==================== hamming_serializer
`config.mk`:
```
export PLATFORM = sky130hd
export DESIGN_NAME = hamming_serializer
export DESIGN_NICKNAME = d
export VERILOG_FILES = /design/src/rtl/hamming_serializer.sv
export SDC_FILE = /design/constraint.sdc
export NUM_CORES = 1
export LEC_CHECK = 0
export CAP_MARGIN = 0
export CORE_MARGIN = 8
export CORE_UTILIZATION = 47
export DETAILED_ROUTE_END_ITERATION = 10
export PLACE_DENSITY = 0.76
export SETUP_SLACK_MARGIN = 0.15
export SYNTH_ARGS = -nofsm -noshare
export SYNTH_HDL_FRONTEND = slang
export SYNTH_SLANG_ARGS = --single-unit
```
`constraint.sdc`:
```
create_clock -name clk -period 22.8 [get_ports clk]
set_input_delay 5.7 -clock clk [delete_from_list [all_inputs] [get_ports clk]]
set_output_delay 5.7 -clock clk [all_outputs]
set_load 0.01 [all_outputs]
```
`src/rtl/hamming_serializer.sv`:
```
// hamming_serializer
// Upstream feeder for the sequential Hamming-distance accumulator core.
// Captures an N-bit garbler/evaluator operand pair through a valid/ready
// handshake and replays it as W-bit slices, LSB slice first, one per clock.
// It also drives the slice index, a last-slice flag and a one-cycle done pulse.
//
// Optional feature: define HAM_SER_PRELOAD_EN to add a one-entry holding
// buffer. With the buffer, a second operand pair can be accepted while the
// first is still being serialized, so operands stream back-to-back every CC
// cycles. With the macro undefined, a pair is only accepted in IDLE.

module hamming_serializer #(
    parameter int N = 160,
    parameter int W = 5,
    localparam int CC = N / W,
    localparam int IW = (CC > 1) ? $clog2(CC) : 1
) (
    input  logic          clk,
    input  logic          rst,
    input  logic [N-1:0]  g_word,
    input  logic [N-1:0]  e_word,
    input  logic          in_valid,
    output logic          in_ready,
    output logic [W-1:0]  g_chunk,
    output logic [W-1:0]  e_chunk,
    output logic          chunk_valid,
    output logic [IW-1:0] chunk_idx,
    output logic          chunk_last,
    output logic          done
);

    typedef enum logic [1:0] {
        IDLE  = 2'd0,
        SHIFT = 2'd1,
        DONE  = 2'd2
    } state_t;

    // Index of the final slice, and the one before it. The last-slice flag is
    // registered, so it is decided one slice early from PRE_LAST_IDX.
    localparam logic [IW-1:0] LAST_IDX     = IW'(CC - 1);
    localparam logic [IW-1:0] PRE_LAST_IDX = (CC > 1) ? IW'(CC - 2) : '0;

    state_t         state;

    // The shift registers always hold the slices still to be presented; the
    // slice currently on g_chunk/e_chunk has already been shifted out.
    logic [N-1:0]   g_sr;
    logic [N-1:0]   e_sr;

    logic           accept;
    logic           last_now;
    logic           load_en;
    logic [N-1:0]   src_g;
    logic [N-1:0]   src_e;

    assign accept   = in_valid && in_ready;
    assign last_now = (state == SHIFT) && (chunk_idx == LAST_IDX);

`ifdef HAM_SER_PRELOAD_EN

    logic           buf_full;
    logic [N-1:0]   hold_g;
    logic [N-1:0]   hold_e;
    logic           hold_wr;
    logic           hold_clr;

    assign in_ready = (state == IDLE) || !buf_full;

    // Decide when a new operand starts serializing and where it comes from:
    // a buffered pair always wins over the live input words.
    always_comb begin
        load_en = 1'b0;
        src_g   = buf_full ? hold_g : g_word;
        src_e   = buf_full ? hold_e : e_word;
        case (state)
            IDLE:    load_en = buf_full || accept;
            SHIFT:   load_en = last_now && buf_full;
            DONE:    load_en = buf_full || accept;
            default: load_en = 1'b0;
        endcase
    end

    // A pair accepted mid-stream is parked; it is released when it is loaded.
    assign hold_wr  = accept && (state == SHIFT);
    assign hold_clr = load_en && buf_full;

    // Holding buffer for one operand pair plus its occupancy flag.
    always_ff @(posedge clk or posedge rst) begin
        if (rst) begin
            buf_full <= 1'b0;
            hold_g   <= '0;
            hold_e   <= '0;
        end else if (hold_wr) begin
            buf_full <= 1'b1;
            hold_g   <= g_word;
            hold_e   <= e_word;
        end else if (hold_clr) begin
            buf_full <= 1'b0;
        end
    end

`else

    assign in_ready = (state == IDLE);

    // Without the buffer, only an IDLE handshake starts a new operand.
    always_comb begin
        load_en = (state == IDLE) && accept;
        src_g   = g_word;
        src_e   = e_word;
    end

`endif

    // Serializer FSM with registered slice outputs. Loading an operand puts
    // slice 0 straight onto the outputs; every later edge presents the next
    // slice until the last one has been consumed.
    always_ff @(posedge clk or posedge rst) begin
        if (rst) begin
            state       <= IDLE;
            g_sr        <= '0;
            e_sr        <= '0;
            g_chunk     <= '0;
            e_chunk     <= '0;
            chunk_valid <= 1'b0;
            chunk_idx   <= '0;
            chunk_last  <= 1'b0;
            done        <= 1'b0;
        end else begin
            done <= last_now;
            if (load_en) begin
                state       <= SHIFT;
                g_chunk     <= src_g[W-1:0];
                e_chunk     <= src_e[W-1:0];
                g_sr        <= src_g >> W;
                e_sr        <= src_e >> W;
                chunk_valid <= 1'b1;
                chunk_idx   <= '0;
                chunk_last  <= (CC == 1);
            end else begin
                case (state)
                    IDLE: begin
                        state <= IDLE;
                    end
                    SHIFT: begin
                        if (last_now) begin
                            state       <= DONE;
                            g_chunk     <= '0;
                            e_chunk     <= '0;
                            chunk_valid <= 1'b0;
                            chunk_idx   <= '0;
                            chunk_last  <= 1'b0;
                        end else begin
                            g_chunk     <= g_sr[W-1:0];
                            e_chunk     <= e_sr[W-1:0];
                            g_sr        <= g_sr >> W;
                            e_sr        <= e_sr >> W;
                            chunk_idx   <= chunk_idx + 1'b1;
                            chunk_last  <= (chunk_idx == PRE_LAST_IDX);
                        end
                    end
                    DONE: begin
                        state <= IDLE;
                    end
                    default: begin
                        state <= IDLE;
                    end
                endcase
            end
        end
    end

endmodule

```
==================== handle_remote_shift
File: config.mk
export PLATFORM = sky130hd
export DESIGN_NAME = handle_remote_shift
export DESIGN_NICKNAME = d
export VERILOG_FILES = /design/src/rtl/handle_remote_shift.sv
export SDC_FILE = /design/constraint.sdc
export NUM_CORES = 1
export LEC_CHECK = 0
export ABC_CLOCK_PERIOD_IN_PS = 7400
export CAP_MARGIN = 20
export CELL_PAD_IN_SITES_DETAIL_PLACEMENT = 1
export CELL_PAD_IN_SITES_GLOBAL_PLACEMENT = 2
export CORE_MARGIN = 5
export CORE_UTILIZATION = 29
export CTS_CLUSTER_DIAMETER = 120
export DETAILED_ROUTE_END_ITERATION = 7
export PLACE_DENSITY = 0.77
export SETUP_SLACK_MARGIN = 0.5
export SLEW_MARGIN = 20
export SYNTH_ARGS = -nofsm -noshare
export SYNTH_HDL_FRONTEND = slang
export SYNTH_SLANG_ARGS = --single-unit
File: constraint.sdc
create_clock -name clk -period 7.4 [get_ports clk]
set_input_delay 1.48 -clock clk [delete_from_list [all_inputs] [get_ports clk]]
set_output_delay 1.48 -clock clk [all_outputs]
set_load 0.01 [all_outputs]
File: src/rtl/handle_remote_shift.sv
// Receive-side shift handler: tracks the opponent's selected card group and
// replays their one-column moves onto the shared table RAM, one slot per cycle.
module handle_remote_shift #(
   parameter logic [3:0] MSG_SHIFT_SEL  = 4'd6,
   parameter logic [3:0] MSG_SHIFT_MOVE = 4'd7,
   parameter logic [3:0] MSG_SHIFT_DONE = 4'd8,
   parameter logic [3:0] ST_OPP_SHIFT   = 4'd5,
   parameter logic [5:0] EMPTY_CARD     = 6'd63
) (
   input  logic           clk,
   input  logic           rst,
   input  logic           interboard_rst,
   input  logic           interboard_en,
   input  logic [3:0]     interboard_msg_type,
   input  logic           interboard_move_dir,
   input  logic [4:0]     interboard_block_x,
   input  logic [2:0]     interboard_block_y,
   input  logic [2:0]     interboard_sel_len,
   input  logic [3:0]     cur_game_state,
   output logic [4:0]     tbl_rd_x,
   output logic [2:0]     tbl_rd_y,
   input  logic [5:0]     tbl_rd_card,
   output logic           tbl_wr_en,
   output logic [4:0]     tbl_wr_x,
   output logic [2:0]     tbl_wr_y,
   output logic [5:0]     tbl_wr_card,
   output logic           remote_busy,
   output logic           remote_shift_done,
   output logic           remote_shift_err,
   output logic [143:0]   remote_sel_card
);

   // state   | meaning
   // S_IDLE  | waiting for a message from the opponent board
   // S_CHECK | reading the target slot, validating the move
   // S_COPY  | copying one group slot per cycle toward the target
   // S_CLEAR | emptying the vacated slot, updating sel_x
   // S_FIN   | pulsing remote_shift_done
   typedef enum logic [2:0] {
      S_IDLE  = 3'd0,
      S_CHECK = 3'd1,
      S_COPY  = 3'd2,
      S_CLEAR = 3'd3,
      S_FIN   = 3'd4
   } state_t;

   state_t         state_q, state_d;
   logic [4:0]     sel_x_q, sel_x_d;
   logic [2:0]     sel_y_q, sel_y_d;
   logic [2:0]     sel_len_q, sel_len_d;
   logic           dir_q, dir_d;
   logic [2:0]     rem_q, rem_d;
   logic           err_q, err_d;
   logic [143:0]   mask_q, mask_d;

   logic           rst_any;
   logic           accept;
   logic           sel_valid;
   logic [5:0]     x6, len6, end6, idx6, src6, dst6;
   logic [8:0]     base9, top9;

   assign rst_any = rst | interboard_rst;
   assign accept  = interboard_en && (cur_game_state == ST_OPP_SHIFT) && (state_q == S_IDLE);

   // Column math is kept at 6 bits so x+len past the right edge cannot wrap.
   assign x6   = {1'b0, sel_x_q};
   assign len6 = {3'd0, sel_len_q};
   assign end6 = x6 + len6;
   assign idx6 = dir_q ? ({3'd0, rem_q} - 6'd1) : (len6 - {3'd0, rem_q});
   assign src6 = x6 + idx6;
   assign dst6 = dir_q ? (src6 + 6'd1) : (src6 - 6'd1);

   assign sel_valid = (interboard_sel_len != 3'd0) &&
                      (({1'b0, interboard_block_x} + {3'd0, interboard_sel_len}) <= 6'd18);

   always_comb begin
      state_d     = state_q;
      sel_x_d     = sel_x_q;
      sel_y_d     = sel_y_q;
      sel_len_d   = sel_len_q;
      dir_d       = dir_q;
      rem_d       = rem_q;
      err_d       = 1'b0;
      tbl_rd_x    = 5'd0;
      tbl_rd_y    = 3'd0;
      tbl_wr_en   = 1'b0;
      tbl_wr_x    = 5'd0;
      tbl_wr_y    = 3'd0;
      tbl_wr_card = 6'd0;

      case (state_q)
         S_IDLE: begin
            if (accept) begin
               if (interboard_msg_type == MSG_SHIFT_SEL) begin
                  if (sel_valid) begin
                     sel_x_d   = interboard_block_x;
                     sel_y_d   = interboard_block_y;
                     sel_len_d = interboard_sel_len;
                  end else begin
                     err_d = 1'b1;
                  end
               end else if (interboard_msg_type == MSG_SHIFT_MOVE) begin
                  if (sel_len_q == 3'd0) begin
                     err_d = 1'b1;
                  end else begin
                     dir_d   = interboard_move_dir;
                     state_d = S_CHECK;
                  end
               end else if (interboard_msg_type == MSG_SHIFT_DONE) begin
                  sel_len_d = 3'd0;
               end
            end
         end

         S_CHECK: begin
            if (dir_q) begin
               if (end6 > 6'd17) begin
                  err_d   = 1'b1;
                  state_d = S_IDLE;
               end else begin
                  tbl_rd_x = end6[4:0];
                  tbl_rd_y = sel_y_q;
                  if (tbl_rd_card != EMPTY_CARD) begin
                     err_d   = 1'b1;
                     state_d = S_IDLE;
                  end else begin
                     rem_d   = sel_len_q;
                     state_d = S_COPY;
                  end
               end
            end else begin
               if (x6 == 6'd0) begin
                  err_d   = 1'b1;
                  state_d = S_IDLE;
               end else begin
                  tbl_rd_x = sel_x_q - 5'd1;
                  tbl_rd_y = sel_y_q;
                  if (tbl_rd_card != EMPTY_CARD) begin
                     err_d   = 1'b1;
                     state_d = S_IDLE;
                  end else begin
                     rem_d   = sel_len_q;
                     state_d = S_COPY;
                  end
               end
            end
         end

         S_COPY: begin
            tbl_rd_x    = src6[4:0];
            tbl_rd_y    = sel_y_q;
            tbl_wr_en   = 1'b1;
            tbl_wr_x    = dst6[4:0];
            tbl_wr_y    = sel_y_q;
            tbl_wr_card = tbl_rd_card;
            rem_d       = rem_q - 3'd1;
            if (rem_q == 3'd1) begin
               state_d = S_CLEAR;
            end
         end

         S_CLEAR: begin
            tbl_wr_en   = 1'b1;
            tbl_wr_x    = dir_q ? sel_x_q : (end6[4:0] - 5'd1);
            tbl_wr_y    = sel_y_q;
            tbl_wr_card = EMPTY_CARD;
            sel_x_d     = dir_q ? (sel_x_q + 5'd1) : (sel_x_q - 5'd1);
            state_d     = S_FIN;
         end

         S_FIN: begin
            state_d = S_IDLE;
         end

         default: begin
            state_d = S_IDLE;
         end
      endcase

      // A reset arriving mid-move must not land one more write in the table.
      if (rst_any) begin
         tbl_wr_en = 1'b0;
      end
   end

   // Mask follows the next-state selection so it is current in the FIN cycle.
   always_comb begin
      base9  = ({6'd0, sel_y_d} * 9'd18) + {4'd0, sel_x_d};
      top9   = base9 + {6'd0, sel_len_d};
      mask_d = '0;
      for (int b = 0; b < 144; b++) begin
         mask_d[b] = (sel_len_d != 3'd0) && (9'(b) >= base9) && (9'(b) < top9);
      end
   end

   always_ff @(posedge clk) begin
      if (rst_any) begin
         state_q   <= S_IDLE;
         sel_x_q   <= 5'd0;
         sel_y_q   <= 3'd0;
         sel_len_q <= 3'd0;
         dir_q     <= 1'b0;
         rem_q     <= 3'd0;
         err_q     <= 1'b0;
         mask_q    <= '0;
      end else begin
         state_q   <= state_d;
         sel_x_q   <= sel_x_d;
         sel_y_q   <= sel_y_d;
         sel_len_q <= sel_len_d;
         dir_q     <= dir_d;
         rem_q     <= rem_d;
         err_q     <= err_d;
         mask_q    <= mask_d;
      end
   end

   assign remote_busy       = (state_q != S_IDLE);
   assign remote_shift_done = (state_q == S_FIN);
   assign remote_shift_err  = err_q;
   assign remote_sel_card   = mask_q;

endmodule

hamming_serializer, signal metal coverage by tile:
Scale: 2 px per µm. 39 x 39 tiles, from dark blue (low) to red (high), scaled to the fullest tile. Values are wire area over tile area, all layers added.
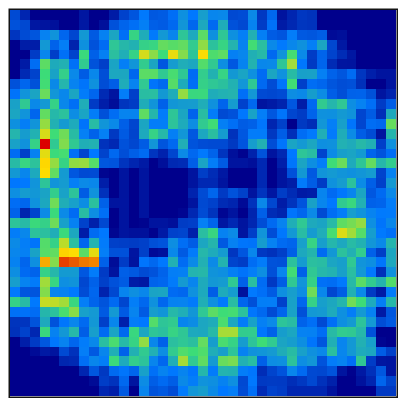
6.8% of the tiles are over half the peak. The fullest tile reaches 0.67. The mean over all tiles is 0.17.

==> job_summary.md, hamming_serializer <==
## Implementation flow summary

| Metric | Value |
|---|---|
| RSZ-0062 raised after global routing | `no` |
| Row cnt | `65` |
| Avg Cell Area, Syn | `10.5 µm²` |
| Startpoint types | `input port` |
| Area reported by Yosys stat | `approximately 15,000 µm²` |
| Achievable Freq | `111 MHz` |
| Comb group | `around 0.93 mW` |
| Cts bufs inserted | `37` |
| Worst VDD drop | `0.124 mV` |
| All-Layer GR Usage | `20.4%` |
| Warnings, synthesis | `0` |
| Placer Congestion | `0.802` |
| WP data required | `23,140 ps` |
| WHS | `between 400 and 500 ps` |
| Hold depth | `2` |
| WS Path Type | `in2reg` |
| CTS resizes | `0` |
| I/O Pins | `approximately 340` |
| Relative slew slack | `between 10% and 20%` |
| Vias in the first global route | `11,692` |
| Met1 WL | `16,700 µm` |
| DR vias/cell | `5.32` |
| Sw Pwr | `0.925 mW` |
| TritonCTS clock tree | `yes` |
| Design Area, Final | `approximately 19,000 µm²` |
| Final WS setup | `13,770 ps` |
| Outcome | `finished, final reports clean` |
| Final Hold Violation Tally | `0` |
| Comb area | `4620 µm²` |
| Placed Cells incl. Taps | `2,046` |
| Period utilization | `39.6%` |
| Max Slew Vio Count | `0` |
| Mapped Cells | `1,401` |
| CP max FO | `between 150 and 200` |
| Tool warnings | `39` |
| Crit-path leading delay family | `buffers and inverters` |
| Layout Utilization | `62.0%` |
| Area growth syn-to-layout | `31.1%` |
| Core Util at FP | `47.3%` |
| DR pass1 iterations | `5` |
| Routed wl met3 | `2550 µm` |
| Post-cts hold buffer count | `0` |
| CP Cell Sequence | `clkdlybuf4s50_1 > nor3b_2 > buf_12 > nor2_8 > inv_6 > buf_4 > o21ai_0` |
| Top-area cell share | `55.9%` |
| Mux area share | `0%` |
| Least-Margin Pin Slew | `1260 ps` |
| Fin cells | `2,120` |
| Biggest consumer | `sequential cells` |
| Max clock buf depth | `3` |
| Worst hold path type | `reg2reg` |
| Biggest regs | `e_sr: 155 flops, g_sr: 155 flops` |
| R2R Path End | `g_sr[94]` |
| Highest metal used | `met5` |
| Met2 wire len | `19,400 µm` |
| Setup TNS | `0 ps` |
| Layout fillers | `between 2,000 and 3,000` |
==> hamming_serializer: cells in the mapped netlist, drive strengths merged <==
library cell  number
or3b               2
xor2               1
dfrtp            330
nand4              1
o21ai            173
nor3b              2
a21oi            133
clkbuf            26
nor2               4
a22oi            168
a22o              11
inv              316
and3               1
nand2b             2
buf               79
nand3              1
o21bai             1
nand2              4
a31oi              1
a222oi            10
o22ai            132
ha                 3
==> hamming_serializer: area by class of cell <==
type,instances,area share (%)
clock inverter,9,0.427
sequential,330,42.7
multi-input combinational,650,23.9
timing repair buffer,348,18.1
inverter,316,6.19
tap,402,2.60
clock buffer,57,6.01
antenna,8,0.103
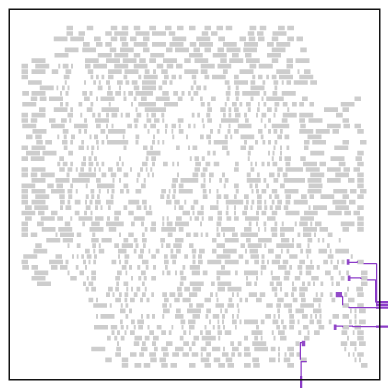
handle_remote_shift: nets reached from selected ports
Scale: 2 px per µm.
Key: purple = `tbl_wr_x` [direction output, edge 4 right, 1 bottom, end cells 5, buffers 5, wire 115 µm]

==> job_summary.md, handle_remote_shift <==
## Implementation flow summary

| Metric | Value |
|---|---|
| Biggest consumer | `the clock network` |
| CP Cell Sequence | `clkdlybuf4s50_1 > ha_1 > inv_1 > fa_1 > xor2_1 > o21ai_0 > o221a_2 > nor2_4 > buf_4 > o21ai_0 > a221o_1 > ha_1 > or2_2 > a21oi_1 > nor2_2 > buf_4 > xnor2_1 > buf_4 > a21oi_1 > o21ai_0 > nand2_1 > a311oi_1` |
| Setup TNS | `0 ps` |
| DR pass1 iterations | `5` |
| Mapped Cells | `about 1,100` |
| Top-area cell share | `37.0%` |
| Placer Congestion | `0.981` |
| Startpoint types | `input port` |
| Nets | `1,376` |
| Critical Path End | `remote_sel_card[108]` |
| TritonCTS clock tree | `yes` |
| Row cnt | `63` |
| Postcts setup bufs | `0` |
| Worst-Skew Late Latency | `440 ps` |
| Clk sink count | `163` |
| Seq. pwr | `0.877 mW` |
| Outcome | `finished, final reports clean` |
| WS Path Type | `in2reg` |
-- handle_remote_shift: state kept, by name, indices dropped and copies added, names as in the netlist --
register	flops
rem_q	3
remote_shift_err	1
sel_y_q	3
sel_len_q	3
remote_sel_card	144
state_q	3
dir_q	1
sel_x_q	5
-- handle_remote_shift: area by class of cell --
cell class / instances / area share, %
clock inverter: 14 / 1.53
multi-input combinational: 816 / 42.2
timing repair buffer: 282 / 21.5
tap: 390 / 3.96
clock buffer: 17 / 3.45
sequential: 163 / 26.5
inverter: 30 / 0.913

==> screenshots <==
Where the registers sit.
Scale: 3 px per µm.
(a)
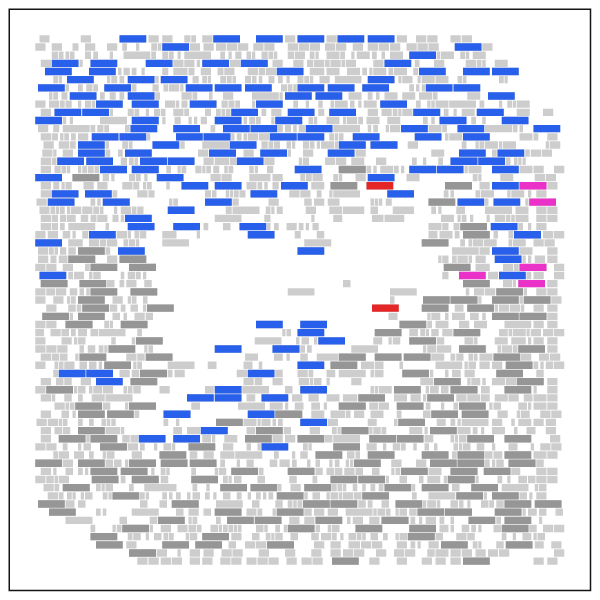
(b)
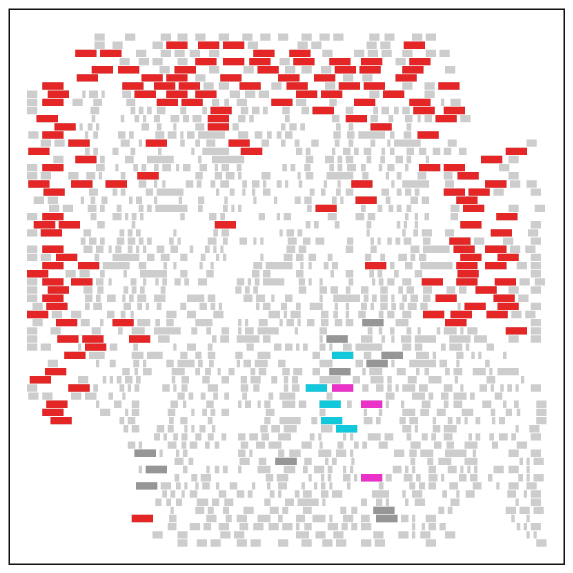
(a) comes from hamming_serializer.
(b) comes from handle_remote_shift.
The one with the most sequential cells is (a).
The one with the most cells is (a).


==================== vec_cfg_sequencer_flat
vec_cfg_sequencer_flat, signal metal coverage by tile:
Scale: 3 px per µm. 23 x 23 tiles, from dark blue (low) to red (high), scaled to the fullest tile. Values are wire area over tile area, all layers added.
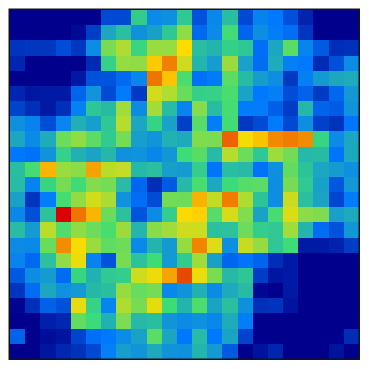

==> src/rtl/vec_cfg_sequencer_pkg.sv <==
// Shared types and field layout for the vector configuration sequencer.
// Pure declarations: no logic, no latency.
// Holds the request-kind enum, vtype field offsets, and the FSM state encoding.
package vec_cfg_sequencer_pkg;

    // Request kind as classified by vector decode; RSVD behaves like VSETVL.
    typedef enum logic [1:0] {
        KIND_VSETVLI  = 2'b00,
        KIND_VSETIVLI = 2'b01,
        KIND_VSETVL   = 2'b10,
        KIND_RSVD     = 2'b11
    } cfg_kind_e;

    // vtype field offsets.
    localparam int VLMUL_LSB = 0;
    localparam int VSEW_LSB  = 3;
    localparam int VTA_BIT   = 6;
    localparam int VMA_BIT   = 7;

    // vlmul encoding that has no defined LMUL.
    localparam logic [2:0] VLMUL_RSVD = 3'b100;

    // Sequencer states.
    typedef enum logic [1:0] {
        IDLE = 2'b00,
        CALC = 2'b01,
        RESP = 2'b10
    } state_e;

    // Low byte of vtype; everything above it is reserved (or the vill bit).
    typedef struct packed {
        logic       vma;
        logic       vta;
        logic [2:0] vsew;
        logic [2:0] vlmul;
    } vtype_t;

endpackage

==> src/rtl/vec_cfg_sequencer_if.sv <==
// Request/response bundle between vector decode, the sequencer and scalar writeback.
// Pure wiring: no latency.
// valid/ready on both the request side and the writeback side.
interface vec_cfg_sequencer_if #(
    parameter int XLEN = 32
);
    logic            cfg_valid_i;
    logic            cfg_ready_o;
    logic [1:0]      cfg_kind_i;
    logic [4:0]      rs1_addr_i;
    logic [4:0]      rd_addr_i;
    logic [XLEN-1:0] rs1_data_i;
    logic [XLEN-1:0] rs2_data_i;
    logic [10:0]     zimm_i;
    logic [4:0]      uimm_i;
    logic            resp_valid_o;
    logic            resp_ready_i;
    logic [4:0]      resp_rd_addr_o;
    logic [XLEN-1:0] resp_rd_data_o;
    logic            resp_wr_en_o;

    // Decode / writeback side.
    modport master (
        output cfg_valid_i, cfg_kind_i, rs1_addr_i, rd_addr_i, rs1_data_i,
               rs2_data_i, zimm_i, uimm_i, resp_ready_i,
        input  cfg_ready_o, resp_valid_o, resp_rd_addr_o, resp_rd_data_o, resp_wr_en_o
    );

    // Sequencer side.
    modport slave (
        input  cfg_valid_i, cfg_kind_i, rs1_addr_i, rd_addr_i, rs1_data_i,
               rs2_data_i, zimm_i, uimm_i, resp_ready_i,
        output cfg_ready_o, resp_valid_o, resp_rd_addr_o, resp_rd_data_o, resp_wr_en_o
    );
endinterface

==> src/rtl/vec_vlmax_calc.sv <==
// VLMAX and vill from vsew/vlmul using shifts only.
// Combinational, zero latency.
// No handshake; result is meaningful only while vill is low.
module vec_vlmax_calc
    import vec_cfg_sequencer_pkg::*;
#(
    parameter int XLEN = 32,
    parameter int VLEN = 512,
    parameter int ELEN = 32
) (
    input  logic [2:0]      vsew,
    input  logic [2:0]      vlmul,
    output logic [XLEN-1:0] vlmax,
    output logic            vill
);

    logic [31:0] sew_bits;
    logic [31:0] base;
    logic [31:0] scaled;
    logic [2:0]  frac_sh;
    logic        sew_bad;
    logic        frac_bad;

    // Legality checks and VLEN/SEW*LMUL computed as a pair of shifts.
    always_comb begin
        sew_bits = 32'd8 << vsew;
        sew_bad  = sew_bits > 32'(ELEN);
        // For 101/110/111 this is 3/2/1, i.e. the LMUL denominator exponent.
        frac_sh  = 3'd0 - vlmul;
        // SEW > ELEN*LMUL with LMUL = 1/2^frac_sh, rearranged to avoid fractions.
        frac_bad = vlmul[2] && (vlmul != VLMUL_RSVD)
                   && ((sew_bits << frac_sh) > 32'(ELEN));
        base     = 32'(VLEN) >> ({2'b00, vsew} + 5'd3);
        if (!vlmul[2]) begin
            scaled = base << vlmul[1:0];
        end else begin
            scaled = base >> frac_sh;
        end
        vill  = sew_bad || (vlmul == VLMUL_RSVD) || frac_bad;
        vlmax = XLEN'(scaled);
    end

endmodule

==> src/rtl/vec_cfg_sequencer.sv <==
// Sequences VSETVLI/VSETIVLI/VSETVL: computes vl, owns the vl/vtype CSRs, returns vl as rd writeback.
// Accept at cycle N, CSRs and resp_valid_o visible at N+2; one request per 3 cycles at best.
// Accepts only in IDLE; response is held stable until resp_ready_i. Perf counters under VEC_CFG_PERF_EN.
module vec_cfg_sequencer
    import vec_cfg_sequencer_pkg::*;
#(
    parameter int XLEN = 32,
    parameter int VLEN = 512,
    parameter int ELEN = 32
) (
    input  logic            clk,
    input  logic            reset,
    vec_cfg_sequencer_if.slave bus,
    output logic [XLEN-1:0] vl_o,
    output logic [XLEN-1:0] vtype_o,
    output logic            busy_o
`ifdef VEC_CFG_PERF_EN
    ,
    output logic [31:0]     cfg_count_o,
    output logic [31:0]     vill_count_o
`endif
);

    localparam logic [XLEN-1:0] VILL_VTYPE = {1'b1, {(XLEN-1){1'b0}}};

    state_e          state_q, state_d;
    cfg_kind_e       kind_q;
    logic [4:0]      rs1_addr_q;
    logic [4:0]      rd_addr_q;
    logic [XLEN-1:0] avl_q;
    logic [XLEN-1:0] vtype_cand_q;
    logic [XLEN-1:0] vl_q;
    logic [XLEN-1:0] vtype_q;
    logic [XLEN-1:0] resp_data_q;
    logic [4:0]      resp_rd_addr_q;
    logic            resp_wr_en_q;
    logic            vill_q;

    logic [XLEN-1:0] vlmax;
    logic            calc_vill;
    logic            rsvd_bad;
    logic            new_vill;
    logic [XLEN-1:0] avl;
    logic [XLEN-1:0] new_vl;
    logic [XLEN-1:0] new_vtype;

    vec_vlmax_calc #(
        .XLEN (XLEN),
        .VLEN (VLEN),
        .ELEN (ELEN)
    ) u_vlmax (
        .vsew  (vtype_cand_q[VSEW_LSB +: 3]),
        .vlmul (vtype_cand_q[VLMUL_LSB +: 3]),
        .vlmax (vlmax),
        .vill  (calc_vill)
    );

    // State register.
    always_ff @(posedge clk) begin
        if (reset) begin
            state_q <= IDLE;
        end else begin
            state_q <= state_d;
        end
    end

    // Next state and handshake outputs.
    always_comb begin
        state_d          = state_q;
        bus.cfg_ready_o  = 1'b0;
        bus.resp_valid_o = 1'b0;
        busy_o           = 1'b1;
        case (state_q)
            IDLE: begin
                bus.cfg_ready_o = 1'b1;
                busy_o          = 1'b0;
                if (bus.cfg_valid_i) begin
                    state_d = CALC;
                end
            end
            CALC: begin
                state_d = RESP;
            end
            RESP: begin
                bus.resp_valid_o = 1'b1;
                if (bus.resp_ready_i) begin
                    state_d = IDLE;
                end
            end
            default: begin
                state_d = IDLE;
            end
        endcase
    end

    // Result of the CALC cycle: legality, AVL selection and min(AVL, VLMAX).
    always_comb begin
        // Bits above the vtype byte, including the source's own vill bit, make the vtype illegal.
        rsvd_bad = |vtype_cand_q[XLEN-1:8];
        new_vill = calc_vill || rsvd_bad;
        if (kind_q == KIND_VSETIVLI) begin
            avl = avl_q;
        end else if (rs1_addr_q != 5'd0) begin
            avl = avl_q;
        end else if (rd_addr_q != 5'd0) begin
            avl = '1;
        end else begin
            // rs1=rd=x0 keeps the current vl, clipped to the new VLMAX.
            avl = vl_q;
        end
        new_vl    = (avl < vlmax) ? avl : vlmax;
        new_vtype = {{(XLEN-8){1'b0}}, vtype_cand_q[7:0]};
        if (new_vill) begin
            new_vl    = '0;
            new_vtype = VILL_VTYPE;
        end
    end

    // Request capture in IDLE; CSR and response registers written only at the end of CALC.
    always_ff @(posedge clk) begin
        if (reset) begin
            kind_q         <= KIND_VSETVLI;
            rs1_addr_q     <= '0;
            rd_addr_q      <= '0;
            avl_q          <= '0;
            vtype_cand_q   <= '0;
            vl_q           <= '0;
            vtype_q        <= VILL_VTYPE;
            resp_data_q    <= '0;
            resp_rd_addr_q <= '0;
            resp_wr_en_q   <= 1'b0;
            vill_q         <= 1'b0;
        end else begin
            if (state_q == IDLE && bus.cfg_valid_i) begin
                kind_q     <= cfg_kind_e'(bus.cfg_kind_i);
                rs1_addr_q <= bus.rs1_addr_i;
                rd_addr_q  <= bus.rd_addr_i;
                case (cfg_kind_e'(bus.cfg_kind_i))
                    KIND_VSETVLI: begin
                        avl_q        <= bus.rs1_data_i;
                        vtype_cand_q <= XLEN'(bus.zimm_i);
                    end
                    KIND_VSETIVLI: begin
                        avl_q        <= XLEN'(bus.uimm_i);
                        vtype_cand_q <= XLEN'(bus.zimm_i[9:0]);
                    end
                    default: begin
                        avl_q        <= bus.rs1_data_i;
                        vtype_cand_q <= bus.rs2_data_i;
                    end
                endcase
            end
            if (state_q == CALC) begin
                vl_q           <= new_vl;
                vtype_q        <= new_vtype;
                resp_data_q    <= new_vl;
                resp_rd_addr_q <= rd_addr_q;
                resp_wr_en_q   <= (rd_addr_q != 5'd0);
                vill_q         <= new_vill;
            end
        end
    end

    assign vl_o               = vl_q;
    assign vtype_o            = vtype_q;
    assign bus.resp_rd_data_o = resp_data_q;
    assign bus.resp_rd_addr_o = resp_rd_addr_q;
    assign bus.resp_wr_en_o   = resp_wr_en_q;

`ifdef VEC_CFG_PERF_EN
    logic [31:0] cfg_cnt_q;
    logic [31:0] vill_cnt_q;

    // Count completed writebacks and the illegal-vtype subset; both wrap.
    always_ff @(posedge clk) begin
        if (reset) begin
            cfg_cnt_q  <= '0;
            vill_cnt_q <= '0;
        end else if (state_q == RESP && bus.resp_ready_i) begin
            cfg_cnt_q <= cfg_cnt_q + 32'd1;
            if (vill_q) begin
                vill_cnt_q <= vill_cnt_q + 32'd1;
            end
        end
    end

    assign cfg_count_o  = cfg_cnt_q;
    assign vill_count_o = vill_cnt_q;
`endif

endmodule

==> src/flat_wrapper.sv <==
// flat-port wrapper written by rule: the top's interface ports become plain ports
module vec_cfg_sequencer_flat import vec_cfg_sequencer_pkg::*;
#(
    parameter int XLEN = 32,
    parameter int VLEN = 512,
    parameter int ELEN = 32
)
  (clk, reset, vl_o, vtype_o, busy_o, bus_cfg_valid_i, bus_cfg_kind_i, bus_rs1_addr_i, bus_rd_addr_i, bus_rs1_data_i, bus_rs2_data_i, bus_zimm_i, bus_uimm_i, bus_resp_ready_i, bus_cfg_ready_o, bus_resp_valid_o, bus_resp_rd_addr_o, bus_resp_rd_data_o, bus_resp_wr_en_o);
  vec_cfg_sequencer_if #(.XLEN(XLEN)) bus_i ();
  input  logic clk;
  input  logic reset;
  output logic [XLEN-1:0] vl_o;
  output logic [XLEN-1:0] vtype_o;
  output logic busy_o;
  input wire logic [$bits(bus_i.cfg_valid_i)-1:0] bus_cfg_valid_i;
  input wire logic [$bits(bus_i.cfg_kind_i)-1:0] bus_cfg_kind_i;
  input wire logic [$bits(bus_i.rs1_addr_i)-1:0] bus_rs1_addr_i;
  input wire logic [$bits(bus_i.rd_addr_i)-1:0] bus_rd_addr_i;
  input wire logic [$bits(bus_i.rs1_data_i)-1:0] bus_rs1_data_i;
  input wire logic [$bits(bus_i.rs2_data_i)-1:0] bus_rs2_data_i;
  input wire logic [$bits(bus_i.zimm_i)-1:0] bus_zimm_i;
  input wire logic [$bits(bus_i.uimm_i)-1:0] bus_uimm_i;
  input wire logic [$bits(bus_i.resp_ready_i)-1:0] bus_resp_ready_i;
  output wire logic [$bits(bus_i.cfg_ready_o)-1:0] bus_cfg_ready_o;
  output wire logic [$bits(bus_i.resp_valid_o)-1:0] bus_resp_valid_o;
  output wire logic [$bits(bus_i.resp_rd_addr_o)-1:0] bus_resp_rd_addr_o;
  output wire logic [$bits(bus_i.resp_rd_data_o)-1:0] bus_resp_rd_data_o;
  output wire logic [$bits(bus_i.resp_wr_en_o)-1:0] bus_resp_wr_en_o;
  assign bus_i.cfg_valid_i = bus_cfg_valid_i;
  assign bus_i.cfg_kind_i = bus_cfg_kind_i;
  assign bus_i.rs1_addr_i = bus_rs1_addr_i;
  assign bus_i.rd_addr_i = bus_rd_addr_i;
  assign bus_i.rs1_data_i = bus_rs1_data_i;
  assign bus_i.rs2_data_i = bus_rs2_data_i;
  assign bus_i.zimm_i = bus_zimm_i;
  assign bus_i.uimm_i = bus_uimm_i;
  assign bus_i.resp_ready_i = bus_resp_ready_i;
  assign bus_cfg_ready_o = bus_i.cfg_ready_o;
  assign bus_resp_valid_o = bus_i.resp_valid_o;
  assign bus_resp_rd_addr_o = bus_i.resp_rd_addr_o;
  assign bus_resp_rd_data_o = bus_i.resp_rd_data_o;
  assign bus_resp_wr_en_o = bus_i.resp_wr_en_o;
  vec_cfg_sequencer #(.XLEN(XLEN), .VLEN(VLEN), .ELEN(ELEN)) u_core (.clk(clk), .reset(reset), .bus(bus_i), .vl_o(vl_o), .vtype_o(vtype_o), .busy_o(busy_o));
endmodule
==> config.mk <==
export PLATFORM = sky130hd
export DESIGN_NAME = vec_cfg_sequencer_flat
export DESIGN_NICKNAME = d
export VERILOG_FILES = /design/src/rtl/vec_cfg_sequencer_pkg.sv /design/src/rtl/vec_cfg_sequencer_if.sv /design/src/rtl/vec_vlmax_calc.sv /design/src/rtl/vec_cfg_sequencer.sv /design/src/flat_wrapper.sv
export SDC_FILE = /design/constraint.sdc
export NUM_CORES = 1
export LEC_CHECK = 0
export ABC_CLOCK_PERIOD_IN_PS = 4330
export CORE_MARGIN = 2
export CORE_UTILIZATION = 46
export CTS_CLUSTER_DIAMETER = 60
export CTS_CLUSTER_SIZE = 16
export DETAILED_ROUTE_END_ITERATION = 8
export HOLD_SLACK_MARGIN = 0.05
export PLACE_DENSITY = 0.88
export SLEW_MARGIN = 30
export SYNTH_ARGS = -nofsm -noshare
export SYNTH_HDL_FRONTEND = slang
export SYNTH_SLANG_ARGS = --single-unit
==> constraint.sdc <==
create_clock -name clk -period 4.33 [get_ports clk]
set_clock_uncertainty 0.1 [all_clocks]
set_input_delay 0.866 -clock clk [delete_from_list [all_inputs] [get_ports clk]]
set_output_delay 0.866 -clock clk [all_outputs]
set_load 0.1 [all_outputs]
==================== uart_rx_8n1
### src/rtl/uart_rx_8n1.sv
// 8N1 UART receiver: 2-flop input synchronizer, mid-bit sampling, one-cycle
// valid / frame_err strobes, and lock-out of a stuck-low line after a framing error.
module uart_rx_8n1 #(
  parameter int unsigned CLKS_PER_BIT = 434
) (
  input  logic       clk,
  input  logic       rst,
  input  logic       rxd,
  output logic [7:0] data,
  output logic       valid,
  output logic       frame_err,
  output logic       busy
);

  localparam int unsigned CNT_W = $clog2(CLKS_PER_BIT);
  localparam int unsigned H     = CLKS_PER_BIT / 2;
  localparam logic [CNT_W-1:0] HALF_LAST = CNT_W'(H - 1);
  localparam logic [CNT_W-1:0] BIT_LAST  = CNT_W'(CLKS_PER_BIT - 1);

  typedef enum logic [2:0] {IDLE, START, DATA, STOP, WAIT_IDLE} state_t;

  state_t           state_q, state_d;
  logic             rxd_meta_q, rxd_s_q;
  logic [CNT_W-1:0] cnt_q, cnt_d;
  logic [2:0]       idx_q, idx_d;
  logic [7:0]       sr_q, sr_d;
  logic [7:0]       data_q, data_d;
  logic             valid_q, valid_d;
  logic             ferr_q, ferr_d;

  // Synchronizer flops reset to the idle (high) line level.
  always_ff @(posedge clk) begin
    if (rst) begin
      rxd_meta_q <= 1'b1;
      rxd_s_q    <= 1'b1;
    end else begin
      rxd_meta_q <= rxd;
      rxd_s_q    <= rxd_meta_q;
    end
  end

  always_ff @(posedge clk) begin
    if (rst) begin
      state_q <= IDLE;
      cnt_q   <= '0;
      idx_q   <= '0;
      sr_q    <= '0;
      data_q  <= '0;
      valid_q <= 1'b0;
      ferr_q  <= 1'b0;
    end else begin
      state_q <= state_d;
      cnt_q   <= cnt_d;
      idx_q   <= idx_d;
      sr_q    <= sr_d;
      data_q  <= data_d;
      valid_q <= valid_d;
      ferr_q  <= ferr_d;
    end
  end

  always_comb begin
    state_d = state_q;
    cnt_d   = cnt_q + CNT_W'(1);
    idx_d   = idx_q;
    sr_d    = sr_q;
    data_d  = data_q;
    valid_d = 1'b0;
    ferr_d  = 1'b0;
    case (state_q)
      IDLE: begin
        cnt_d = '0;
        if (!rxd_s_q) state_d = START;
      end
      START: begin
        if (cnt_q == HALF_LAST) begin
          cnt_d = '0;
          idx_d = '0;
          state_d = rxd_s_q ? IDLE : DATA;
        end
      end
      DATA: begin
        if (cnt_q == BIT_LAST) begin
          cnt_d = '0;
          sr_d  = {rxd_s_q, sr_q[7:1]};
          idx_d = idx_q + 3'd1;
          if (idx_q == 3'd7) state_d = STOP;
        end
      end
      STOP: begin
        if (cnt_q == BIT_LAST) begin
          cnt_d = '0;
          if (rxd_s_q) begin
            data_d  = sr_q;
            valid_d = 1'b1;
            state_d = IDLE;
          end else begin
            ferr_d  = 1'b1;
            state_d = WAIT_IDLE;
          end
        end
      end
      WAIT_IDLE: begin
        cnt_d = '0;
        if (rxd_s_q) state_d = IDLE;
      end
      default: begin
        cnt_d   = '0;
        state_d = IDLE;
      end
    endcase
  end

  always_comb begin
    busy = (state_q != IDLE);
  end

  assign data      = data_q;
  assign valid     = valid_q;
  assign frame_err = ferr_q;

endmodule

### config.mk
export PLATFORM = sky130hd
export DESIGN_NAME = uart_rx_8n1
export DESIGN_NICKNAME = d
export VERILOG_FILES = /design/src/rtl/uart_rx_8n1.sv
export SDC_FILE = /design/constraint.sdc
export NUM_CORES = 1
export LEC_CHECK = 0
export ABC_AREA = 1
export CORE_AREA = 5 5 95 70
export CTS_CLUSTER_DIAMETER = 60
export DETAILED_ROUTE_END_ITERATION = 16
export DIE_AREA = 0 0 100 75
export PLACE_DENSITY_LB_ADDON = 0.3
export SLEW_MARGIN = 5
export SYNTH_ARGS = -nofsm -noshare
export SYNTH_HDL_FRONTEND = slang
export SYNTH_SLANG_ARGS = --single-unit
### constraint.sdc
create_clock -name clk -period 1.3 [get_ports clk]
set_input_delay 0.26 -clock clk [delete_from_list [all_inputs] [get_ports clk]]
set_output_delay 0.26 -clock clk [all_outputs]
set_load 0.05 [all_outputs]
==================== vga_text_writer_flat
## src/rtl/vga_text_writer_if.sv

```systemverilog
// CPU-side byte bus and RAM write port of the VGA text writer.
// The writer takes the slave modport; the CPU/test side takes the master modport.
interface vga_text_writer_if;
  logic [7:0]  cpu_data;
  logic        cpu_reg;
  logic        cpu_wr;
  logic [12:0] wr_addr;
  logic [7:0]  wr_data;
  logic        wr_en;
  logic        busy;
  logic        fifo_full;
  logic        overflow;
  logic [5:0]  cur_row;
  logic [5:0]  cur_col;

  modport slave (
    input  cpu_data, cpu_reg, cpu_wr,
    output wr_addr, wr_data, wr_en, busy, fifo_full, overflow, cur_row, cur_col
  );

  modport master (
    output cpu_data, cpu_reg, cpu_wr,
    input  wr_addr, wr_data, wr_en, busy, fifo_full, overflow, cur_row, cur_col
  );
endinterface

```

## src/rtl/vga_text_writer.sv

```systemverilog
// Character-stream front end for the VGA text display: buffers CPU bytes, decodes
// control codes, and writes glyph/attribute pairs into the character/colour RAM.
module vga_text_writer #(
  parameter int         COLS       = 50,
  parameter int         ROWS       = 37,
  parameter int         FIFO_DEPTH = 16,
  parameter logic [7:0] ATTR_RESET = 8'hF0
) (
  input  logic             clk_20MHz,
  input  logic             n_reset,
  vga_text_writer_if.slave bus
);

  localparam int               PTR_W    = $clog2(FIFO_DEPTH);
  localparam int               CNT_W    = $clog2(FIFO_DEPTH) + 1;
  localparam logic [CNT_W-1:0] FULL_CNT = CNT_W'(FIFO_DEPTH);
  localparam logic [5:0]       LAST_COL = 6'(COLS - 1);
  localparam logic [5:0]       LAST_ROW = 6'(ROWS - 1);
  localparam logic [7:0]       SPACE    = 8'h20;

  typedef enum logic [2:0] {
    S_IDLE,
    S_DECODE,
    S_WR_CHAR,
    S_WR_ATTR,
    S_NEWLINE,
    S_CLR_ROW,
    S_CLEAR
  } state_t;

  state_t state_q, state_d;

  logic [8:0]       fifo_mem_q [FIFO_DEPTH];
  logic [PTR_W-1:0] wr_ptr_q, wr_ptr_d;
  logic [PTR_W-1:0] rd_ptr_q, rd_ptr_d;
  logic [CNT_W-1:0] count_q, count_d;
  logic             fifo_full_q, fifo_full_d;
  logic             overflow_q, overflow_d;
  logic             push, pop;

  logic             head_reg_q, head_reg_d;
  logic [7:0]       head_data_q, head_data_d;
  logic [7:0]       attr_q, attr_d;
  logic [5:0]       row_q, row_d;
  logic [5:0]       col_q, col_d;
  logic [5:0]       clr_row_q, clr_row_d;
  logic [5:0]       clr_col_q, clr_col_d;
  logic             clr_phase_q, clr_phase_d;

  logic [12:0]      wr_addr_q, wr_addr_d;
  logic [7:0]       wr_data_q, wr_data_d;
  logic             wr_en_q, wr_en_d;
  logic             busy_q, busy_d;

  // A strobe against a full FIFO is lost even if the FSM pops in the same cycle.
  assign push = bus.cpu_wr && (count_q != FULL_CNT);
  assign pop  = (state_q == S_IDLE) && (count_q != '0);

  always_comb begin
    wr_ptr_d   = wr_ptr_q;
    rd_ptr_d   = rd_ptr_q;
    count_d    = count_q;
    overflow_d = overflow_q;
    if (push) wr_ptr_d = wr_ptr_q + 1'b1;
    if (pop)  rd_ptr_d = rd_ptr_q + 1'b1;
    case ({push, pop})
      2'b10:   count_d = count_q + 1'b1;
      2'b01:   count_d = count_q - 1'b1;
      default: count_d = count_q;
    endcase
    if (bus.cpu_wr && !push) overflow_d = 1'b1;
    fifo_full_d = (count_d == FULL_CNT);
  end

  always_ff @(posedge clk_20MHz) begin
    if (push) fifo_mem_q[wr_ptr_q] <= {bus.cpu_reg, bus.cpu_data};
  end

  // Write-port outputs are decided one cycle ahead so the RAM sees registered signals.
  always_comb begin
    state_d     = state_q;
    head_reg_d  = head_reg_q;
    head_data_d = head_data_q;
    attr_d      = attr_q;
    row_d       = row_q;
    col_d       = col_q;
    clr_row_d   = clr_row_q;
    clr_col_d   = clr_col_q;
    clr_phase_d = clr_phase_q;
    wr_en_d     = 1'b0;
    wr_addr_d   = wr_addr_q;
    wr_data_d   = wr_data_q;

    case (state_q)
      S_IDLE: begin
        if (pop) begin
          {head_reg_d, head_data_d} = fifo_mem_q[rd_ptr_q];
          state_d = S_DECODE;
        end
      end

      S_DECODE: begin
        state_d = S_IDLE;
        if (head_reg_q) begin
          attr_d = head_data_q;
        end else begin
          case (head_data_q)
            8'h0D: col_d = '0;
            8'h0A: state_d = S_NEWLINE;
            8'h08: if (col_q != '0) col_d = col_q - 1'b1;
            8'h0C: begin
              clr_row_d   = '0;
              clr_col_d   = '0;
              clr_phase_d = 1'b0;
              state_d     = S_CLEAR;
            end
            default: begin
              wr_en_d   = 1'b1;
              wr_addr_d = {1'b0, row_q, col_q};
              wr_data_d = head_data_q;
              state_d   = S_WR_CHAR;
            end
          endcase
        end
      end

      S_WR_CHAR: begin
        wr_en_d   = 1'b1;
        wr_addr_d = {1'b1, row_q, col_q};
        wr_data_d = attr_q;
        state_d   = S_WR_ATTR;
      end

      S_WR_ATTR: begin
        if (col_q == LAST_COL) begin
          state_d = S_NEWLINE;
        end else begin
          col_d   = col_q + 1'b1;
          state_d = S_IDLE;
        end
      end

      // No scrolling: the row below (or row 0 after the last) is blanked in place.
      S_NEWLINE: begin
        col_d       = '0;
        row_d       = (row_q == LAST_ROW) ? 6'd0 : row_q + 1'b1;
        clr_col_d   = '0;
        clr_phase_d = 1'b0;
        state_d     = S_CLR_ROW;
      end

      S_CLR_ROW: begin
        wr_en_d     = 1'b1;
        wr_addr_d   = {clr_phase_q, row_q, clr_col_q};
        wr_data_d   = clr_phase_q ? attr_q : SPACE;
        clr_phase_d = ~clr_phase_q;
        if (clr_phase_q) begin
          if (clr_col_q == LAST_COL) begin
            clr_col_d = '0;
            state_d   = S_IDLE;
          end else begin
            clr_col_d = clr_col_q + 1'b1;
          end
        end
      end

      S_CLEAR: begin
        wr_en_d     = 1'b1;
        wr_addr_d   = {clr_phase_q, clr_row_q, clr_col_q};
        wr_data_d   = clr_phase_q ? attr_q : SPACE;
        clr_phase_d = ~clr_phase_q;
        if (clr_phase_q) begin
          if (clr_col_q == LAST_COL) begin
            clr_col_d = '0;
            if (clr_row_q == LAST_ROW) begin
              clr_row_d = '0;
              row_d     = '0;
              col_d     = '0;
              state_d   = S_IDLE;
            end else begin
              clr_row_d = clr_row_q + 1'b1;
            end
          end else begin
            clr_col_d = clr_col_q + 1'b1;
          end
        end
      end

      default: state_d = S_IDLE;
    endcase

    busy_d = (state_d != S_IDLE) || (count_d != '0) || wr_en_d;
  end

  always_ff @(posedge clk_20MHz or negedge n_reset) begin
    if (!n_reset) begin
      state_q     <= S_CLEAR;
      wr_ptr_q    <= '0;
      rd_ptr_q    <= '0;
      count_q     <= '0;
      fifo_full_q <= 1'b0;
      overflow_q  <= 1'b0;
      head_reg_q  <= 1'b0;
      head_data_q <= '0;
      attr_q      <= ATTR_RESET;
      row_q       <= '0;
      col_q       <= '0;
      clr_row_q   <= '0;
      clr_col_q   <= '0;
      clr_phase_q <= 1'b0;
      wr_en_q     <= 1'b0;
      wr_addr_q   <= '0;
      wr_data_q   <= '0;
      busy_q      <= 1'b1;
    end else begin
      state_q     <= state_d;
      wr_ptr_q    <= wr_ptr_d;
      rd_ptr_q    <= rd_ptr_d;
      count_q     <= count_d;
      fifo_full_q <= fifo_full_d;
      overflow_q  <= overflow_d;
      head_reg_q  <= head_reg_d;
      head_data_q <= head_data_d;
      attr_q      <= attr_d;
      row_q       <= row_d;
      col_q       <= col_d;
      clr_row_q   <= clr_row_d;
      clr_col_q   <= clr_col_d;
      clr_phase_q <= clr_phase_d;
      wr_en_q     <= wr_en_d;
      wr_addr_q   <= wr_addr_d;
      wr_data_q   <= wr_data_d;
      busy_q      <= busy_d;
    end
  end

  assign bus.wr_addr   = wr_addr_q;
  assign bus.wr_data   = wr_data_q;
  assign bus.wr_en     = wr_en_q;
  assign bus.busy      = busy_q;
  assign bus.fifo_full = fifo_full_q;
  assign bus.overflow  = overflow_q;
  assign bus.cur_row   = row_q;
  assign bus.cur_col   = col_q;

endmodule

```

## src/flat_wrapper.sv

```systemverilog
// flat-port wrapper written by rule: the top's interface ports become plain ports
module vga_text_writer_flat 
#(
  parameter int         COLS       = 50,
  parameter int         ROWS       = 37,
  parameter int         FIFO_DEPTH = 16,
  parameter logic [7:0] ATTR_RESET = 8'hF0
)
  (clk_20MHz, n_reset, bus_cpu_data, bus_cpu_reg, bus_cpu_wr, bus_wr_addr, bus_wr_data, bus_wr_en, bus_busy, bus_fifo_full, bus_overflow, bus_cur_row, bus_cur_col);
  vga_text_writer_if bus_i ();
  input  logic clk_20MHz;
  input  logic n_reset;
  input wire logic [$bits(bus_i.cpu_data)-1:0] bus_cpu_data;
  input wire logic [$bits(bus_i.cpu_reg)-1:0] bus_cpu_reg;
  input wire logic [$bits(bus_i.cpu_wr)-1:0] bus_cpu_wr;
  output wire logic [$bits(bus_i.wr_addr)-1:0] bus_wr_addr;
  output wire logic [$bits(bus_i.wr_data)-1:0] bus_wr_data;
  output wire logic [$bits(bus_i.wr_en)-1:0] bus_wr_en;
  output wire logic [$bits(bus_i.busy)-1:0] bus_busy;
  output wire logic [$bits(bus_i.fifo_full)-1:0] bus_fifo_full;
  output wire logic [$bits(bus_i.overflow)-1:0] bus_overflow;
  output wire logic [$bits(bus_i.cur_row)-1:0] bus_cur_row;
  output wire logic [$bits(bus_i.cur_col)-1:0] bus_cur_col;
  assign bus_i.cpu_data = bus_cpu_data;
  assign bus_i.cpu_reg = bus_cpu_reg;
  assign bus_i.cpu_wr = bus_cpu_wr;
  assign bus_wr_addr = bus_i.wr_addr;
  assign bus_wr_data = bus_i.wr_data;
  assign bus_wr_en = bus_i.wr_en;
  assign bus_busy = bus_i.busy;
  assign bus_fifo_full = bus_i.fifo_full;
  assign bus_overflow = bus_i.overflow;
  assign bus_cur_row = bus_i.cur_row;
  assign bus_cur_col = bus_i.cur_col;
  vga_text_writer #(.COLS(COLS), .ROWS(ROWS), .FIFO_DEPTH(FIFO_DEPTH), .ATTR_RESET(ATTR_RESET)) u_core (.clk_20MHz(clk_20MHz), .n_reset(n_reset), .bus(bus_i));
endmodule
```

## config.mk

```make
export PLATFORM = sky130hd
export DESIGN_NAME = vga_text_writer_flat
export DESIGN_NICKNAME = d
export VERILOG_FILES = /design/src/rtl/vga_text_writer_if.sv /design/src/rtl/vga_text_writer.sv /design/src/flat_wrapper.sv
export SDC_FILE = /design/constraint.sdc
export NUM_CORES = 1
export LEC_CHECK = 0
export CORE_MARGIN = 10
export CORE_UTILIZATION = 25
export DETAILED_ROUTE_END_ITERATION = 8
export GPL_TIMING_DRIVEN = 0
export PLACE_DENSITY = 0.52
export RECOVER_POWER = 100
export SETUP_SLACK_MARGIN = 0.1
export SYNTH_ARGS = -nofsm -noshare
export SYNTH_HDL_FRONTEND = slang
export SYNTH_SLANG_ARGS = --single-unit
```

## constraint.sdc

```tcl
create_clock -name clk_20MHz -period 6.3 [get_ports clk_20MHz]
set_input_delay 0.945 -clock clk_20MHz [delete_from_list [all_inputs] [get_ports clk_20MHz]]
set_output_delay 0.945 -clock clk_20MHz [all_outputs]
set_load 0.02 [all_outputs]
```


==> gallery <==
Where the registers sit.
panel A
Scale: 2 px per µm.
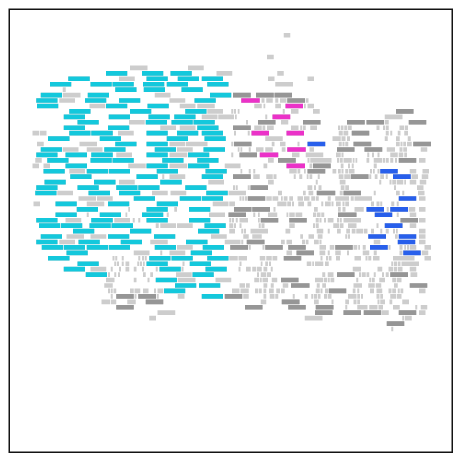
panel B
Scale: 4 px per µm.
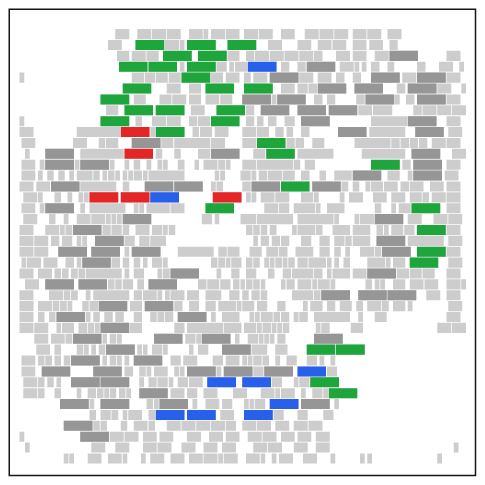
panel C
Scale: 6 px per µm.
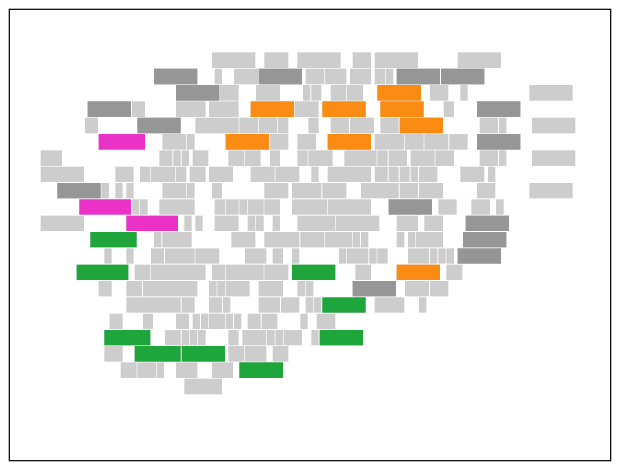
Of these, smallest die: panel C
Of these, largest die: panel A
| picture | from |
|---|---|
| panel A | vga_text_writer_flat |
| panel C | uart_rx_8n1 |
| panel B | vec_cfg_sequencer_flat |

Key to panel A:
Key: magenta = `u_core.attr_q` [sequential cells 8]; blue = `u_core.bus.wr_addr` [sequential cells 13, where right middle]; cyan = `u_core.fifo_mem_q` [sequential cells 144]
Another 62 sequential cells are not coloured.

uart_rx_8n1, nets reached from selected ports:
Scale: 4 px per µm.
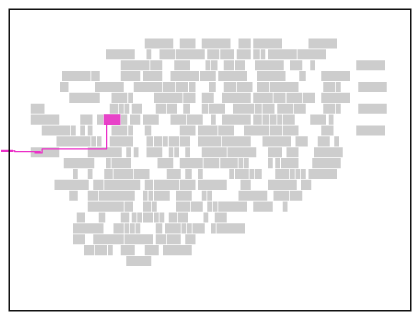
Key: magenta = `busy` [direction output, edge left, end cells 1, buffers 1, wire 32.7 µm]

==> job_summary.md, uart_rx_8n1 <==
## Implementation flow summary

| Metric | Value |
|---|---|
| Outcome | `finished with violations` |
| Most frequent logic cell in the layout | `dfxtp_1` |
| Critical Path End | `data[0]` |
| Sw Pwr | `1.39 mW` |
| Achievable Freq | `740 MHz` |
| Die height | `~75 µm` |
| FF+latch count | `35` |
| Final WS setup | `-52.0 ps` |
| Failing checks | `negative setup slack` |
| Area growth syn-to-layout | `64.2%` |
| Fin cells | `318` |
| DR pass1 iterations | `4` |
| Worst Hold Path EP | `rxd_s_q` |
| Area reported by Yosys stat | `1590 µm²` |
| R2R Path End | `data[0]` |
| Warnings, synthesis | `0` |
| H-tree depth | `2` |
| Pre-CTS setup slack | `-165 ps` |
| Postcts setup bufs | `1` |
| Worst-case reg-to-reg path depth | `9` |
| CP peak stage delay | `330 ps` |
| Cts bufs inserted | `5` |
| I/O Pins | `14` |
| Avg Cell Area, Syn | `7.96 µm²` |
| Core Util at FP | `between 20 and 30%` |
| Clock-pin slew on the worst setup and hold paths | `roughly 70 ps` |
| Buffers & Inverters on Critical Path | `3` |
| Max Slew Vio Count | `0` |
| Mi-comb count | `136` |
| Worst hold path type | `reg2reg` |
| Logic share of the area | `42.5%` |
| Top-area cell share | `44.0%` |
| Clock Network Area Fraction | `3.83%` |
| I/O Buffers | `13` |
| CP max FO | `7` |
| Core area | `5610 µm²` |
| Relative slew slack | `73.8%` |
| # setup viols final | `20` |
| Nets | `250` |
| Final Hold Violation Tally | `0` |
| Sequential share of power | `34.8%` |
| Power share of the combinational group | `42.4%` |
| Hold Crit Start | `rxd_meta_q` |
## uart_rx_8n1: routing by layer
metal	track usage [%]	up-vias	share of wire (%)
met5	0	-	0
met2	13.5	27	44
met1	13.6	654	50
li1	-	729	-
met4	5.38	0	2.4
met3	2.50	7	3.7
## uart_rx_8n1: state kept, by name, indices dropped and copies added (netlist names)
| signal | cells |
|---|---|
| cnt_q | 9 |
| data | 8 |
| sr_q | 8 |
| idx_q | 3 |
| state_q | 3 |
| frame_err | 1 |
| rxd_meta_q | 1 |
| rxd_s_q | 1 |
| valid | 1 |
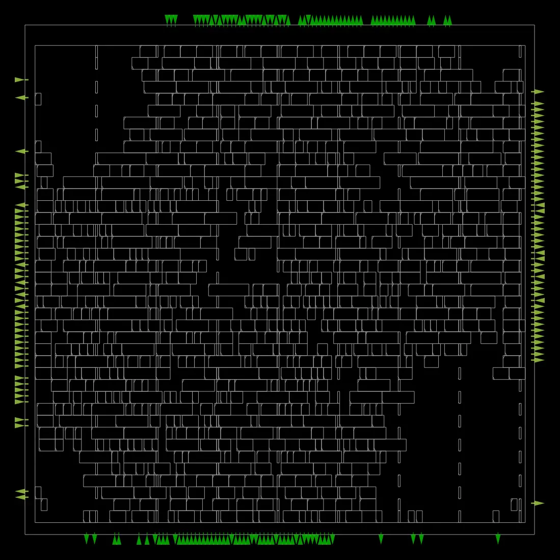
vec_cfg_sequencer_flat: placement view
core area: 12,200 µm²
fin cells: 977
Layout fillers: 980
row cnt: 40
Layout Utilization: 65.2%

About 'signal metal coverage by tile' of vec_cfg_sequencer_flat:
13% of the tiles are nearly empty. The emptiest ninth of the die: bottom right. The mean over all tiles is 0.18. The fullest tile reaches 0.52. 25% of the tiles are over half the peak.

==> job_summary.md, vec_cfg_sequencer_flat <==
## Implementation flow summary

| Metric | Value |
|---|---|
| Levels on crit path | `13` |
| All-Layer GR Usage | `22.6%` |
| Top logic family | `simple AND/OR/NAND/NOR gates` |
| Clock Network Area Fraction | `7.46%` |
| Warnings, synthesis | `0` |
| Postcts setup bufs | `0` |
| Placer Congestion | `0.903` |
| Period utilization | `around 87%` |
| Top-area cell share | `between 40% and 50%` |
| PwrDens | `419 nW/µm²` |
| AND-OR/OR-AND Cells, Area Fraction | `17.3%` |
| CTS resizes | `0` |
| Arr. time, crit path | `4000 ps` |
| # setup viols final | `0` |
| WHS | `351 ps` |
| Synth area leader | `dfxtp_1` |
| Mapped Cells | `669` |
| Clock-pin slew on the worst setup and hold paths | `60 ps` |
| Post-cts hold buffer count | `0` |
| Core Util at FP | `47.6%` |
| Buffering overhead | `23.2%` |
| CP max FO | `11` |
| DR vias/cell | `about 5.2` |
| Chip width | `116 µm` |
| Avg Cell Area, Syn | `a little under 9 µm²` |
| Clk pwr share | `42.7%` |
| Final WS setup | `561 ps` |
| Max Slew Vio Count | `0` |
| Inverters | `16` |
| Final Hold Violation Tally | `0` |
| Clock buffer count | `21` |
| Layout cells sized above 1 | `under 10%` |
| Sequential share of power | `37.4%` |
| WP data required | `4560 ps` |
| Int Pwr | `about 2.4 mW` |
| CP Cell Sequence | `nor4_1 > nor2b_1 > nand2_1 > o22a_1 > ha_1 > a21oi_1 > o21ai_0 > nor4_1 > o211ai_1 > a211oi_2 > buf_4 > mux2_4 > o21ai_2` |
| Adder Area Share | `2.79%` |
| Outcome | `finished, final reports clean` |
| Top class by area | `combinational gates` |
| I/O Pins | `201` |
| Vias | `5,123` |
| Pre-CTS setup slack | `631 ps` |
| Ys async rst share | `0%` |
| Nets | `904` |
| FF+latch count | `125` |
| Worst hold path type | `reg2reg` |
| Most frequent cells in the layout | `clkdlybuf4s50_1, dfxtp_1, nand2_1, a21oi_1, nor2_1` |
| Cell Type Count | `57` |
| Setup TNS | `0 ps` |
| Area reported by Yosys stat | `about 5800 µm²` |
| Wire per inst | `15.3 µm` |
| Number of synthesized flops with an enable pin | `0` |
==> vec_cfg_sequencer_flat: kinds of logic after synthesis <==
kind of cell / after synthesis
AOI/OAI and AO/OA: 148
xor gates and xnor gates: 4
adders and majority gates: 13
buffers and inverters: 117
DFF: 125
muxes: 25
other: 1
and+or+nand+nor: 236
==> vec_cfg_sequencer_flat: routing by layer <==
layer | GRT usage, % | wire [µm]
met5 | 0 | 0
met2 | 38.3 | 7450
met4 | 7.14 | 176
met1 | 28.7 | 6510
met3 | 5.03 | 819
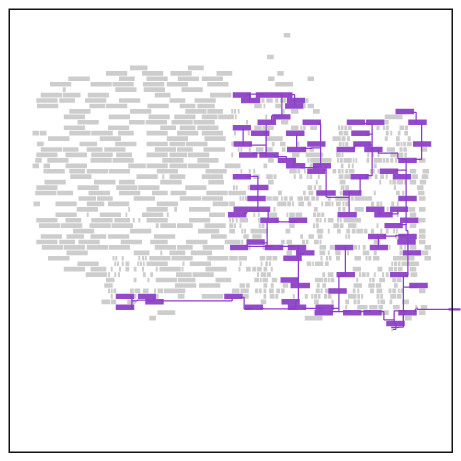
vga_text_writer_flat: nets reached from selected ports
Scale: 2 px per µm.
Key: purple = `n_reset` [direction input, edge right, end cells 83, buffers 2, wire 765 µm]

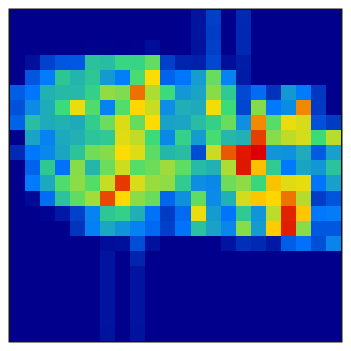
vga_text_writer_flat: signal metal coverage by tile
Scale: 1.5 px per µm. 22 x 22 tiles, from dark blue (low) to red (high), scaled to the fullest tile. Values are wire area over tile area, all layers added.
44% of the tiles are nearly empty. The densest ninth of the die: right middle. 18% of the tiles are over half the peak.

==> job_summary.md, vga_text_writer_flat <==
## Implementation flow summary

| Metric | Value |
|---|---|
| Outcome | `finished with violations` |
| Failing checks | `max-capacitance violations, max-slew violations` |
| Vias in the first global route | `5,977` |
| Chip width | `roughly 220 µm` |
| Post-synth top cells | `edfxtp_1, dfrtp_1, nand2_1` |
| FF+latch count | `227` |
| Layout fillers | `4,076` |
| Max Cap Viol | `3` |
| Levels on crit path | `12` |
| Tap cell count | `roughly 530` |
| Worst hold path type | `reg2reg` |
| Setup crit end kind | `flop` |
| Area reported by Yosys stat | `10,100 µm²` |
| Ys async rst share | `36.6%` |
| Clk sink count | `227` |
| Post-synth top flop | `edfxtp_1` |
| Top-area cell share | `a little over two fifths` |
| Highest metal used | `met4` |
| Reg-to-reg startpoint | `u_core.count_q[2]` |
| Cell count listed in synth_stat.txt | `707` |
| Biggest consumer | `sequential cells` |
| # setup viols final | `0` |
| Postcts setup bufs | `0` |
| Setup TNS | `0 ps` |
| DR iter-0 viols | `between 500 and 600` |
| Relative slew slack | `-82.7%` |
| Core Util at FP | `approximately a quarter` |
| Met1 WL | `~11,000 µm` |
| Max Slew Vio Count | `95` |
| Largest net degree at the start of global routing | `51` |
| Adder Area Share | `2.46%` |
| Clock Network Area Fraction | `6.39%` |
| Reg2reg setup slack | `a little over 2000 ps` |
| Row cnt | `~73` |
| CP Cell Sequence | `dlygate4sd3_1 > a21boi_0 > inv_1 > ha_1 > clkbuf_1 > xor2_1 > ha_1 > a21o_1 > a22oi_1 > nor2_1 > o311ai_0 > nand4b_1` |
| CP max-delay cell | `a21boi_0` |
| Most frequent cells in the layout | `edfxtp_1, dfrtp_1, nand2_1, nor2_1, dlygate4sd3_1` |
| Clock buffer count | `26` |
| Least-Margin Pin Slew | `approximately 2700 ps` |
| Final WS setup | `between 1500 and 2000 ps` |
| GRT Residual Overflow | `0` |
| CP Launch Point | `bus_cpu_wr` |
| Simple Share, Synth | `10.7%` |
| Clock group | `1.41 mW` |
| Cell Type Count | `77` |
| Post-route DRC violation count | `0` |
| Tool warnings | `36` |
| Die height | `221 µm` |
| AND-OR/OR-AND Cells, Area Fraction | `7.07%` |
| Cts bufs inserted | `23` |
| Final Hold Violation Tally | `0` |
| Logic share of the area | `28.2%` |
| All-Layer GR Usage | `roughly a tenth` |
| Pre-CTS setup slack | `1650 ps` |
| Most used routing layer | `met2` |
[vga_text_writer_flat: flip-flops by register name (all words and copies together) (netlist names), 3 cells and up]
signal              flops
u_core.bus.cur_row      6
u_core.state_q          3
u_core.count_q          5
u_core.rd_ptr_q         4
u_core.clr_col_q        6
u_core.bus.cur_col      6
u_core.bus.wr_data      8
u_core.head_data_q      8
u_core.wr_ptr_q         4
u_core.attr_q           8
u_core.clr_row_q        6
u_core.fifo_mem_q     144
u_core.bus.wr_addr     13

==================== math_subtractor_pipelined_nbit
math_subtractor_pipelined_nbit, nets reached from selected ports:
Scale: 2 px per µm.
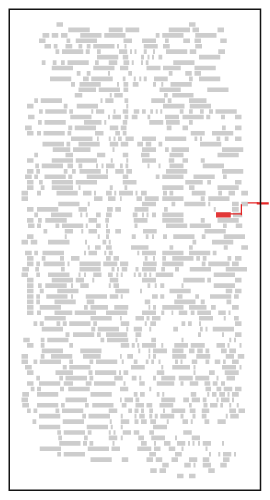

[src/rtl/math_pipe_pkg.sv]
// Shared types and helpers for the pipelined subtractor.
package math_pipe_pkg;

  localparam int unsigned DEFAULT_STAGES = 4;

  // Per-stage control record; the chunk difference travels beside it.
  typedef struct packed {
    logic valid;
    logic borrow;
    logic zero;
  } stage_rec_t;

  function automatic int unsigned chunk_count(input int unsigned n, input int unsigned stages);
    return n / stages;
  endfunction

endpackage

[src/rtl/math_subtractor_full_nbit.sv]
// Combinational W-bit subtractor: diff_c = a - b - b_in, borrow_c = unsigned borrow out.
module math_subtractor_full_nbit #(
  parameter int unsigned W = 8
) (
  input  logic [W-1:0] a,
  input  logic [W-1:0] b,
  input  logic         b_in,
  output logic [W-1:0] diff_c,
  output logic         borrow_c
);

  localparam int unsigned WE = W + 1;

  logic [W:0] full;

  // The extra top bit of the widened difference is the borrow.
  assign full     = {1'b0, a} - {1'b0, b} - WE'(b_in);
  assign diff_c   = full[W-1:0];
  assign borrow_c = full[W];

endmodule

[src/rtl/math_subtractor_pipe_stage.sv]
// One pipeline stage: resolves one operand chunk and registers difference, borrow, valid and zero flag.
module math_subtractor_pipe_stage
  import math_pipe_pkg::*;
#(
  parameter int unsigned CHUNK = 8
) (
  input  logic             clk,
  input  logic             rst_n,
  input  logic             adv,
  input  logic             valid,
  input  logic             borrow,
  input  logic             zero,
  input  logic [CHUNK-1:0] a,
  input  logic [CHUNK-1:0] b,
  output stage_rec_t       rec,
  output logic [CHUNK-1:0] diff
);

  logic [CHUNK-1:0] diff_c;
  logic             borrow_c;

  math_subtractor_full_nbit #(.W(CHUNK)) u_sub (
    .a        (a),
    .b        (b),
    .b_in     (borrow),
    .diff_c   (diff_c),
    .borrow_c (borrow_c)
  );

  // zero accumulates "all chunks resolved so far are zero"
  always_ff @(posedge clk) begin
    if (!rst_n) begin
      rec  <= '0;
      diff <= '0;
    end else if (adv) begin
      rec.valid  <= valid;
      rec.borrow <= borrow_c;
      rec.zero   <= zero & ~|diff_c;
      diff       <= diff_c;
    end
  end

endmodule

[src/rtl/math_subtractor_pipelined_nbit.sv]
// Pipelined N-bit subtractor D = A - B - Bin, one CHUNK per stage, valid/ready with full backpressure.
// Optional MATH_SUBTRACTOR_SATURATE_EN: floor o_d at 0 when the final borrow is set.
module math_subtractor_pipelined_nbit
  import math_pipe_pkg::*;
#(
  parameter int unsigned N      = 32,
  parameter int unsigned STAGES = DEFAULT_STAGES
) (
  input  logic         i_clk,
  input  logic         i_rst_n,
  input  logic         i_valid,
  output logic         o_ready,
  input  logic [N-1:0] i_a,
  input  logic [N-1:0] i_b,
  input  logic         i_b_in,
  output logic         o_valid,
  input  logic         i_ready,
  output logic [N-1:0] o_d,
  output logic         o_b,
  output logic         o_zero
);

  localparam int unsigned CHUNK = chunk_count(N, STAGES);

  if (N % STAGES != 0) begin : g_bad_cfg
    $error("math_subtractor_pipelined_nbit: N must be a multiple of STAGES");
  end

  logic adv;

  // Operand view entering each stage, skewed operands, deskewed differences.
  logic [N-1:0]     a_op  [STAGES];
  logic [N-1:0]     b_op  [STAGES];
  logic [N-1:0]     a_sk  [STAGES];
  logic [N-1:0]     b_sk  [STAGES];
  logic [N-1:0]     d_ds  [STAGES];
  logic [N-1:0]     d_acc [STAGES];
  logic [CHUNK-1:0] dq    [STAGES];
  stage_rec_t       rec   [STAGES];

  assign adv     = !o_valid || i_ready;
  assign o_ready = i_rst_n && adv;

  for (genvar k = 0; k < STAGES; k++) begin : g_stage
    logic [CHUNK-1:0] a_c;
    logic [CHUNK-1:0] b_c;
    logic             v_in;
    logic             bo_in;
    logic             z_in;

    if (k == 0) begin : g_src
      assign a_op[k] = i_a;
      assign b_op[k] = i_b;
      assign v_in    = i_valid;
      assign bo_in   = i_b_in;
      assign z_in    = 1'b1;
    end else begin : g_src
      assign a_op[k] = a_sk[k-1];
      assign b_op[k] = b_sk[k-1];
      assign v_in    = rec[k-1].valid;
      assign bo_in   = rec[k-1].borrow;
      assign z_in    = rec[k-1].zero;
    end

    assign a_c = a_op[k][k*CHUNK +: CHUNK];
    assign b_c = b_op[k][k*CHUNK +: CHUNK];

    math_subtractor_pipe_stage #(.CHUNK(CHUNK)) u_stage (
      .clk    (i_clk),
      .rst_n  (i_rst_n),
      .adv    (adv),
      .valid  (v_in),
      .borrow (bo_in),
      .zero   (z_in),
      .a      (a_c),
      .b      (b_c),
      .rec    (rec[k]),
      .diff   (dq[k])
    );

    // Upper chunks not yet consumed ride along to later stages.
    if (k < STAGES - 1) begin : g_skew
      localparam int unsigned LO = (k + 1) * CHUNK;
      always_ff @(posedge i_clk) begin
        if (!i_rst_n) begin
          a_sk[k] <= '0;
          b_sk[k] <= '0;
        end else if (adv) begin
          a_sk[k][N-1:LO] <= a_op[k][N-1:LO];
          b_sk[k][N-1:LO] <= b_op[k][N-1:LO];
        end
      end
    end

    // Lower difference chunks already resolved are delayed to line up with chunk k.
    if (k > 0) begin : g_deskew
      always_ff @(posedge i_clk) begin
        if (!i_rst_n) begin
          d_ds[k] <= '0;
        end else if (adv) begin
          d_ds[k] <= d_acc[k-1];
        end
      end
      assign d_acc[k] = d_ds[k] | (N'(dq[k]) << (k * CHUNK));
    end else begin : g_deskew
      assign d_acc[k] = N'(dq[k]);
    end
  end

  assign o_valid = rec[STAGES-1].valid;
  assign o_b     = rec[STAGES-1].borrow;
  assign o_zero  = rec[STAGES-1].zero;

`ifdef MATH_SUBTRACTOR_SATURATE_EN
  assign o_d = o_b ? '0 : d_acc[STAGES-1];
`else
  assign o_d = d_acc[STAGES-1];
`endif

endmodule

[config.mk]
export PLATFORM = sky130hd
export DESIGN_NAME = math_subtractor_pipelined_nbit
export DESIGN_NICKNAME = d
export VERILOG_FILES = /design/src/rtl/math_pipe_pkg.sv /design/src/rtl/math_subtractor_full_nbit.sv /design/src/rtl/math_subtractor_pipe_stage.sv /design/src/rtl/math_subtractor_pipelined_nbit.sv
export SDC_FILE = /design/constraint.sdc
export NUM_CORES = 1
export LEC_CHECK = 0
export CELL_PAD_IN_SITES_DETAIL_PLACEMENT = 1
export CELL_PAD_IN_SITES_GLOBAL_PLACEMENT = 2
export CORE_ASPECT_RATIO = 2
export CORE_MARGIN = 5
export CORE_UTILIZATION = 34
export DETAILED_ROUTE_END_ITERATION = 12
export PLACE_DENSITY_LB_ADDON = 0.1
export SYNTH_ARGS = -nofsm -noshare
export SYNTH_HDL_FRONTEND = slang
export SYNTH_SLANG_ARGS = --single-unit
[constraint.sdc]
create_clock -name i_clk -period 4.6 [get_ports i_clk]
set_input_delay 0.92 -clock i_clk [delete_from_list [all_inputs] [get_ports i_clk]]
set_output_delay 0.92 -clock i_clk [all_outputs]
set_load 0.02 [all_outputs]
==================== spi_slave
`config.mk`:
```
export PLATFORM = sky130hd
export DESIGN_NAME = spi_slave
export DESIGN_NICKNAME = d
export VERILOG_FILES = /design/src/rtl/spi_slave.sv
export SDC_FILE = /design/constraint.sdc
export NUM_CORES = 1
export LEC_CHECK = 0
export ABC_AREA = 1
export CAP_MARGIN = 10
export CORE_UTILIZATION = 35
export CTS_CLUSTER_DIAMETER = 200
export DETAILED_ROUTE_END_ITERATION = 6
export PLACE_DENSITY_LB_ADDON = 0.2
export SLEW_MARGIN = 10
export SYNTH_ARGS = -nofsm -noshare
export SYNTH_HDL_FRONTEND = slang
export SYNTH_SLANG_ARGS = --single-unit
```
`constraint.sdc`:
```
create_clock -name clk -period 3.4 [get_ports clk]
set_clock_uncertainty 0.05 [all_clocks]
set_input_delay 0.68 -clock clk [delete_from_list [all_inputs] [get_ports clk]]
set_output_delay 0.68 -clock clk [all_outputs]
set_load 0.005 [all_outputs]
```
`src/rtl/spi_slave.sv`:
```
// SPI slave that receives two-byte frames (hi, lo) and rebuilds a 0..9999 counter value
// as hi*100 + lo; the previous frame's low byte is echoed back on miso.
module spi_slave (
  input  logic        clk,
  input  logic        reset,
  input  logic        cpol,
  input  logic        cpha,
  input  logic        ss,
  input  logic        sclk,
  input  logic        mosi,
  output logic        miso,
  output logic [7:0]  rx_data,
  output logic        rx_done,
  output logic [13:0] count_value,
  output logic        count_valid,
  output logic        frame_err
);

  typedef enum logic [1:0] {IDLE, HI_BYTE, LO_BYTE, WAIT_END} state_t;

  state_t state, state_next;

  logic ss_s1, ss_s2, ss_s3;
  logic sclk_s1, sclk_s2, sclk_s3;
  logic mosi_s1, mosi_s2;

  logic [1:0]  settle;
  logic        armed;
  logic [7:0]  rx_shift;
  logic [2:0]  bit_cnt;
  logic [7:0]  tx_shift;
  logic        miso_bit;
  logic [7:0]  hi_byte;
  logic [7:0]  last_lo;
  logic        rise_pend;

  logic        ss_fall, ss_rise, rise_now;
  logic        sclk_rise, sclk_fall, in_frame;
  logic        lead_edge, trail_edge, sample_edge, shift_edge;
  logic        byte_done;
  logic [7:0]  byte_full;
  logic [13:0] count_calc;
  logic        hi_we, lo_we, count_we, err_set;

  // A fall is only trusted once ss has been seen high after reset, so a reset
  // in the middle of a frame cannot restart reception halfway through a byte.
  assign ss_fall   = ss_s3 & ~ss_s2 & armed;
  assign ss_rise   = ~ss_s3 & ss_s2;
  assign sclk_rise = ~sclk_s3 & sclk_s2;
  assign sclk_fall = sclk_s3 & ~sclk_s2;

  // Gating on the delayed ss stage lets an edge coincident with ss rising still count.
  assign in_frame    = (state != IDLE) & ~ss_s3;
  assign lead_edge   = in_frame & (cpol ? sclk_fall : sclk_rise);
  assign trail_edge  = in_frame & (cpol ? sclk_rise : sclk_fall);
  assign sample_edge = cpha ? trail_edge : lead_edge;
  assign shift_edge  = cpha ? lead_edge : trail_edge;

  assign byte_done  = sample_edge & (bit_cnt == 3'd7);
  assign byte_full  = {rx_shift[6:0], mosi_s2};
  assign rise_now   = (ss_rise & ~byte_done) | rise_pend;
  assign count_calc = {6'd0, hi_byte} * 14'd100 + {6'd0, byte_full};

  assign miso = ~ss_s2 & (ss_fall ? (~cpha & last_lo[7]) : miso_bit);

  always_ff @(posedge clk) begin
    if (reset) begin
      state <= IDLE;
    end else begin
      state <= state_next;
    end
  end

  always_comb begin
    state_next = state;
    hi_we      = 1'b0;
    lo_we      = 1'b0;
    count_we   = 1'b0;
    err_set    = 1'b0;
    case (state)
      IDLE: begin
        if (ss_fall) state_next = HI_BYTE;
      end
      HI_BYTE: begin
        if (byte_done) begin
          state_next = LO_BYTE;
          hi_we      = 1'b1;
        end else if (rise_now) begin
          state_next = IDLE;
          err_set    = 1'b1;
        end
      end
      LO_BYTE: begin
        if (byte_done) begin
          state_next = WAIT_END;
          lo_we      = 1'b1;
          if (hi_byte <= 8'd99 && byte_full <= 8'd99) count_we = 1'b1;
          else                                        err_set  = 1'b1;
        end else if (rise_now) begin
          state_next = IDLE;
          err_set    = 1'b1;
        end
      end
      WAIT_END: begin
        if (rise_now) state_next = IDLE;
      end
      default: state_next = IDLE;
    endcase
  end

  always_ff @(posedge clk) begin
    if (reset) begin
      ss_s1       <= 1'b1;
      ss_s2       <= 1'b1;
      ss_s3       <= 1'b1;
      sclk_s1     <= cpol;
      sclk_s2     <= cpol;
      sclk_s3     <= cpol;
      mosi_s1     <= 1'b0;
      mosi_s2     <= 1'b0;
      settle      <= 2'd0;
      armed       <= 1'b0;
      rx_shift    <= 8'd0;
      bit_cnt     <= 3'd0;
      tx_shift    <= 8'd0;
      miso_bit    <= 1'b0;
      hi_byte     <= 8'd0;
      last_lo     <= 8'd0;
      rise_pend   <= 1'b0;
      rx_data     <= 8'd0;
      rx_done     <= 1'b0;
      count_value <= 14'd0;
      count_valid <= 1'b0;
      frame_err   <= 1'b0;
    end else begin
      ss_s1   <= ss;
      ss_s2   <= ss_s1;
      ss_s3   <= ss_s2;
      sclk_s1 <= sclk;
      sclk_s2 <= sclk_s1;
      sclk_s3 <= sclk_s2;
      mosi_s1 <= mosi;
      mosi_s2 <= mosi_s1;

      // ss_s2 only reflects the real pin two cycles after reset releases.
      if (settle != 2'd2) settle <= settle + 2'd1;
      armed <= armed | ((settle == 2'd2) & ss_s2);

      rise_pend <= ss_rise & byte_done;

      if (ss_fall || rise_now) begin
        rx_shift <= 8'd0;
        bit_cnt  <= 3'd0;
      end else if (sample_edge) begin
        rx_shift <= byte_full;
        bit_cnt  <= bit_cnt + 3'd1;
      end

      // For cpha=1 the first leading edge moves the MSB out, so it is not preloaded.
      if (ss_fall) begin
        tx_shift <= cpha ? last_lo : {last_lo[6:0], 1'b0};
        miso_bit <= ~cpha & last_lo[7];
      end else if (shift_edge) begin
        tx_shift <= {tx_shift[6:0], 1'b0};
        miso_bit <= tx_shift[7];
      end

      if (hi_we) hi_byte <= byte_full;
      if (lo_we) last_lo <= byte_full;

      rx_done <= byte_done;
      if (byte_done) rx_data <= byte_full;

      count_valid <= count_we;
      if (count_we) count_value <= count_calc;

      frame_err <= err_set;
    end
  end

endmodule

```
==================== lsu_ctrl
--- src/rtl/lsu_ctrl.sv ---
// lsu_ctrl - single-outstanding load/store unit controller.
//
// Accepts one core request at a time and runs it against a word-wide data
// memory. Loads read the word once and format the selected byte/halfword.
// Word stores write straight through. Byte/halfword stores read the word,
// merge the new lane in and write it back. Misaligned accesses and illegal
// funct3 codes never touch memory and answer with resp_err.
//
// Ports
//   clk, rst                    clock, asynchronous active-high reset
//   req_valid/req_ready         request handshake (ready only in IDLE)
//   req_we, req_funct3          1=store / 0=load, RISC-V width/sign code
//   req_addr, req_wdata         byte address, right-aligned store data
//   resp_valid/resp_err         one-cycle completion pulse and error flag
//   resp_rdata                  formatted load data (0 for stores/errors)
//   addr, dataW, MemRW          word address, write data, write strobe
//   dataB                       memory read data, same-cycle
module lsu_ctrl (
    input  logic        clk,
    input  logic        rst,
    input  logic        req_valid,
    output logic        req_ready,
    input  logic        req_we,
    input  logic [2:0]  req_funct3,
    input  logic [31:0] req_addr,
    input  logic [31:0] req_wdata,
    output logic        resp_valid,
    output logic        resp_err,
    output logic [31:0] resp_rdata,
    output logic [31:0] addr,
    output logic [31:0] dataW,
    output logic        MemRW,
    input  logic [31:0] dataB
);

    localparam logic [2:0] S_IDLE  = 3'd0;
    localparam logic [2:0] S_READ  = 3'd1;
    localparam logic [2:0] S_RMW   = 3'd2;
    localparam logic [2:0] S_WRITE = 3'd3;
    localparam logic [2:0] S_RESP  = 3'd4;

    logic [2:0]  state_q, state_d;
    logic [2:0]  f3_q, f3_d;
    logic        we_q, we_d;
    logic        err_q, err_d;
    logic [31:0] addr_q, addr_d;
    logic [31:0] wdata_q, wdata_d;
    logic [31:0] rdata_q, rdata_d;
    logic [31:0] merge_q, merge_d;

    logic        req_legal, req_misal, req_err;
    logic [7:0]  ld_byte;
    logic [15:0] ld_half;
    logic [31:0] ld_fmt;
    logic [31:0] wr_word;

    // Decode of the incoming request, used only on the acceptance edge.
    always_comb begin
        if (req_we)
            req_legal = (req_funct3 == 3'b000) || (req_funct3 == 3'b001) ||
                        (req_funct3 == 3'b010);
        else
            req_legal = (req_funct3 == 3'b000) || (req_funct3 == 3'b001) ||
                        (req_funct3 == 3'b010) || (req_funct3 == 3'b100) ||
                        (req_funct3 == 3'b101);
        req_misal = ((req_funct3[1:0] == 2'b01) && req_addr[0]) ||
                    ((req_funct3[1:0] == 2'b10) && (req_addr[1:0] != 2'b00));
        req_err   = !req_legal || req_misal;
    end

    // Load formatting: lane select from the latched address, then extend.
    always_comb begin
        ld_byte = dataB[{addr_q[1:0], 3'b000} +: 8];
        ld_half = addr_q[1] ? dataB[31:16] : dataB[15:0];
        case (f3_q)
            3'b000:  ld_fmt = {{24{ld_byte[7]}}, ld_byte};
            3'b001:  ld_fmt = {{16{ld_half[15]}}, ld_half};
            3'b100:  ld_fmt = {24'd0, ld_byte};
            3'b101:  ld_fmt = {16'd0, ld_half};
            default: ld_fmt = dataB;
        endcase
    end

    // Store merge: sub-word stores replace one lane of the word read back.
    always_comb begin
        wr_word = merge_q;
        case (f3_q[1:0])
            2'b00:   wr_word[{addr_q[1:0], 3'b000} +: 8] = wdata_q[7:0];
            2'b01:   wr_word[{addr_q[1], 4'b0000} +: 16] = wdata_q[15:0];
            default: wr_word = wdata_q;
        endcase
    end

    always_comb begin
        state_d = state_q;
        f3_d    = f3_q;
        we_d    = we_q;
        err_d   = err_q;
        addr_d  = addr_q;
        wdata_d = wdata_q;
        rdata_d = rdata_q;
        merge_d = merge_q;
        case (state_q)
            S_IDLE: begin
                if (req_valid) begin
                    f3_d    = req_funct3;
                    we_d    = req_we;
                    addr_d  = req_addr;
                    wdata_d = req_wdata;
                    err_d   = req_err;
                    rdata_d = 32'd0;
                    if (req_err)                       state_d = S_RESP;
                    else if (!req_we)                  state_d = S_READ;
                    else if (req_funct3[1:0] == 2'b10) state_d = S_WRITE;
                    else                               state_d = S_RMW;
                end
            end
            S_READ: begin
                rdata_d = ld_fmt;
                state_d = S_RESP;
            end
            S_RMW: begin
                merge_d = dataB;
                state_d = S_WRITE;
            end
            S_WRITE: state_d = S_RESP;
            S_RESP:  state_d = S_IDLE;
            default: state_d = S_IDLE;
        endcase
    end

    always_ff @(posedge clk or posedge rst) begin
        if (rst) begin
            state_q <= S_IDLE;
            f3_q    <= 3'd0;
            we_q    <= 1'b0;
            err_q   <= 1'b0;
            addr_q  <= 32'd0;
            wdata_q <= 32'd0;
            rdata_q <= 32'd0;
            merge_q <= 32'd0;
        end else begin
            state_q <= state_d;
            f3_q    <= f3_d;
            we_q    <= we_d;
            err_q   <= err_d;
            addr_q  <= addr_d;
            wdata_q <= wdata_d;
            rdata_q <= rdata_d;
            merge_q <= merge_d;
        end
    end

    // All outputs decode from state, so the async reset clears them at once
    // (a WRITE in flight loses its strobe before the next edge).
    logic mem_act;
    assign mem_act    = (state_q == S_READ) || (state_q == S_RMW) || (state_q == S_WRITE);
    assign req_ready  = (state_q == S_IDLE);
    assign resp_valid = (state_q == S_RESP);
    assign resp_err   = (state_q == S_RESP) && err_q;
    assign resp_rdata = (state_q == S_RESP) ? rdata_q : 32'd0;
    assign addr       = mem_act ? {addr_q[31:2], 2'b00} : 32'd0;
    assign dataW      = (state_q == S_WRITE) ? wr_word : 32'd0;
    assign MemRW      = (state_q == S_WRITE);

endmodule

--- config.mk ---
export PLATFORM = sky130hd
export DESIGN_NAME = lsu_ctrl
export DESIGN_NICKNAME = d
export VERILOG_FILES = /design/src/rtl/lsu_ctrl.sv
export SDC_FILE = /design/constraint.sdc
export NUM_CORES = 1
export LEC_CHECK = 0
export ABC_AREA = 1
export CORE_ASPECT_RATIO = 0.75
export CORE_UTILIZATION = 44
export CTS_BUF_LIST = sky130_fd_sc_hd__clkbuf_4 sky130_fd_sc_hd__clkbuf_8
export CTS_CLUSTER_SIZE = 25
export DETAILED_ROUTE_END_ITERATION = 10
export PLACE_DENSITY = 0.88
export SLEW_MARGIN = 20
export SYNTH_ARGS = -nofsm -noshare
export SYNTH_HDL_FRONTEND = slang
export SYNTH_SLANG_ARGS = --single-unit
--- constraint.sdc ---
create_clock -name clk -period 4.34 [get_ports clk]
set_input_delay 1.085 -clock clk [delete_from_list [all_inputs] [get_ports clk]]
set_output_delay 1.085 -clock clk [all_outputs]
set_load 0.02 [all_outputs]
==================== lane_pack_collector_flat
`src/rtl/lane_pack_collector_if.sv`:
```
// ---------------------------------------------------------------------------
// lane_pack_collector_if
// Handshake bundle between a word producer, the lane packer and the
// downstream OR-reduction stage.
//   in_data   [WIDTH]          incoming word
//   in_valid                   in_data is valid
//   in_ready                   packer can accept a word
//   flush                      close the current partial array
//   out_arr   [LANES][WIDTH]   packed array, lane LANES-1 holds the first word
//   out_count [clog2(LANES+1)] number of lanes written in out_arr
//   out_valid                  out_arr / out_count are valid
//   out_ready                  downstream consumes the array
//   out_any                    OR of every bit of out_arr (0 when not built)
// Modports: slave = packer view, master = producer/consumer view.
// ---------------------------------------------------------------------------
interface lane_pack_collector_if #(
    parameter int unsigned LANES = 4,
    parameter int unsigned WIDTH = 2
);
    localparam int unsigned CW = $clog2(LANES + 1);

    logic [WIDTH-1:0]            in_data;
    logic                        in_valid;
    logic                        in_ready;
    logic                        flush;
    logic [LANES-1:0][WIDTH-1:0] out_arr;
    logic [CW-1:0]               out_count;
    logic                        out_valid;
    logic                        out_ready;
    logic                        out_any;

    modport slave (
        input  in_data,
        input  in_valid,
        input  flush,
        input  out_ready,
        output in_ready,
        output out_arr,
        output out_count,
        output out_valid,
        output out_any
    );

    modport master (
        output in_data,
        output in_valid,
        output flush,
        output out_ready,
        input  in_ready,
        input  out_arr,
        input  out_count,
        input  out_valid,
        input  out_any
    );
endinterface

```
`src/rtl/lane_pack_collector.sv`:
```
// ---------------------------------------------------------------------------
// lane_pack_collector
// Serial-to-parallel lane packer. Collects one WIDTH-bit word per accepted
// handshake into a LANES x WIDTH array (first word in the top lane), then
// presents the array plus a lane count on a valid/ready handshake. A flush
// closes a partially filled array with the unfilled lanes left at zero.
//
// Ports:
//   clk  rising-edge clock
//   rst  asynchronous, active-high reset
//   bus  lane_pack_collector_if.slave (see interface header for signals)
//
// Configuration macro: LANE_PACK_ANY_EN
//   defined   : out_any is a registered OR of the next out_arr value
//   undefined : out_any is tied to 0, no reduction logic is built
// ---------------------------------------------------------------------------
module lane_pack_collector #(
    parameter int unsigned LANES = 4,
    parameter int unsigned WIDTH = 2
) (
    input  logic                  clk,
    input  logic                  rst,
    lane_pack_collector_if.slave  bus
);
    localparam int unsigned CW = $clog2(LANES + 1);
    localparam int unsigned IW = (LANES > 1) ? $clog2(LANES) : 1;

    localparam logic [IW-1:0] IDX_TOP  = IW'(LANES - 1);
    localparam logic [CW-1:0] CNT_LAST = CW'(LANES - 1);

    typedef enum logic {
        S_FILL = 1'b0,
        S_HOLD = 1'b1
    } state_t;

    state_t                      r_state;
    state_t                      w_state_nxt;

    logic                        r_in_ready;
    logic [LANES-1:0][WIDTH-1:0] r_arr;
    logic [CW-1:0]               r_count;
    logic                        r_valid;
    logic [IW-1:0]               r_idx;

    logic                        w_in_ready_nxt;
    logic [LANES-1:0][WIDTH-1:0] w_arr_nxt;
    logic [CW-1:0]               w_count_nxt;
    logic                        w_valid_nxt;
    logic [IW-1:0]               w_idx_nxt;

    logic                        w_accept;
    logic                        w_full;
    logic                        w_close;
    logic                        w_release;

    // Handshake qualifiers shared by the next-state and output logic.
    // r_in_ready is low in FILL only on the first cycle after reset.
    assign w_accept  = (r_state == S_FILL) && r_in_ready && bus.in_valid;
    assign w_full    = w_accept && (r_count == CNT_LAST);
    // Flush closes the array if it already holds a word or gains one now.
    assign w_close   = w_full ||
                       ((r_state == S_FILL) && bus.flush &&
                        (w_accept || (r_count != '0)));
    assign w_release = (r_state == S_HOLD) && r_valid && bus.out_ready;

    // State and output registers.
    always_ff @(posedge clk or posedge rst) begin
        if (rst) begin
            r_state    <= S_FILL;
            r_in_ready <= 1'b0;
            r_arr      <= '0;
            r_count    <= '0;
            r_valid    <= 1'b0;
            r_idx      <= IDX_TOP;
        end else begin
            r_state    <= w_state_nxt;
            r_in_ready <= w_in_ready_nxt;
            r_arr      <= w_arr_nxt;
            r_count    <= w_count_nxt;
            r_valid    <= w_valid_nxt;
            r_idx      <= w_idx_nxt;
        end
    end

    // Next-state logic.
    always_comb begin
        w_state_nxt = r_state;
        case (r_state)
            S_FILL: begin
                if (w_close) begin
                    w_state_nxt = S_HOLD;
                end
            end
            S_HOLD: begin
                if (w_release) begin
                    w_state_nxt = S_FILL;
                end
            end
            default: begin
                w_state_nxt = S_FILL;
            end
        endcase
    end

    // Next values of the registered outputs and the lane index.
    always_comb begin
        w_arr_nxt   = r_arr;
        w_count_nxt = r_count;
        w_valid_nxt = r_valid;
        w_idx_nxt   = r_idx;

        case (r_state)
            S_FILL: begin
                if (w_accept) begin
                    w_arr_nxt[r_idx] = bus.in_data;
                    w_count_nxt      = r_count + CW'(1);
                    // Index saturates at lane 0; the full case leaves FILL.
                    if (r_idx != '0) begin
                        w_idx_nxt = r_idx - IW'(1);
                    end
                end
                if (w_close) begin
                    w_valid_nxt = 1'b1;
                end
            end
            S_HOLD: begin
                if (w_release) begin
                    w_arr_nxt   = '0;
                    w_count_nxt = '0;
                    w_valid_nxt = 1'b0;
                    w_idx_nxt   = IDX_TOP;
                end
            end
            default: begin
                w_arr_nxt   = '0;
                w_count_nxt = '0;
                w_valid_nxt = 1'b0;
                w_idx_nxt   = IDX_TOP;
            end
        endcase

        w_in_ready_nxt = (w_state_nxt == S_FILL);
    end

`ifdef LANE_PACK_ANY_EN
    logic r_any;

    // Reduction of the next array so out_any lines up with out_arr.
    always_ff @(posedge clk or posedge rst) begin
        if (rst) begin
            r_any <= 1'b0;
        end else begin
            r_any <= |w_arr_nxt;
        end
    end

    assign bus.out_any = r_any;
`else
    assign bus.out_any = 1'b0;
`endif

    assign bus.in_ready  = r_in_ready;
    assign bus.out_arr   = r_arr;
    assign bus.out_count = r_count;
    assign bus.out_valid = r_valid;

endmodule
```
`src/flat_wrapper.sv`:
```
// flat-port wrapper written by rule: the top's interface ports become plain ports
module lane_pack_collector_flat 
#(
    parameter int unsigned LANES = 4,
    parameter int unsigned WIDTH = 2
)
  (clk, rst, bus_in_data, bus_in_valid, bus_flush, bus_out_ready, bus_in_ready, bus_out_arr, bus_out_count, bus_out_valid, bus_out_any);
  lane_pack_collector_if #(.LANES(LANES), .WIDTH(WIDTH)) bus_i ();
  input  logic clk;
  input  logic rst;
  input wire logic [$bits(bus_i.in_data)-1:0] bus_in_data;
  input wire logic [$bits(bus_i.in_valid)-1:0] bus_in_valid;
  input wire logic [$bits(bus_i.flush)-1:0] bus_flush;
  input wire logic [$bits(bus_i.out_ready)-1:0] bus_out_ready;
  output wire logic [$bits(bus_i.in_ready)-1:0] bus_in_ready;
  output wire logic [$bits(bus_i.out_arr)-1:0] bus_out_arr;
  output wire logic [$bits(bus_i.out_count)-1:0] bus_out_count;
  output wire logic [$bits(bus_i.out_valid)-1:0] bus_out_valid;
  output wire logic [$bits(bus_i.out_any)-1:0] bus_out_any;
  assign bus_i.in_data = bus_in_data;
  assign bus_i.in_valid = bus_in_valid;
  assign bus_i.flush = bus_flush;
  assign bus_i.out_ready = bus_out_ready;
  assign bus_in_ready = bus_i.in_ready;
  assign bus_out_arr = bus_i.out_arr;
  assign bus_out_count = bus_i.out_count;
  assign bus_out_valid = bus_i.out_valid;
  assign bus_out_any = bus_i.out_any;
  lane_pack_collector #(.LANES(LANES), .WIDTH(WIDTH)) u_core (.clk(clk), .rst(rst), .bus(bus_i));
endmodule
```
`config.mk`:
```
export PLATFORM = sky130hd
export DESIGN_NAME = lane_pack_collector_flat
export DESIGN_NICKNAME = d
export VERILOG_FILES = /design/src/rtl/lane_pack_collector_if.sv /design/src/rtl/lane_pack_collector.sv /design/src/flat_wrapper.sv
export SDC_FILE = /design/constraint.sdc
export NUM_CORES = 1
export LEC_CHECK = 0
export CAP_MARGIN = 20
export CORE_AREA = 2 2 49 51
export CTS_CLUSTER_DIAMETER = 80
export DETAILED_ROUTE_END_ITERATION = 16
export DIE_AREA = 0 0 51 53
export GPL_ROUTABILITY_DRIVEN = 1
export PLACE_DENSITY = 0.71
export SETUP_SLACK_MARGIN = 0.02
export SLEW_MARGIN = 25
export SYNTH_ARGS = -nofsm -noshare
export SYNTH_HDL_FRONTEND = slang
export SYNTH_SLANG_ARGS = --single-unit
```
`constraint.sdc`:
```
create_clock -name clk -period 1.45 [get_ports clk]
set_input_delay 0.435 -clock clk [delete_from_list [all_inputs] [get_ports clk]]
set_output_delay 0.435 -clock clk [all_outputs]
set_load 0.05 [all_outputs]
```
lane_pack_collector_flat, where the registers sit:
Scale: 12 px per µm.
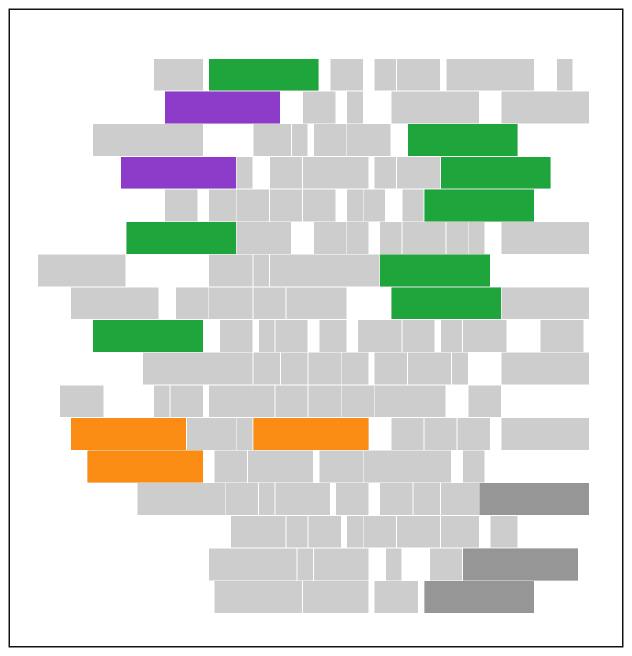
Key: orange = `u_core.bus.out_count` [sequential cells 3]; purple = `u_core.r_idx` [sequential cells 2]; green = `u_core.bus.out_arr` [sequential cells 8]
Another 3 sequential cells are not coloured.

==> job_summary.md, lane_pack_collector_flat <==
## Implementation flow summary

| Metric | Value |
|---|---|
| Biggest area cells | `dfrtp_1, ha_1, dfstp_2` |
| Reg-to-reg startpoint | `u_core.r_idx[0]` |
| Final WS setup | `-116 ps` |
| Nets | `between 100 and 150` |
| Largest net degree at the start of global routing | `10` |
| Clk sink count | `16` |
| Vias in the first global route | `761` |
| CP max FO | `3` |
| Outcome | `finished with violations` |
| Worst-case reg-to-reg path depth | `5` |
| Ys flops | `16` |
| Avg Cell Area, Syn | `roughly 11 µm²` |
| Postcts setup bufs | `4` |
| Failing checks | `negative setup slack` |
| I/O Pins | `21` |
| Clk pwr share | `9.2%` |
| Clock buffer count | `4` |
| Crit-path leading delay family | `flip-flops` |
| Final Skew | `around 1.6 ps` |
| Count leader, synth | `dfrtp_1` |
| Ys async rst share | `100%` |
| Static leakage | `0.705 nW` |
| Comb group | `~2.1 mW` |
| Tool warnings | `33` |
| Worst VDD drop | `1.19 mV` |
| Worst hold path type | `in2async` |
| AND-OR/OR-AND Cells, Area Fraction | `19.2%` |
| Sw Pwr | `1.39 mW` |
| Placed Cells incl. Taps | `142` |
| Sequential share of power | `26.8%` |
| Post-route ant nets | `0` |
| Area growth syn-to-layout | `65.6%` |
| Clock-pin slew on the worst setup and hold paths | `around 100 ps` |
| Post-cts hold buffer count | `0` |
| H-tree depth | `1` |
| Fin cells | `between 150 and 200` |
| DR iter-0 viols | `14` |
| GRT Residual Overflow | `0` |
| Cell Type Count | `32` |
| DR pass1 iterations | `4` |
| Pre-CTS setup slack | `-288 ps` |
| Yosys xor share | `0.974%` |
| Layout cells sized above 1 | `approximately 47%` |
| Final Hold Violation Tally | `0` |
| Post-synth top flop | `dfrtp_1` |
| Initial antenna violation count | `0` |
| WS Path Type | `reg2reg` |
| CP Launch Point | `u_core.r_idx[0]` |
| Design Area, Final | `about 1500 µm²` |
| Power share of the combinational group | `about 64%` |
| Biggest consumer | `combinational logic` |
| Cts bufs inserted | `3` |
| # setup viols final | `3` |
==> lane_pack_collector_flat: cells by family after synthesis <==
group | after synthesis
DFF | 16
other | 1
AOI/OAI and AO/OA | 22
buffers and inverters | 12
muxes | 5
and+or+nand+nor | 20
xor gates and xnor gates | 1
adders and majority gates | 7
==> lane_pack_collector_flat: routing by layer <==
metal / vias to the layer above / share of wire, % / GRT usage [%]
met2: 40 / 50 / 32.9
met1: 396 / 41 / 21.5
met3: 4 / 6.7 / 1.69
met4: 0 / 2.0 / 6.76
met5: - / 0 / 0
li1: 385 / - / -
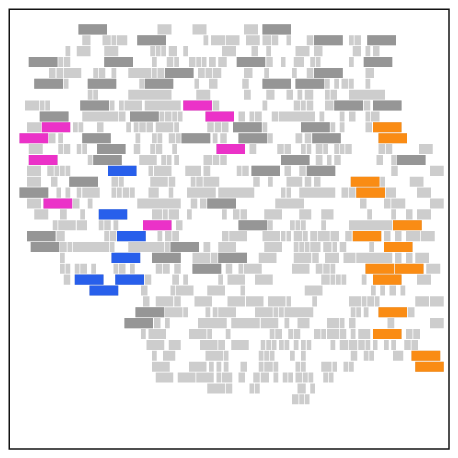
spi_slave: where the registers sit
Scale: 4 px per µm.
Key: blue = `rx_shift` [sequential cells 7, where left middle]; orange = `count_value` [sequential cells 14]; magenta = `rx_data` [sequential cells 8]

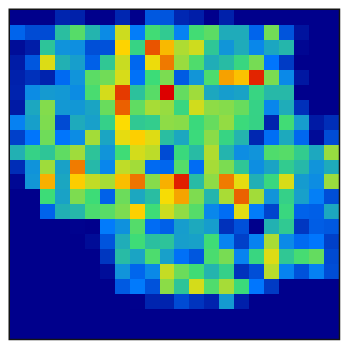
spi_slave: signal metal coverage by tile
Scale: 3 px per µm. 22 x 22 tiles, from dark blue (low) to red (high), scaled to the fullest tile. Values are wire area over tile area, all layers added.
26% of the tiles are over half the peak. The mean over all tiles is 0.12. The densest ninth of the die: middle. The emptiest ninth of the die: bottom left.

==> job_summary.md, spi_slave <==
## Implementation flow summary

| Metric | Value |
|---|---|
| TritonCTS clock tree | `yes` |
| Setup crit end kind | `flop` |
| Area reported by Yosys stat | `4050 µm²` |
| I/O Buffers | `32` |
| Comb group | `0.144 mW` |
| Die height | `110 µm` |
| Highest metal used | `met4` |
| CTS resizes | `0` |
| Final WS setup | `266 ps` |
| Placed inst area | `approximately 4500 µm²` |
| Met2 Use GR | `26.5%` |
| Total power draw | `~2.1 mW` |
| Post-cts hold buffer count | `0` |
| Drt total wl | `just over 9000 µm` |
| Layout cells sized above 1 | `7.17%` |
| Avg Cell Area, Syn | `7.56 µm²` |
| WHS | `355 ps` |
| Chip width | `approximately 110 µm` |
| Cell count listed in synth_stat.txt | `536` |
| Count leader, synth | `nand2_1` |
| Die ar. | `12,000 µm²` |
| Layout Utilization | `43.7%` |
| Worst-Skew Late Latency | `around 330 ps` |
| Most frequent cells in the layout | `nand2_1, dfxtp_1, inv_1, a21oi_1, ha_1` |
| Largest register FFs | `14` |
| Warnings, synthesis | `0` |
| Vias | `3,447` |
| Mapped Cells | `~540` |
| Clk pwr share | `50.8%` |
| Sequential share of the synthesized area | `a little over a third` |
| CP max-delay cell | `fa_1` |
| Cell Type Count | `36` |
| Register with the most flip-flops | `count_value` |
| Levels on crit path | `17` |
| Layout fillers | `approximately 1,100` |
| Achievable Freq | `319 MHz` |
| Seq. pwr | `around 0.9 mW` |
| R2R Path End | `count_value[12]` |
| Biggest consumer | `the clock network` |
| Outcome | `finished, final reports clean` |
| Startpoint types | `flop` |
| Root Driver | `clkbuf_16` |
| Period utilization | `between 90% and 100%` |
| # setup viols final | `0` |
| Final Hold Violation Tally | `0` |
| Sw Pwr | `0.478 mW` |
| Setup TNS | `0 ps` |
-- spi_slave: cells by family after synthesis --
group	after synthesis	synth area share, %
buf+inv	88	8.74
compound gates	115	14.9
flops	74	36.6
xor+xnor	9	1.95
simple gates	203	22.6
fa+ha+maj	47	15.3
-- spi_slave: area by class of cell --
class	instances	area share (%)
clock buffer	9	4.65
clock inverter	7	2.40
inverter	71	5.50
multi-input combinational	374	45.9
sequential	74	30.6
tap	140	3.62
timing repair buffer	37	7.39
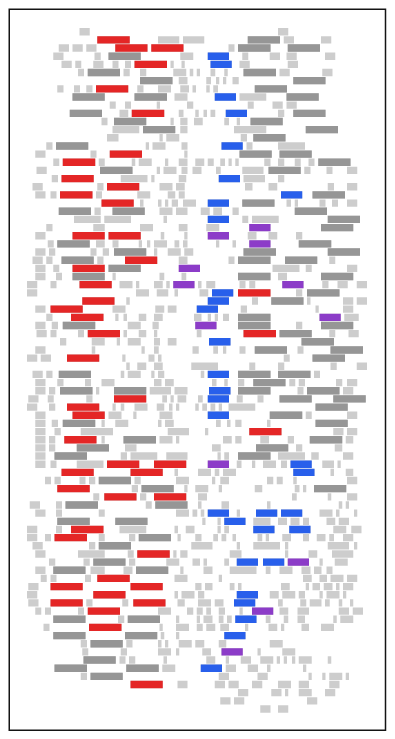
math_subtractor_pipelined_nbit: where the registers sit
Scale: 3 px per µm.
Key: purple = `g_stage.u_stage.rec` [sequential cells 12]; red = `b_sk` [sequential cells 48, where a vertical strip on the left]; blue = `g_stage.u_stage.diff` [sequential cells 32, where a vertical strip down the middle]

Notes on 'nets reached from selected ports' of math_subtractor_pipelined_nbit above:
Key: red = `o_valid` [direction output, edge right, end cells 1, buffers 1, wire 16.9 µm]

==> job_summary.md, math_subtractor_pipelined_nbit <==
## Implementation flow summary

| Metric | Value |
|---|---|
| Period utilization | `between 70% and 80%` |
| Worst-Skew Late Latency | `430 ps` |
| Final Skew | `11.4 ps` |
| Wire per inst | `15.7 µm` |
| Worst-case reg-to-reg path depth | `8` |
| Biggest area cells | `edfxtp_1, and3_1, dfxtp_1` |
| Met2 wire len | `around 11,000 µm` |
| Die ar. | `30,000 µm²` |
| Mi-comb count | `just over 400` |
| DR vias/cell | `4.75` |
| Cell count listed in synth_stat.txt | `roughly 760` |
| Final Hold Violation Tally | `0` |
| Met1 WL | `between 6000 and 7000 µm` |
| Reg-to-reg startpoint | `a_sk[0][0]` |
| Mapped Cells | `761` |
| Routed wl met3 | `522 µm` |
| Sw Pwr | `~1.1 mW` |
| Clock-pin slew on the worst setup and hold paths | `70 ps` |
| Biggest consumer | `sequential cells` |
| N_diodes | `0` |
| RSZ-0062 raised after global routing | `no` |
| # setup viols final | `0` |
| Least-Margin Pin Slew | `1130 ps` |
| Largest net degree at the start of global routing | `146` |
| TritonCTS clock tree | `yes` |
| First-pass GRT wire length | `31,200 µm` |
| Mapped Area | `~9000 µm²` |
| Seq area share | `48.4%` |
| CP Launch Point | `i_ready` |
| Core Util at FP | `34.3%` |
| Tool warnings | `34` |
| Clk pwr share | `between 30 and 40%` |
| Cts bufs inserted | `17` |
| DR pass1 iterations | `4` |
| Post-route ant nets | `0` |
| Sequential share of power | `48.0%` |
| Reg2reg setup slack | `around 2200 ps` |
| GRT Residual Overflow | `0` |
| Vias | `5,585` |
| Outcome | `finished, final reports clean` |
| Post-route DRC violation count | `0` |
| Comb area | `3050 µm²` |
| Clock Network Area Fraction | `under 10%` |
| Ys async rst share | `0%` |
| Highest metal used | `met4` |
| H-tree depth | `4` |
| Nets | `951` |
| WS Path Type | `in2out` |
-- math_subtractor_pipelined_nbit: metrics by stage --
step | cells | util [%] | cell area, µm² | setup slack (ps) | hold slack, ps
after floorplan | 761 | - | 8980 | 330 | 417
after global routing | 1175 | 41.1 | 10800 | 1190 | 488
after detailed placement | 1143 | 38.8 | 10100 | 1220 | 442
after global placement | 1143 | 38.8 | 10100 | 1210 | 436
after CTS | 1175 | 41.1 | 10800 | 1210 | 457
final | 1175 | 41.1 | 10800 | 1240 | 450
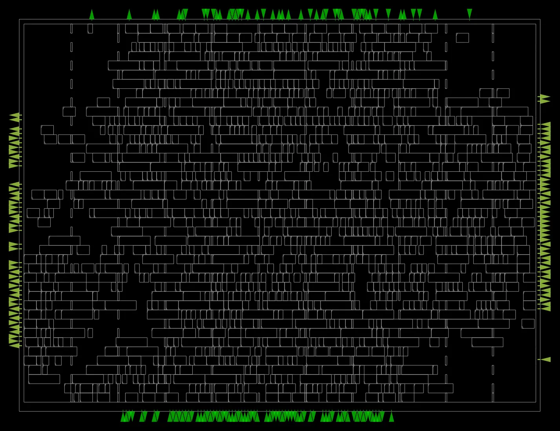
lsu_ctrl: placement view
core area: 16,800 µm²
Layout fillers: 1,519
FF+latch count: 135
Seq area share: 33.6%
Layout Utilization: 59.8%

==> job_summary.md, lsu_ctrl <==
## Implementation flow summary

| Metric | Value |
|---|---|
| CP Cell Sequence | `inv_4 > ha_1 > nand2_1 > o22ai_1 > nand2_1 > a21oi_1 > clkdlybuf4s50_1` |
| Ys flops | `135` |
| Drt total wl | `approximately 25,000 µm` |
| Max clock buf depth | `2` |
| Biggest area cells | `dfrtp_1, nand2_1, inv_1` |
| Placed Cells incl. Taps | `between 1,000 and 1,500` |
| Outcome | `finished, final reports clean` |
| I/O Buffers | `200` |
| Area growth syn-to-layout | `32.9%` |
| Routed wl met3 | `2950 µm` |
| Mux area share | `0%` |
| Levels on crit path | `7` |
| R2R Path End | `rdata_q[15]` |
| Top-area cell share | `44.6%` |
| WP data required | `3250 ps` |
| Crit-path leading delay family | `buffers and inverters` |
| AND-OR/OR-AND Cells, Area Fraction | `19.1%` |
| Worst Hold Path EP | `rdata_q[1]` |
| Worst-case reg-to-reg path depth | `8` |
| Logic share of the area | `32.7%` |
| DR vias/cell | `5.33` |
| Synth area leader | `dfrtp_1` |
| Wire per inst | `17.2 µm` |
| Least-Margin Pin Slew | `1040 ps` |
| Post-synth top flop | `dfrtp_1` |
| Tool warnings | `32` |
| Initial antenna violation count | `0` |
| Met2 wire len | `10,700 µm` |
| First-pass GRT wire length | `around 38,000 µm` |
| I/O Pins | `203` |
| Register area | `3380 µm²` |
| Cell Type Count | `32` |
| Cell count listed in synth_stat.txt | `1,065` |
| Mi-comb count | `roughly 720` |
| Avg Cell Area, Syn | `7.11 µm²` |
| Fin cells | `1,464` |
| Highest metal used | `met4` |
| Post-synth top cells | `nand2_1, inv_1, dfrtp_1` |
| GRT Residual Overflow | `0` |
| Ys async rst share | `100%` |
| Clock buffer count | `21` |
| Top class by area | `registers` |
| Number of synthesized flops with an enable pin | `0` |
| Cts bufs inserted | `17` |
| Area reported by Yosys stat | `7580 µm²` |
| Post-route DRC violation count | `0` |
| Worst hold path type | `reg2reg` |
| Final min period | `4050 ps` |
[lsu_ctrl: stage by stage]
| step | util, % | instance area (µm²) | setup WS (ps) |
|---|---|---|---|
| after floorplan | - | 7580 | 996 |
| after CTS | 59.8 | 10100 | 356 |
| final | 59.8 | 10100 | 288 |
| after global placement | 57.3 | 9640 | 894 |
| after global routing | 59.8 | 10100 | 169 |
| after detailed placement | 57.3 | 9640 | 841 |
[lsu_ctrl: power by group]
group | internal, mW | switching, mW | total [mW]
Clock | 0.620 | 0.518 | 1.14
Combinational | 1.11 | 2.27 | 3.38
Sequential | 1.83 | 0.361 | 2.19

==> layout pictures side by side <==
Signal wires by layer.
image #1
Scale: 2 px per µm. Only two layers are drawn.
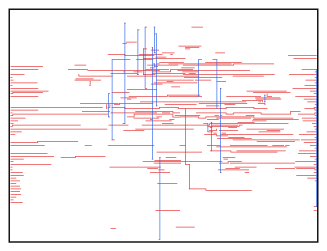
image #2
Scale: 2 px per µm. Only two layers are drawn.
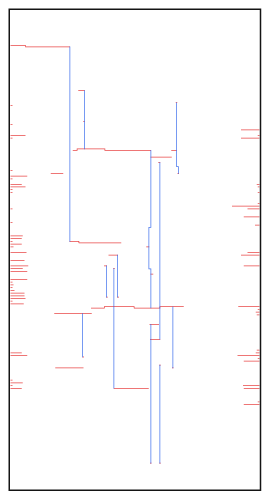
image #3
Scale: 8 px per µm. Only two layers are drawn.
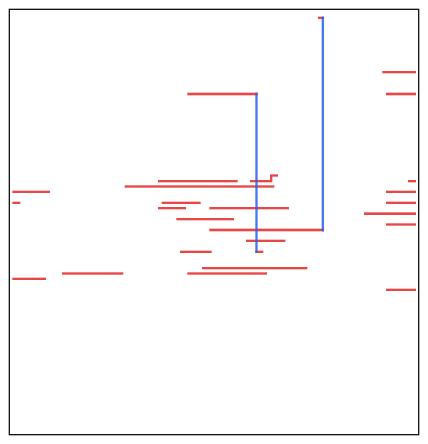
image #4
Scale: 3 px per µm. Only two layers are drawn.
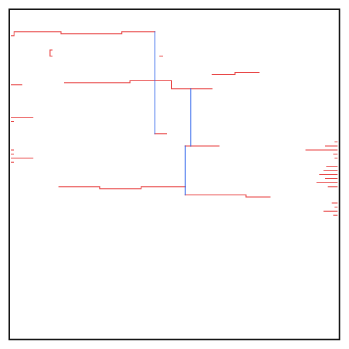
lsu_ctrl is image #1.
spi_slave is image #4.
math_subtractor_pipelined_nbit is image #2.
lane_pack_collector_flat is image #3.
The one with the most wire is image #1.
The one with the least wire is image #3.


==================== uart_rx_fifo
uart_rx_fifo, signal metal coverage by tile:
Scale: 2 px per µm. 29 x 29 tiles, from dark blue (low) to red (high), scaled to the fullest tile. Values are wire area over tile area, all layers added.
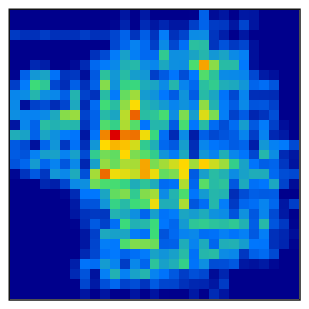
uart_rx_fifo, where the registers sit:
Scale: 4 px per µm.
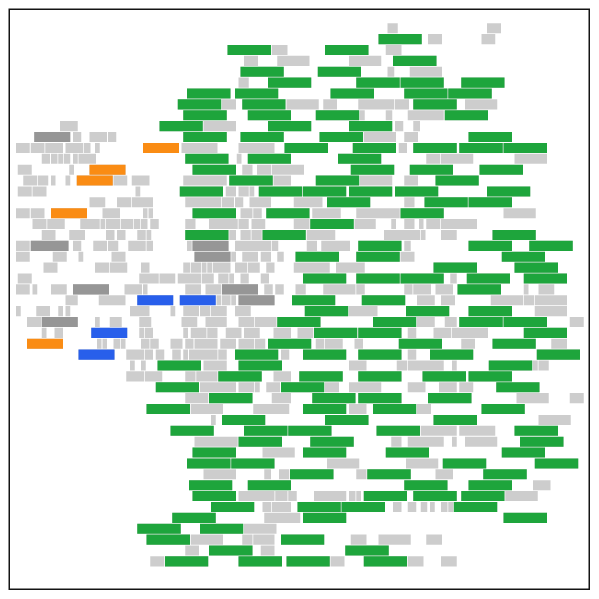
`src/rtl/uart_rx_fifo.sv`:
```
// First-word-fall-through receive buffer between the UART receive frontend and the register block.
// Stores {parity_err, frame_err, data[7:0]} per frame; reports level, threshold and a sticky overrun.
module uart_rx_fifo #(
   parameter int DEPTH          = 16,
   parameter int MAX_FRAME_SIZE = 11,
   localparam int LEVEL_W       = $clog2(DEPTH) + 1
) (
   input  logic                      clk_i,
   input  logic                      rst_i,
   input  logic                      flush_i,
   input  logic [MAX_FRAME_SIZE-1:0] frame_i,
   input  logic                      parity_err_i,
   input  logic                      frame_err_i,
   input  logic                      valid_i,
   input  logic                      pop_i,
   output logic [7:0]                data_o,
   output logic                      parity_err_o,
   output logic                      frame_err_o,
   output logic                      empty_o,
   output logic                      full_o,
   output logic [LEVEL_W-1:0]        level_o,
   input  logic [LEVEL_W-1:0]        threshold_i,
   output logic                      threshold_o,
   output logic                      overrun_o,
   input  logic                      clear_overrun_i
);

   localparam int AW = $clog2(DEPTH);

   // Handshake: valid_i is a one-cycle strobe with no back-pressure (a push into a full
   // FIFO without a coincident pop is dropped and flagged); pop_i is honoured only when not empty.

   logic [9:0]         mem [DEPTH];
   logic [AW:0]        wr_ptr, rd_ptr;
   logic [LEVEL_W-1:0] level_q, level_next;
   logic               empty_q, full_q, threshold_q, overrun_q, overrun_next;
   logic               do_push, do_pop, drop;
   logic [9:0]         head;

   // Only the low 8 frame bits are buffered; the rest are intentionally ignored.
   logic unused_frame_bits;
   assign unused_frame_bits = ^frame_i[MAX_FRAME_SIZE-1:8];

   assign do_pop  = pop_i && !empty_q;
   assign do_push = valid_i && (!full_q || do_pop);
   assign drop    = valid_i && full_q && !do_pop;

   always_comb begin
      level_next = level_q;
      if (flush_i)
         level_next = '0;
      else if (do_push && !do_pop)
         level_next = level_q + LEVEL_W'(1);
      else if (do_pop && !do_push)
         level_next = level_q - LEVEL_W'(1);
   end

   // Set beats clear; flush beats everything.
   always_comb begin
      overrun_next = overrun_q;
      if (flush_i)
         overrun_next = 1'b0;
      else if (drop)
         overrun_next = 1'b1;
      else if (clear_overrun_i)
         overrun_next = 1'b0;
   end

   always_ff @(posedge clk_i or posedge rst_i) begin
      if (rst_i) begin
         wr_ptr      <= '0;
         rd_ptr      <= '0;
         level_q     <= '0;
         empty_q     <= 1'b1;
         full_q      <= 1'b0;
         threshold_q <= 1'b0;
         overrun_q   <= 1'b0;
      end else begin
         if (flush_i) begin
            wr_ptr <= '0;
            rd_ptr <= '0;
         end else begin
            if (do_push) wr_ptr <= wr_ptr + (AW+1)'(1);
            if (do_pop)  rd_ptr <= rd_ptr + (AW+1)'(1);
         end
         level_q     <= level_next;
         empty_q     <= (level_next == '0);
         full_q      <= (level_next == LEVEL_W'(DEPTH));
         threshold_q <= (threshold_i != '0) && (level_next >= threshold_i);
         overrun_q   <= overrun_next;
      end
   end

   // Storage is deliberately left unreset.
   always_ff @(posedge clk_i) begin
      if (do_push && !flush_i)
         mem[wr_ptr[AW-1:0]] <= {parity_err_i, frame_err_i, frame_i[7:0]};
   end

   assign head         = empty_q ? 10'd0 : mem[rd_ptr[AW-1:0]];
   assign data_o       = head[7:0];
   assign frame_err_o  = head[8];
   assign parity_err_o = head[9];
   assign empty_o      = empty_q;
   assign full_o       = full_q;
   assign level_o      = level_q;
   assign threshold_o  = threshold_q;
   assign overrun_o    = overrun_q;

endmodule

```
`config.mk`:
```
export PLATFORM = sky130hd
export DESIGN_NAME = uart_rx_fifo
export DESIGN_NICKNAME = d
export VERILOG_FILES = /design/src/rtl/uart_rx_fifo.sv
export SDC_FILE = /design/constraint.sdc
export NUM_CORES = 1
export LEC_CHECK = 0
export CAP_MARGIN = 20
export CORE_UTILIZATION = 36
export CTS_BUF_LIST = sky130_fd_sc_hd__clkbuf_16
export DETAILED_ROUTE_END_ITERATION = 10
export GPL_TIMING_DRIVEN = 0
export HOLD_SLACK_MARGIN = 0.02
export PLACE_DENSITY = 0.54
export SLEW_MARGIN = 15
export SYNTH_ARGS = -nofsm -noshare
export SYNTH_HDL_FRONTEND = slang
export SYNTH_SLANG_ARGS = --single-unit
export TNS_END_PERCENT = 20
```
`constraint.sdc`:
```
create_clock -name clk_i -period 2.4 [get_ports clk_i]
set_input_delay 0.24 -clock clk_i [delete_from_list [all_inputs] [get_ports clk_i]]
set_output_delay 0.24 -clock clk_i [all_outputs]
set_load 0.05 [all_outputs]
```
==> job_summary.md <==
## Implementation flow summary

| Metric | Value |
|---|---|
| Post-route DRC violation count | `0` |
| Die ar. | `20,900 µm²` |
| CP peak stage delay | `480 ps` |
| Biggest consumer | `sequential cells` |
| RSZ-0062 raised after global routing | `yes` |
| Power share of the combinational group | `25.8%` |
| Register area | `about 5200 µm²` |
| Max Slew Vio Count | `0` |
| Seq area share | `a little under three fifths` |
| Arr. time, crit path | `2280 ps` |
| Seq. pwr | `3.52 mW` |
| Int Pwr | `6.04 mW` |
| Chip width | `145 µm` |
| Nets at Floorplan | `about 460` |
| WP data required | `2160 ps` |
| Worst-case reg-to-reg path depth | `8` |
| Critical Path End | `data_o[7]` |
| Sw Pwr | `around 2.4 mW` |
| Core Util at FP | `37.1%` |
| Logic share of the area | `24.2%` |
| Max clock buf depth | `2` |
| Buffers, non-clock | `79` |
| FF+latch count | `177` |
| Met2 wire len | `8190 µm` |
| Adder Area Share | `2.05%` |
| Vias in the first global route | `4,136` |
| Most frequent logic cell in the layout | `edfxtp_1` |
| Layout cells sized above 1 | `32.2%` |
| Area reported by Yosys stat | `7320 µm²` |
| Post-synth top flop | `edfxtp_1` |
| Top logic family | `multiplexers` |
| Mapped Cells | `422` |
| Drt total wl | `17,200 µm` |
| # setup viols final | `8` |
| Startpoint types | `flop` |
| HPWL after DPL | `approximately 11,000 µm` |
| Avg Cell Area, Syn | `17.4 µm²` |
| Synth area leader | `edfxtp_1` |
| Vias | `4,081` |
| M1 GR Usage | `24.1%` |
| Period utilization | `105%` |
| Postcts setup bufs | `11` |
| Failing checks | `negative setup slack` |
| WS Path Type | `reg2out` |
| Worst hold path type | `in2async` |
| Crit-path leading delay family | `buffers and inverters` |
| Biggest area cells | `edfxtp_1, mux4_2, dfrtp_1` |
| Most used routing layer | `met2` |
| Most frequent cells in the layout | `edfxtp_1, mux4_2, clkdlybuf4s50_1, clkbuf_16, mux2i_1` |
| All-Layer GR Usage | `17.8%` |
| Top class by area | `registers` |
| Layout fillers | `roughly 1,600` |
| CP max-delay cell | `mux4_2` |
| Outcome | `finished with violations` |
| WHS | `214 ps` |
| Top-area cell share | `approximately 66%` |
| Placed inst area | `8160 µm²` |
| Final WS setup | `-118 ps` |
| Buffers & Inverters on Critical Path | `5` |
| Sequential share of the synthesized area | `between 70% and 80%` |
| Final Hold Violation Tally | `0` |
| Achievable Freq | `~400 MHz` |
| Levels on crit path | `9` |
| Routed wl met3 | `around 840 µm` |
Notes on 'signal metal coverage by tile' of uart_rx_fifo above:
The densest ninth of the die: middle. The fullest tile reaches 0.60. The emptiest ninth of the die: bottom left. 9.3% of the tiles are over half the peak. 25% of the tiles are nearly empty.

Notes on 'where the registers sit' of uart_rx_fifo above:
Key: green = `mem` [sequential cells 160]; blue = `wr_ptr` [sequential cells 4, where left middle]; orange = `level_o` [sequential cells 5]
Another 8 sequential cells are not coloured.

[state kept, by name, indices dropped and copies added, names as in the netlist]
name / cells
empty_o: 1
full_o: 1
level_o: 5
mem: 160
overrun_o: 1
rd_ptr: 4
threshold_o: 1
wr_ptr: 4
[per-stage QoR]
step | setup TNS, ps | utilization, % | std cells | setup slack, ps
6_report | -697 | 46.9 | 777 | -118
5_1_grt | -1530 | 46.9 | 777 | -222
4_1_cts | -2010 | 46.2 | 772 | -145
3_5_place_dp | -101200 | 41.4 | 731 | -895
3_3_place_gp | -167840 | 40.8 | 725 | -1710
2_1_floorplan | -5840 | - | 422 | -196


==> gallery <==
Signal metal coverage by tile.
picture 1
Scale: 2 px per µm. 31 x 23 tiles, from dark blue (low) to red (high), scaled to the fullest tile. Values are wire area over tile area, all layers added.
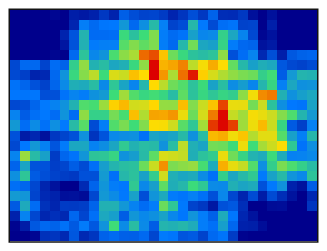
picture 2
Scale: 4 px per µm. 20 x 15 tiles, from dark blue (low) to red (high), scaled to the fullest tile. Values are wire area over tile area, all layers added.
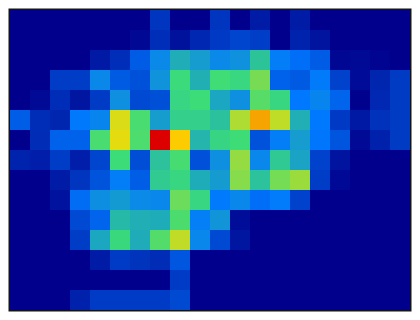
picture 3
Scale: 2 px per µm. 12 x 24 tiles, from dark blue (low) to red (high), scaled to the fullest tile. Values are wire area over tile area, all layers added.
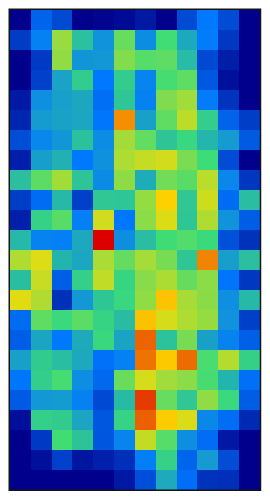
picture 4
Scale: 2 px per µm. 37 x 37 tiles, from dark blue (low) to red (high), scaled to the fullest tile. Values are wire area over tile area, all layers added.
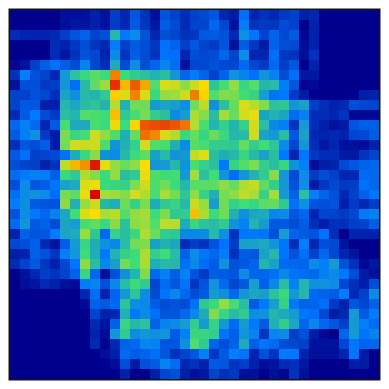
picture 5
Scale: 8 px per µm. 10 x 11 tiles, from dark blue (low) to red (high), scaled to the fullest tile. Values are wire area over tile area, all layers added.
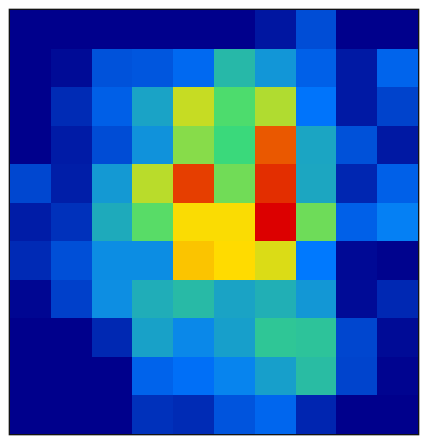
picture 2: uart_rx_8n1
picture 1: lsu_ctrl
picture 5: lane_pack_collector_flat
picture 3: math_subtractor_pipelined_nbit
picture 4: handle_remote_shift

Key to picture 4:
The fullest tile reaches 0.80. 14% of the tiles are nearly empty. The densest ninth of the die: middle. The emptiest ninth of the die: bottom left. 14% of the tiles are over half the peak. The mean over all tiles is 0.21.


==> screenshots <==
Signal wires by layer.
shot_01.png
Scale: 4 px per µm. Only two layers are drawn.
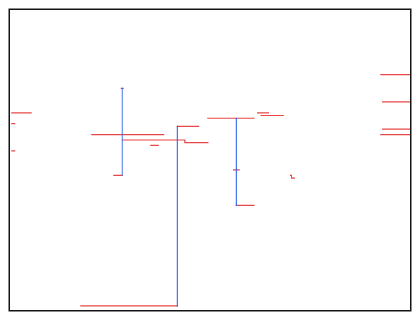
shot_02.png
Scale: 2 px per µm. Only two layers are drawn.
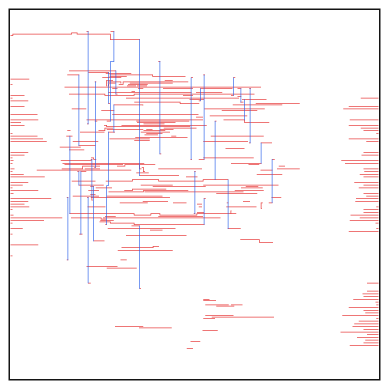
shot_03.png
Scale: 2 px per µm. Only two layers are drawn.
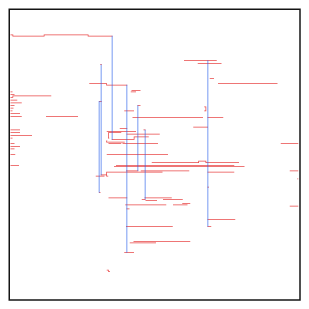
shot_04.png
Scale: 1.5 px per µm. Only two layers are drawn.
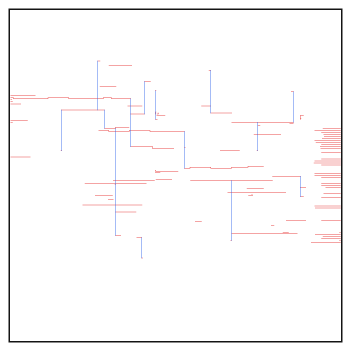
shot_05.png
Scale: 2 px per µm. Only two layers are drawn.
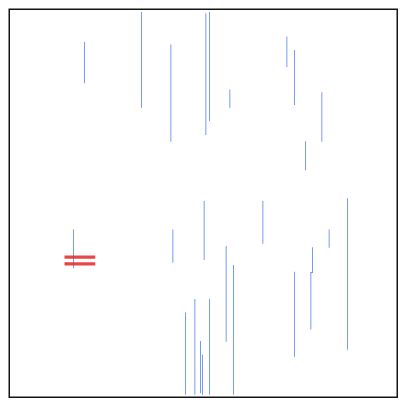
shot_06.png
Scale: 3 px per µm. Only two layers are drawn.
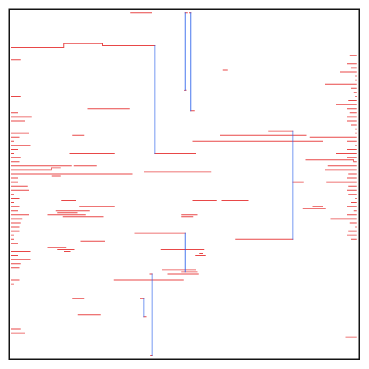
shot_01.png comes from uart_rx_8n1.
shot_04.png comes from vga_text_writer_flat.
shot_05.png comes from hamming_serializer.
shot_06.png comes from vec_cfg_sequencer_flat.
shot_03.png comes from uart_rx_fifo.
shot_02.png comes from handle_remote_shift.
The one with the least wire is shot_01.png.
The one with the largest die is shot_04.png.

Key to shot_02.png:
Key: red = metal 3 [wire length 3,560 µm]; blue = metal 4 [wire length 864 µm]

Power figures rest on the tool's default switching activity, not on a simulated workload.
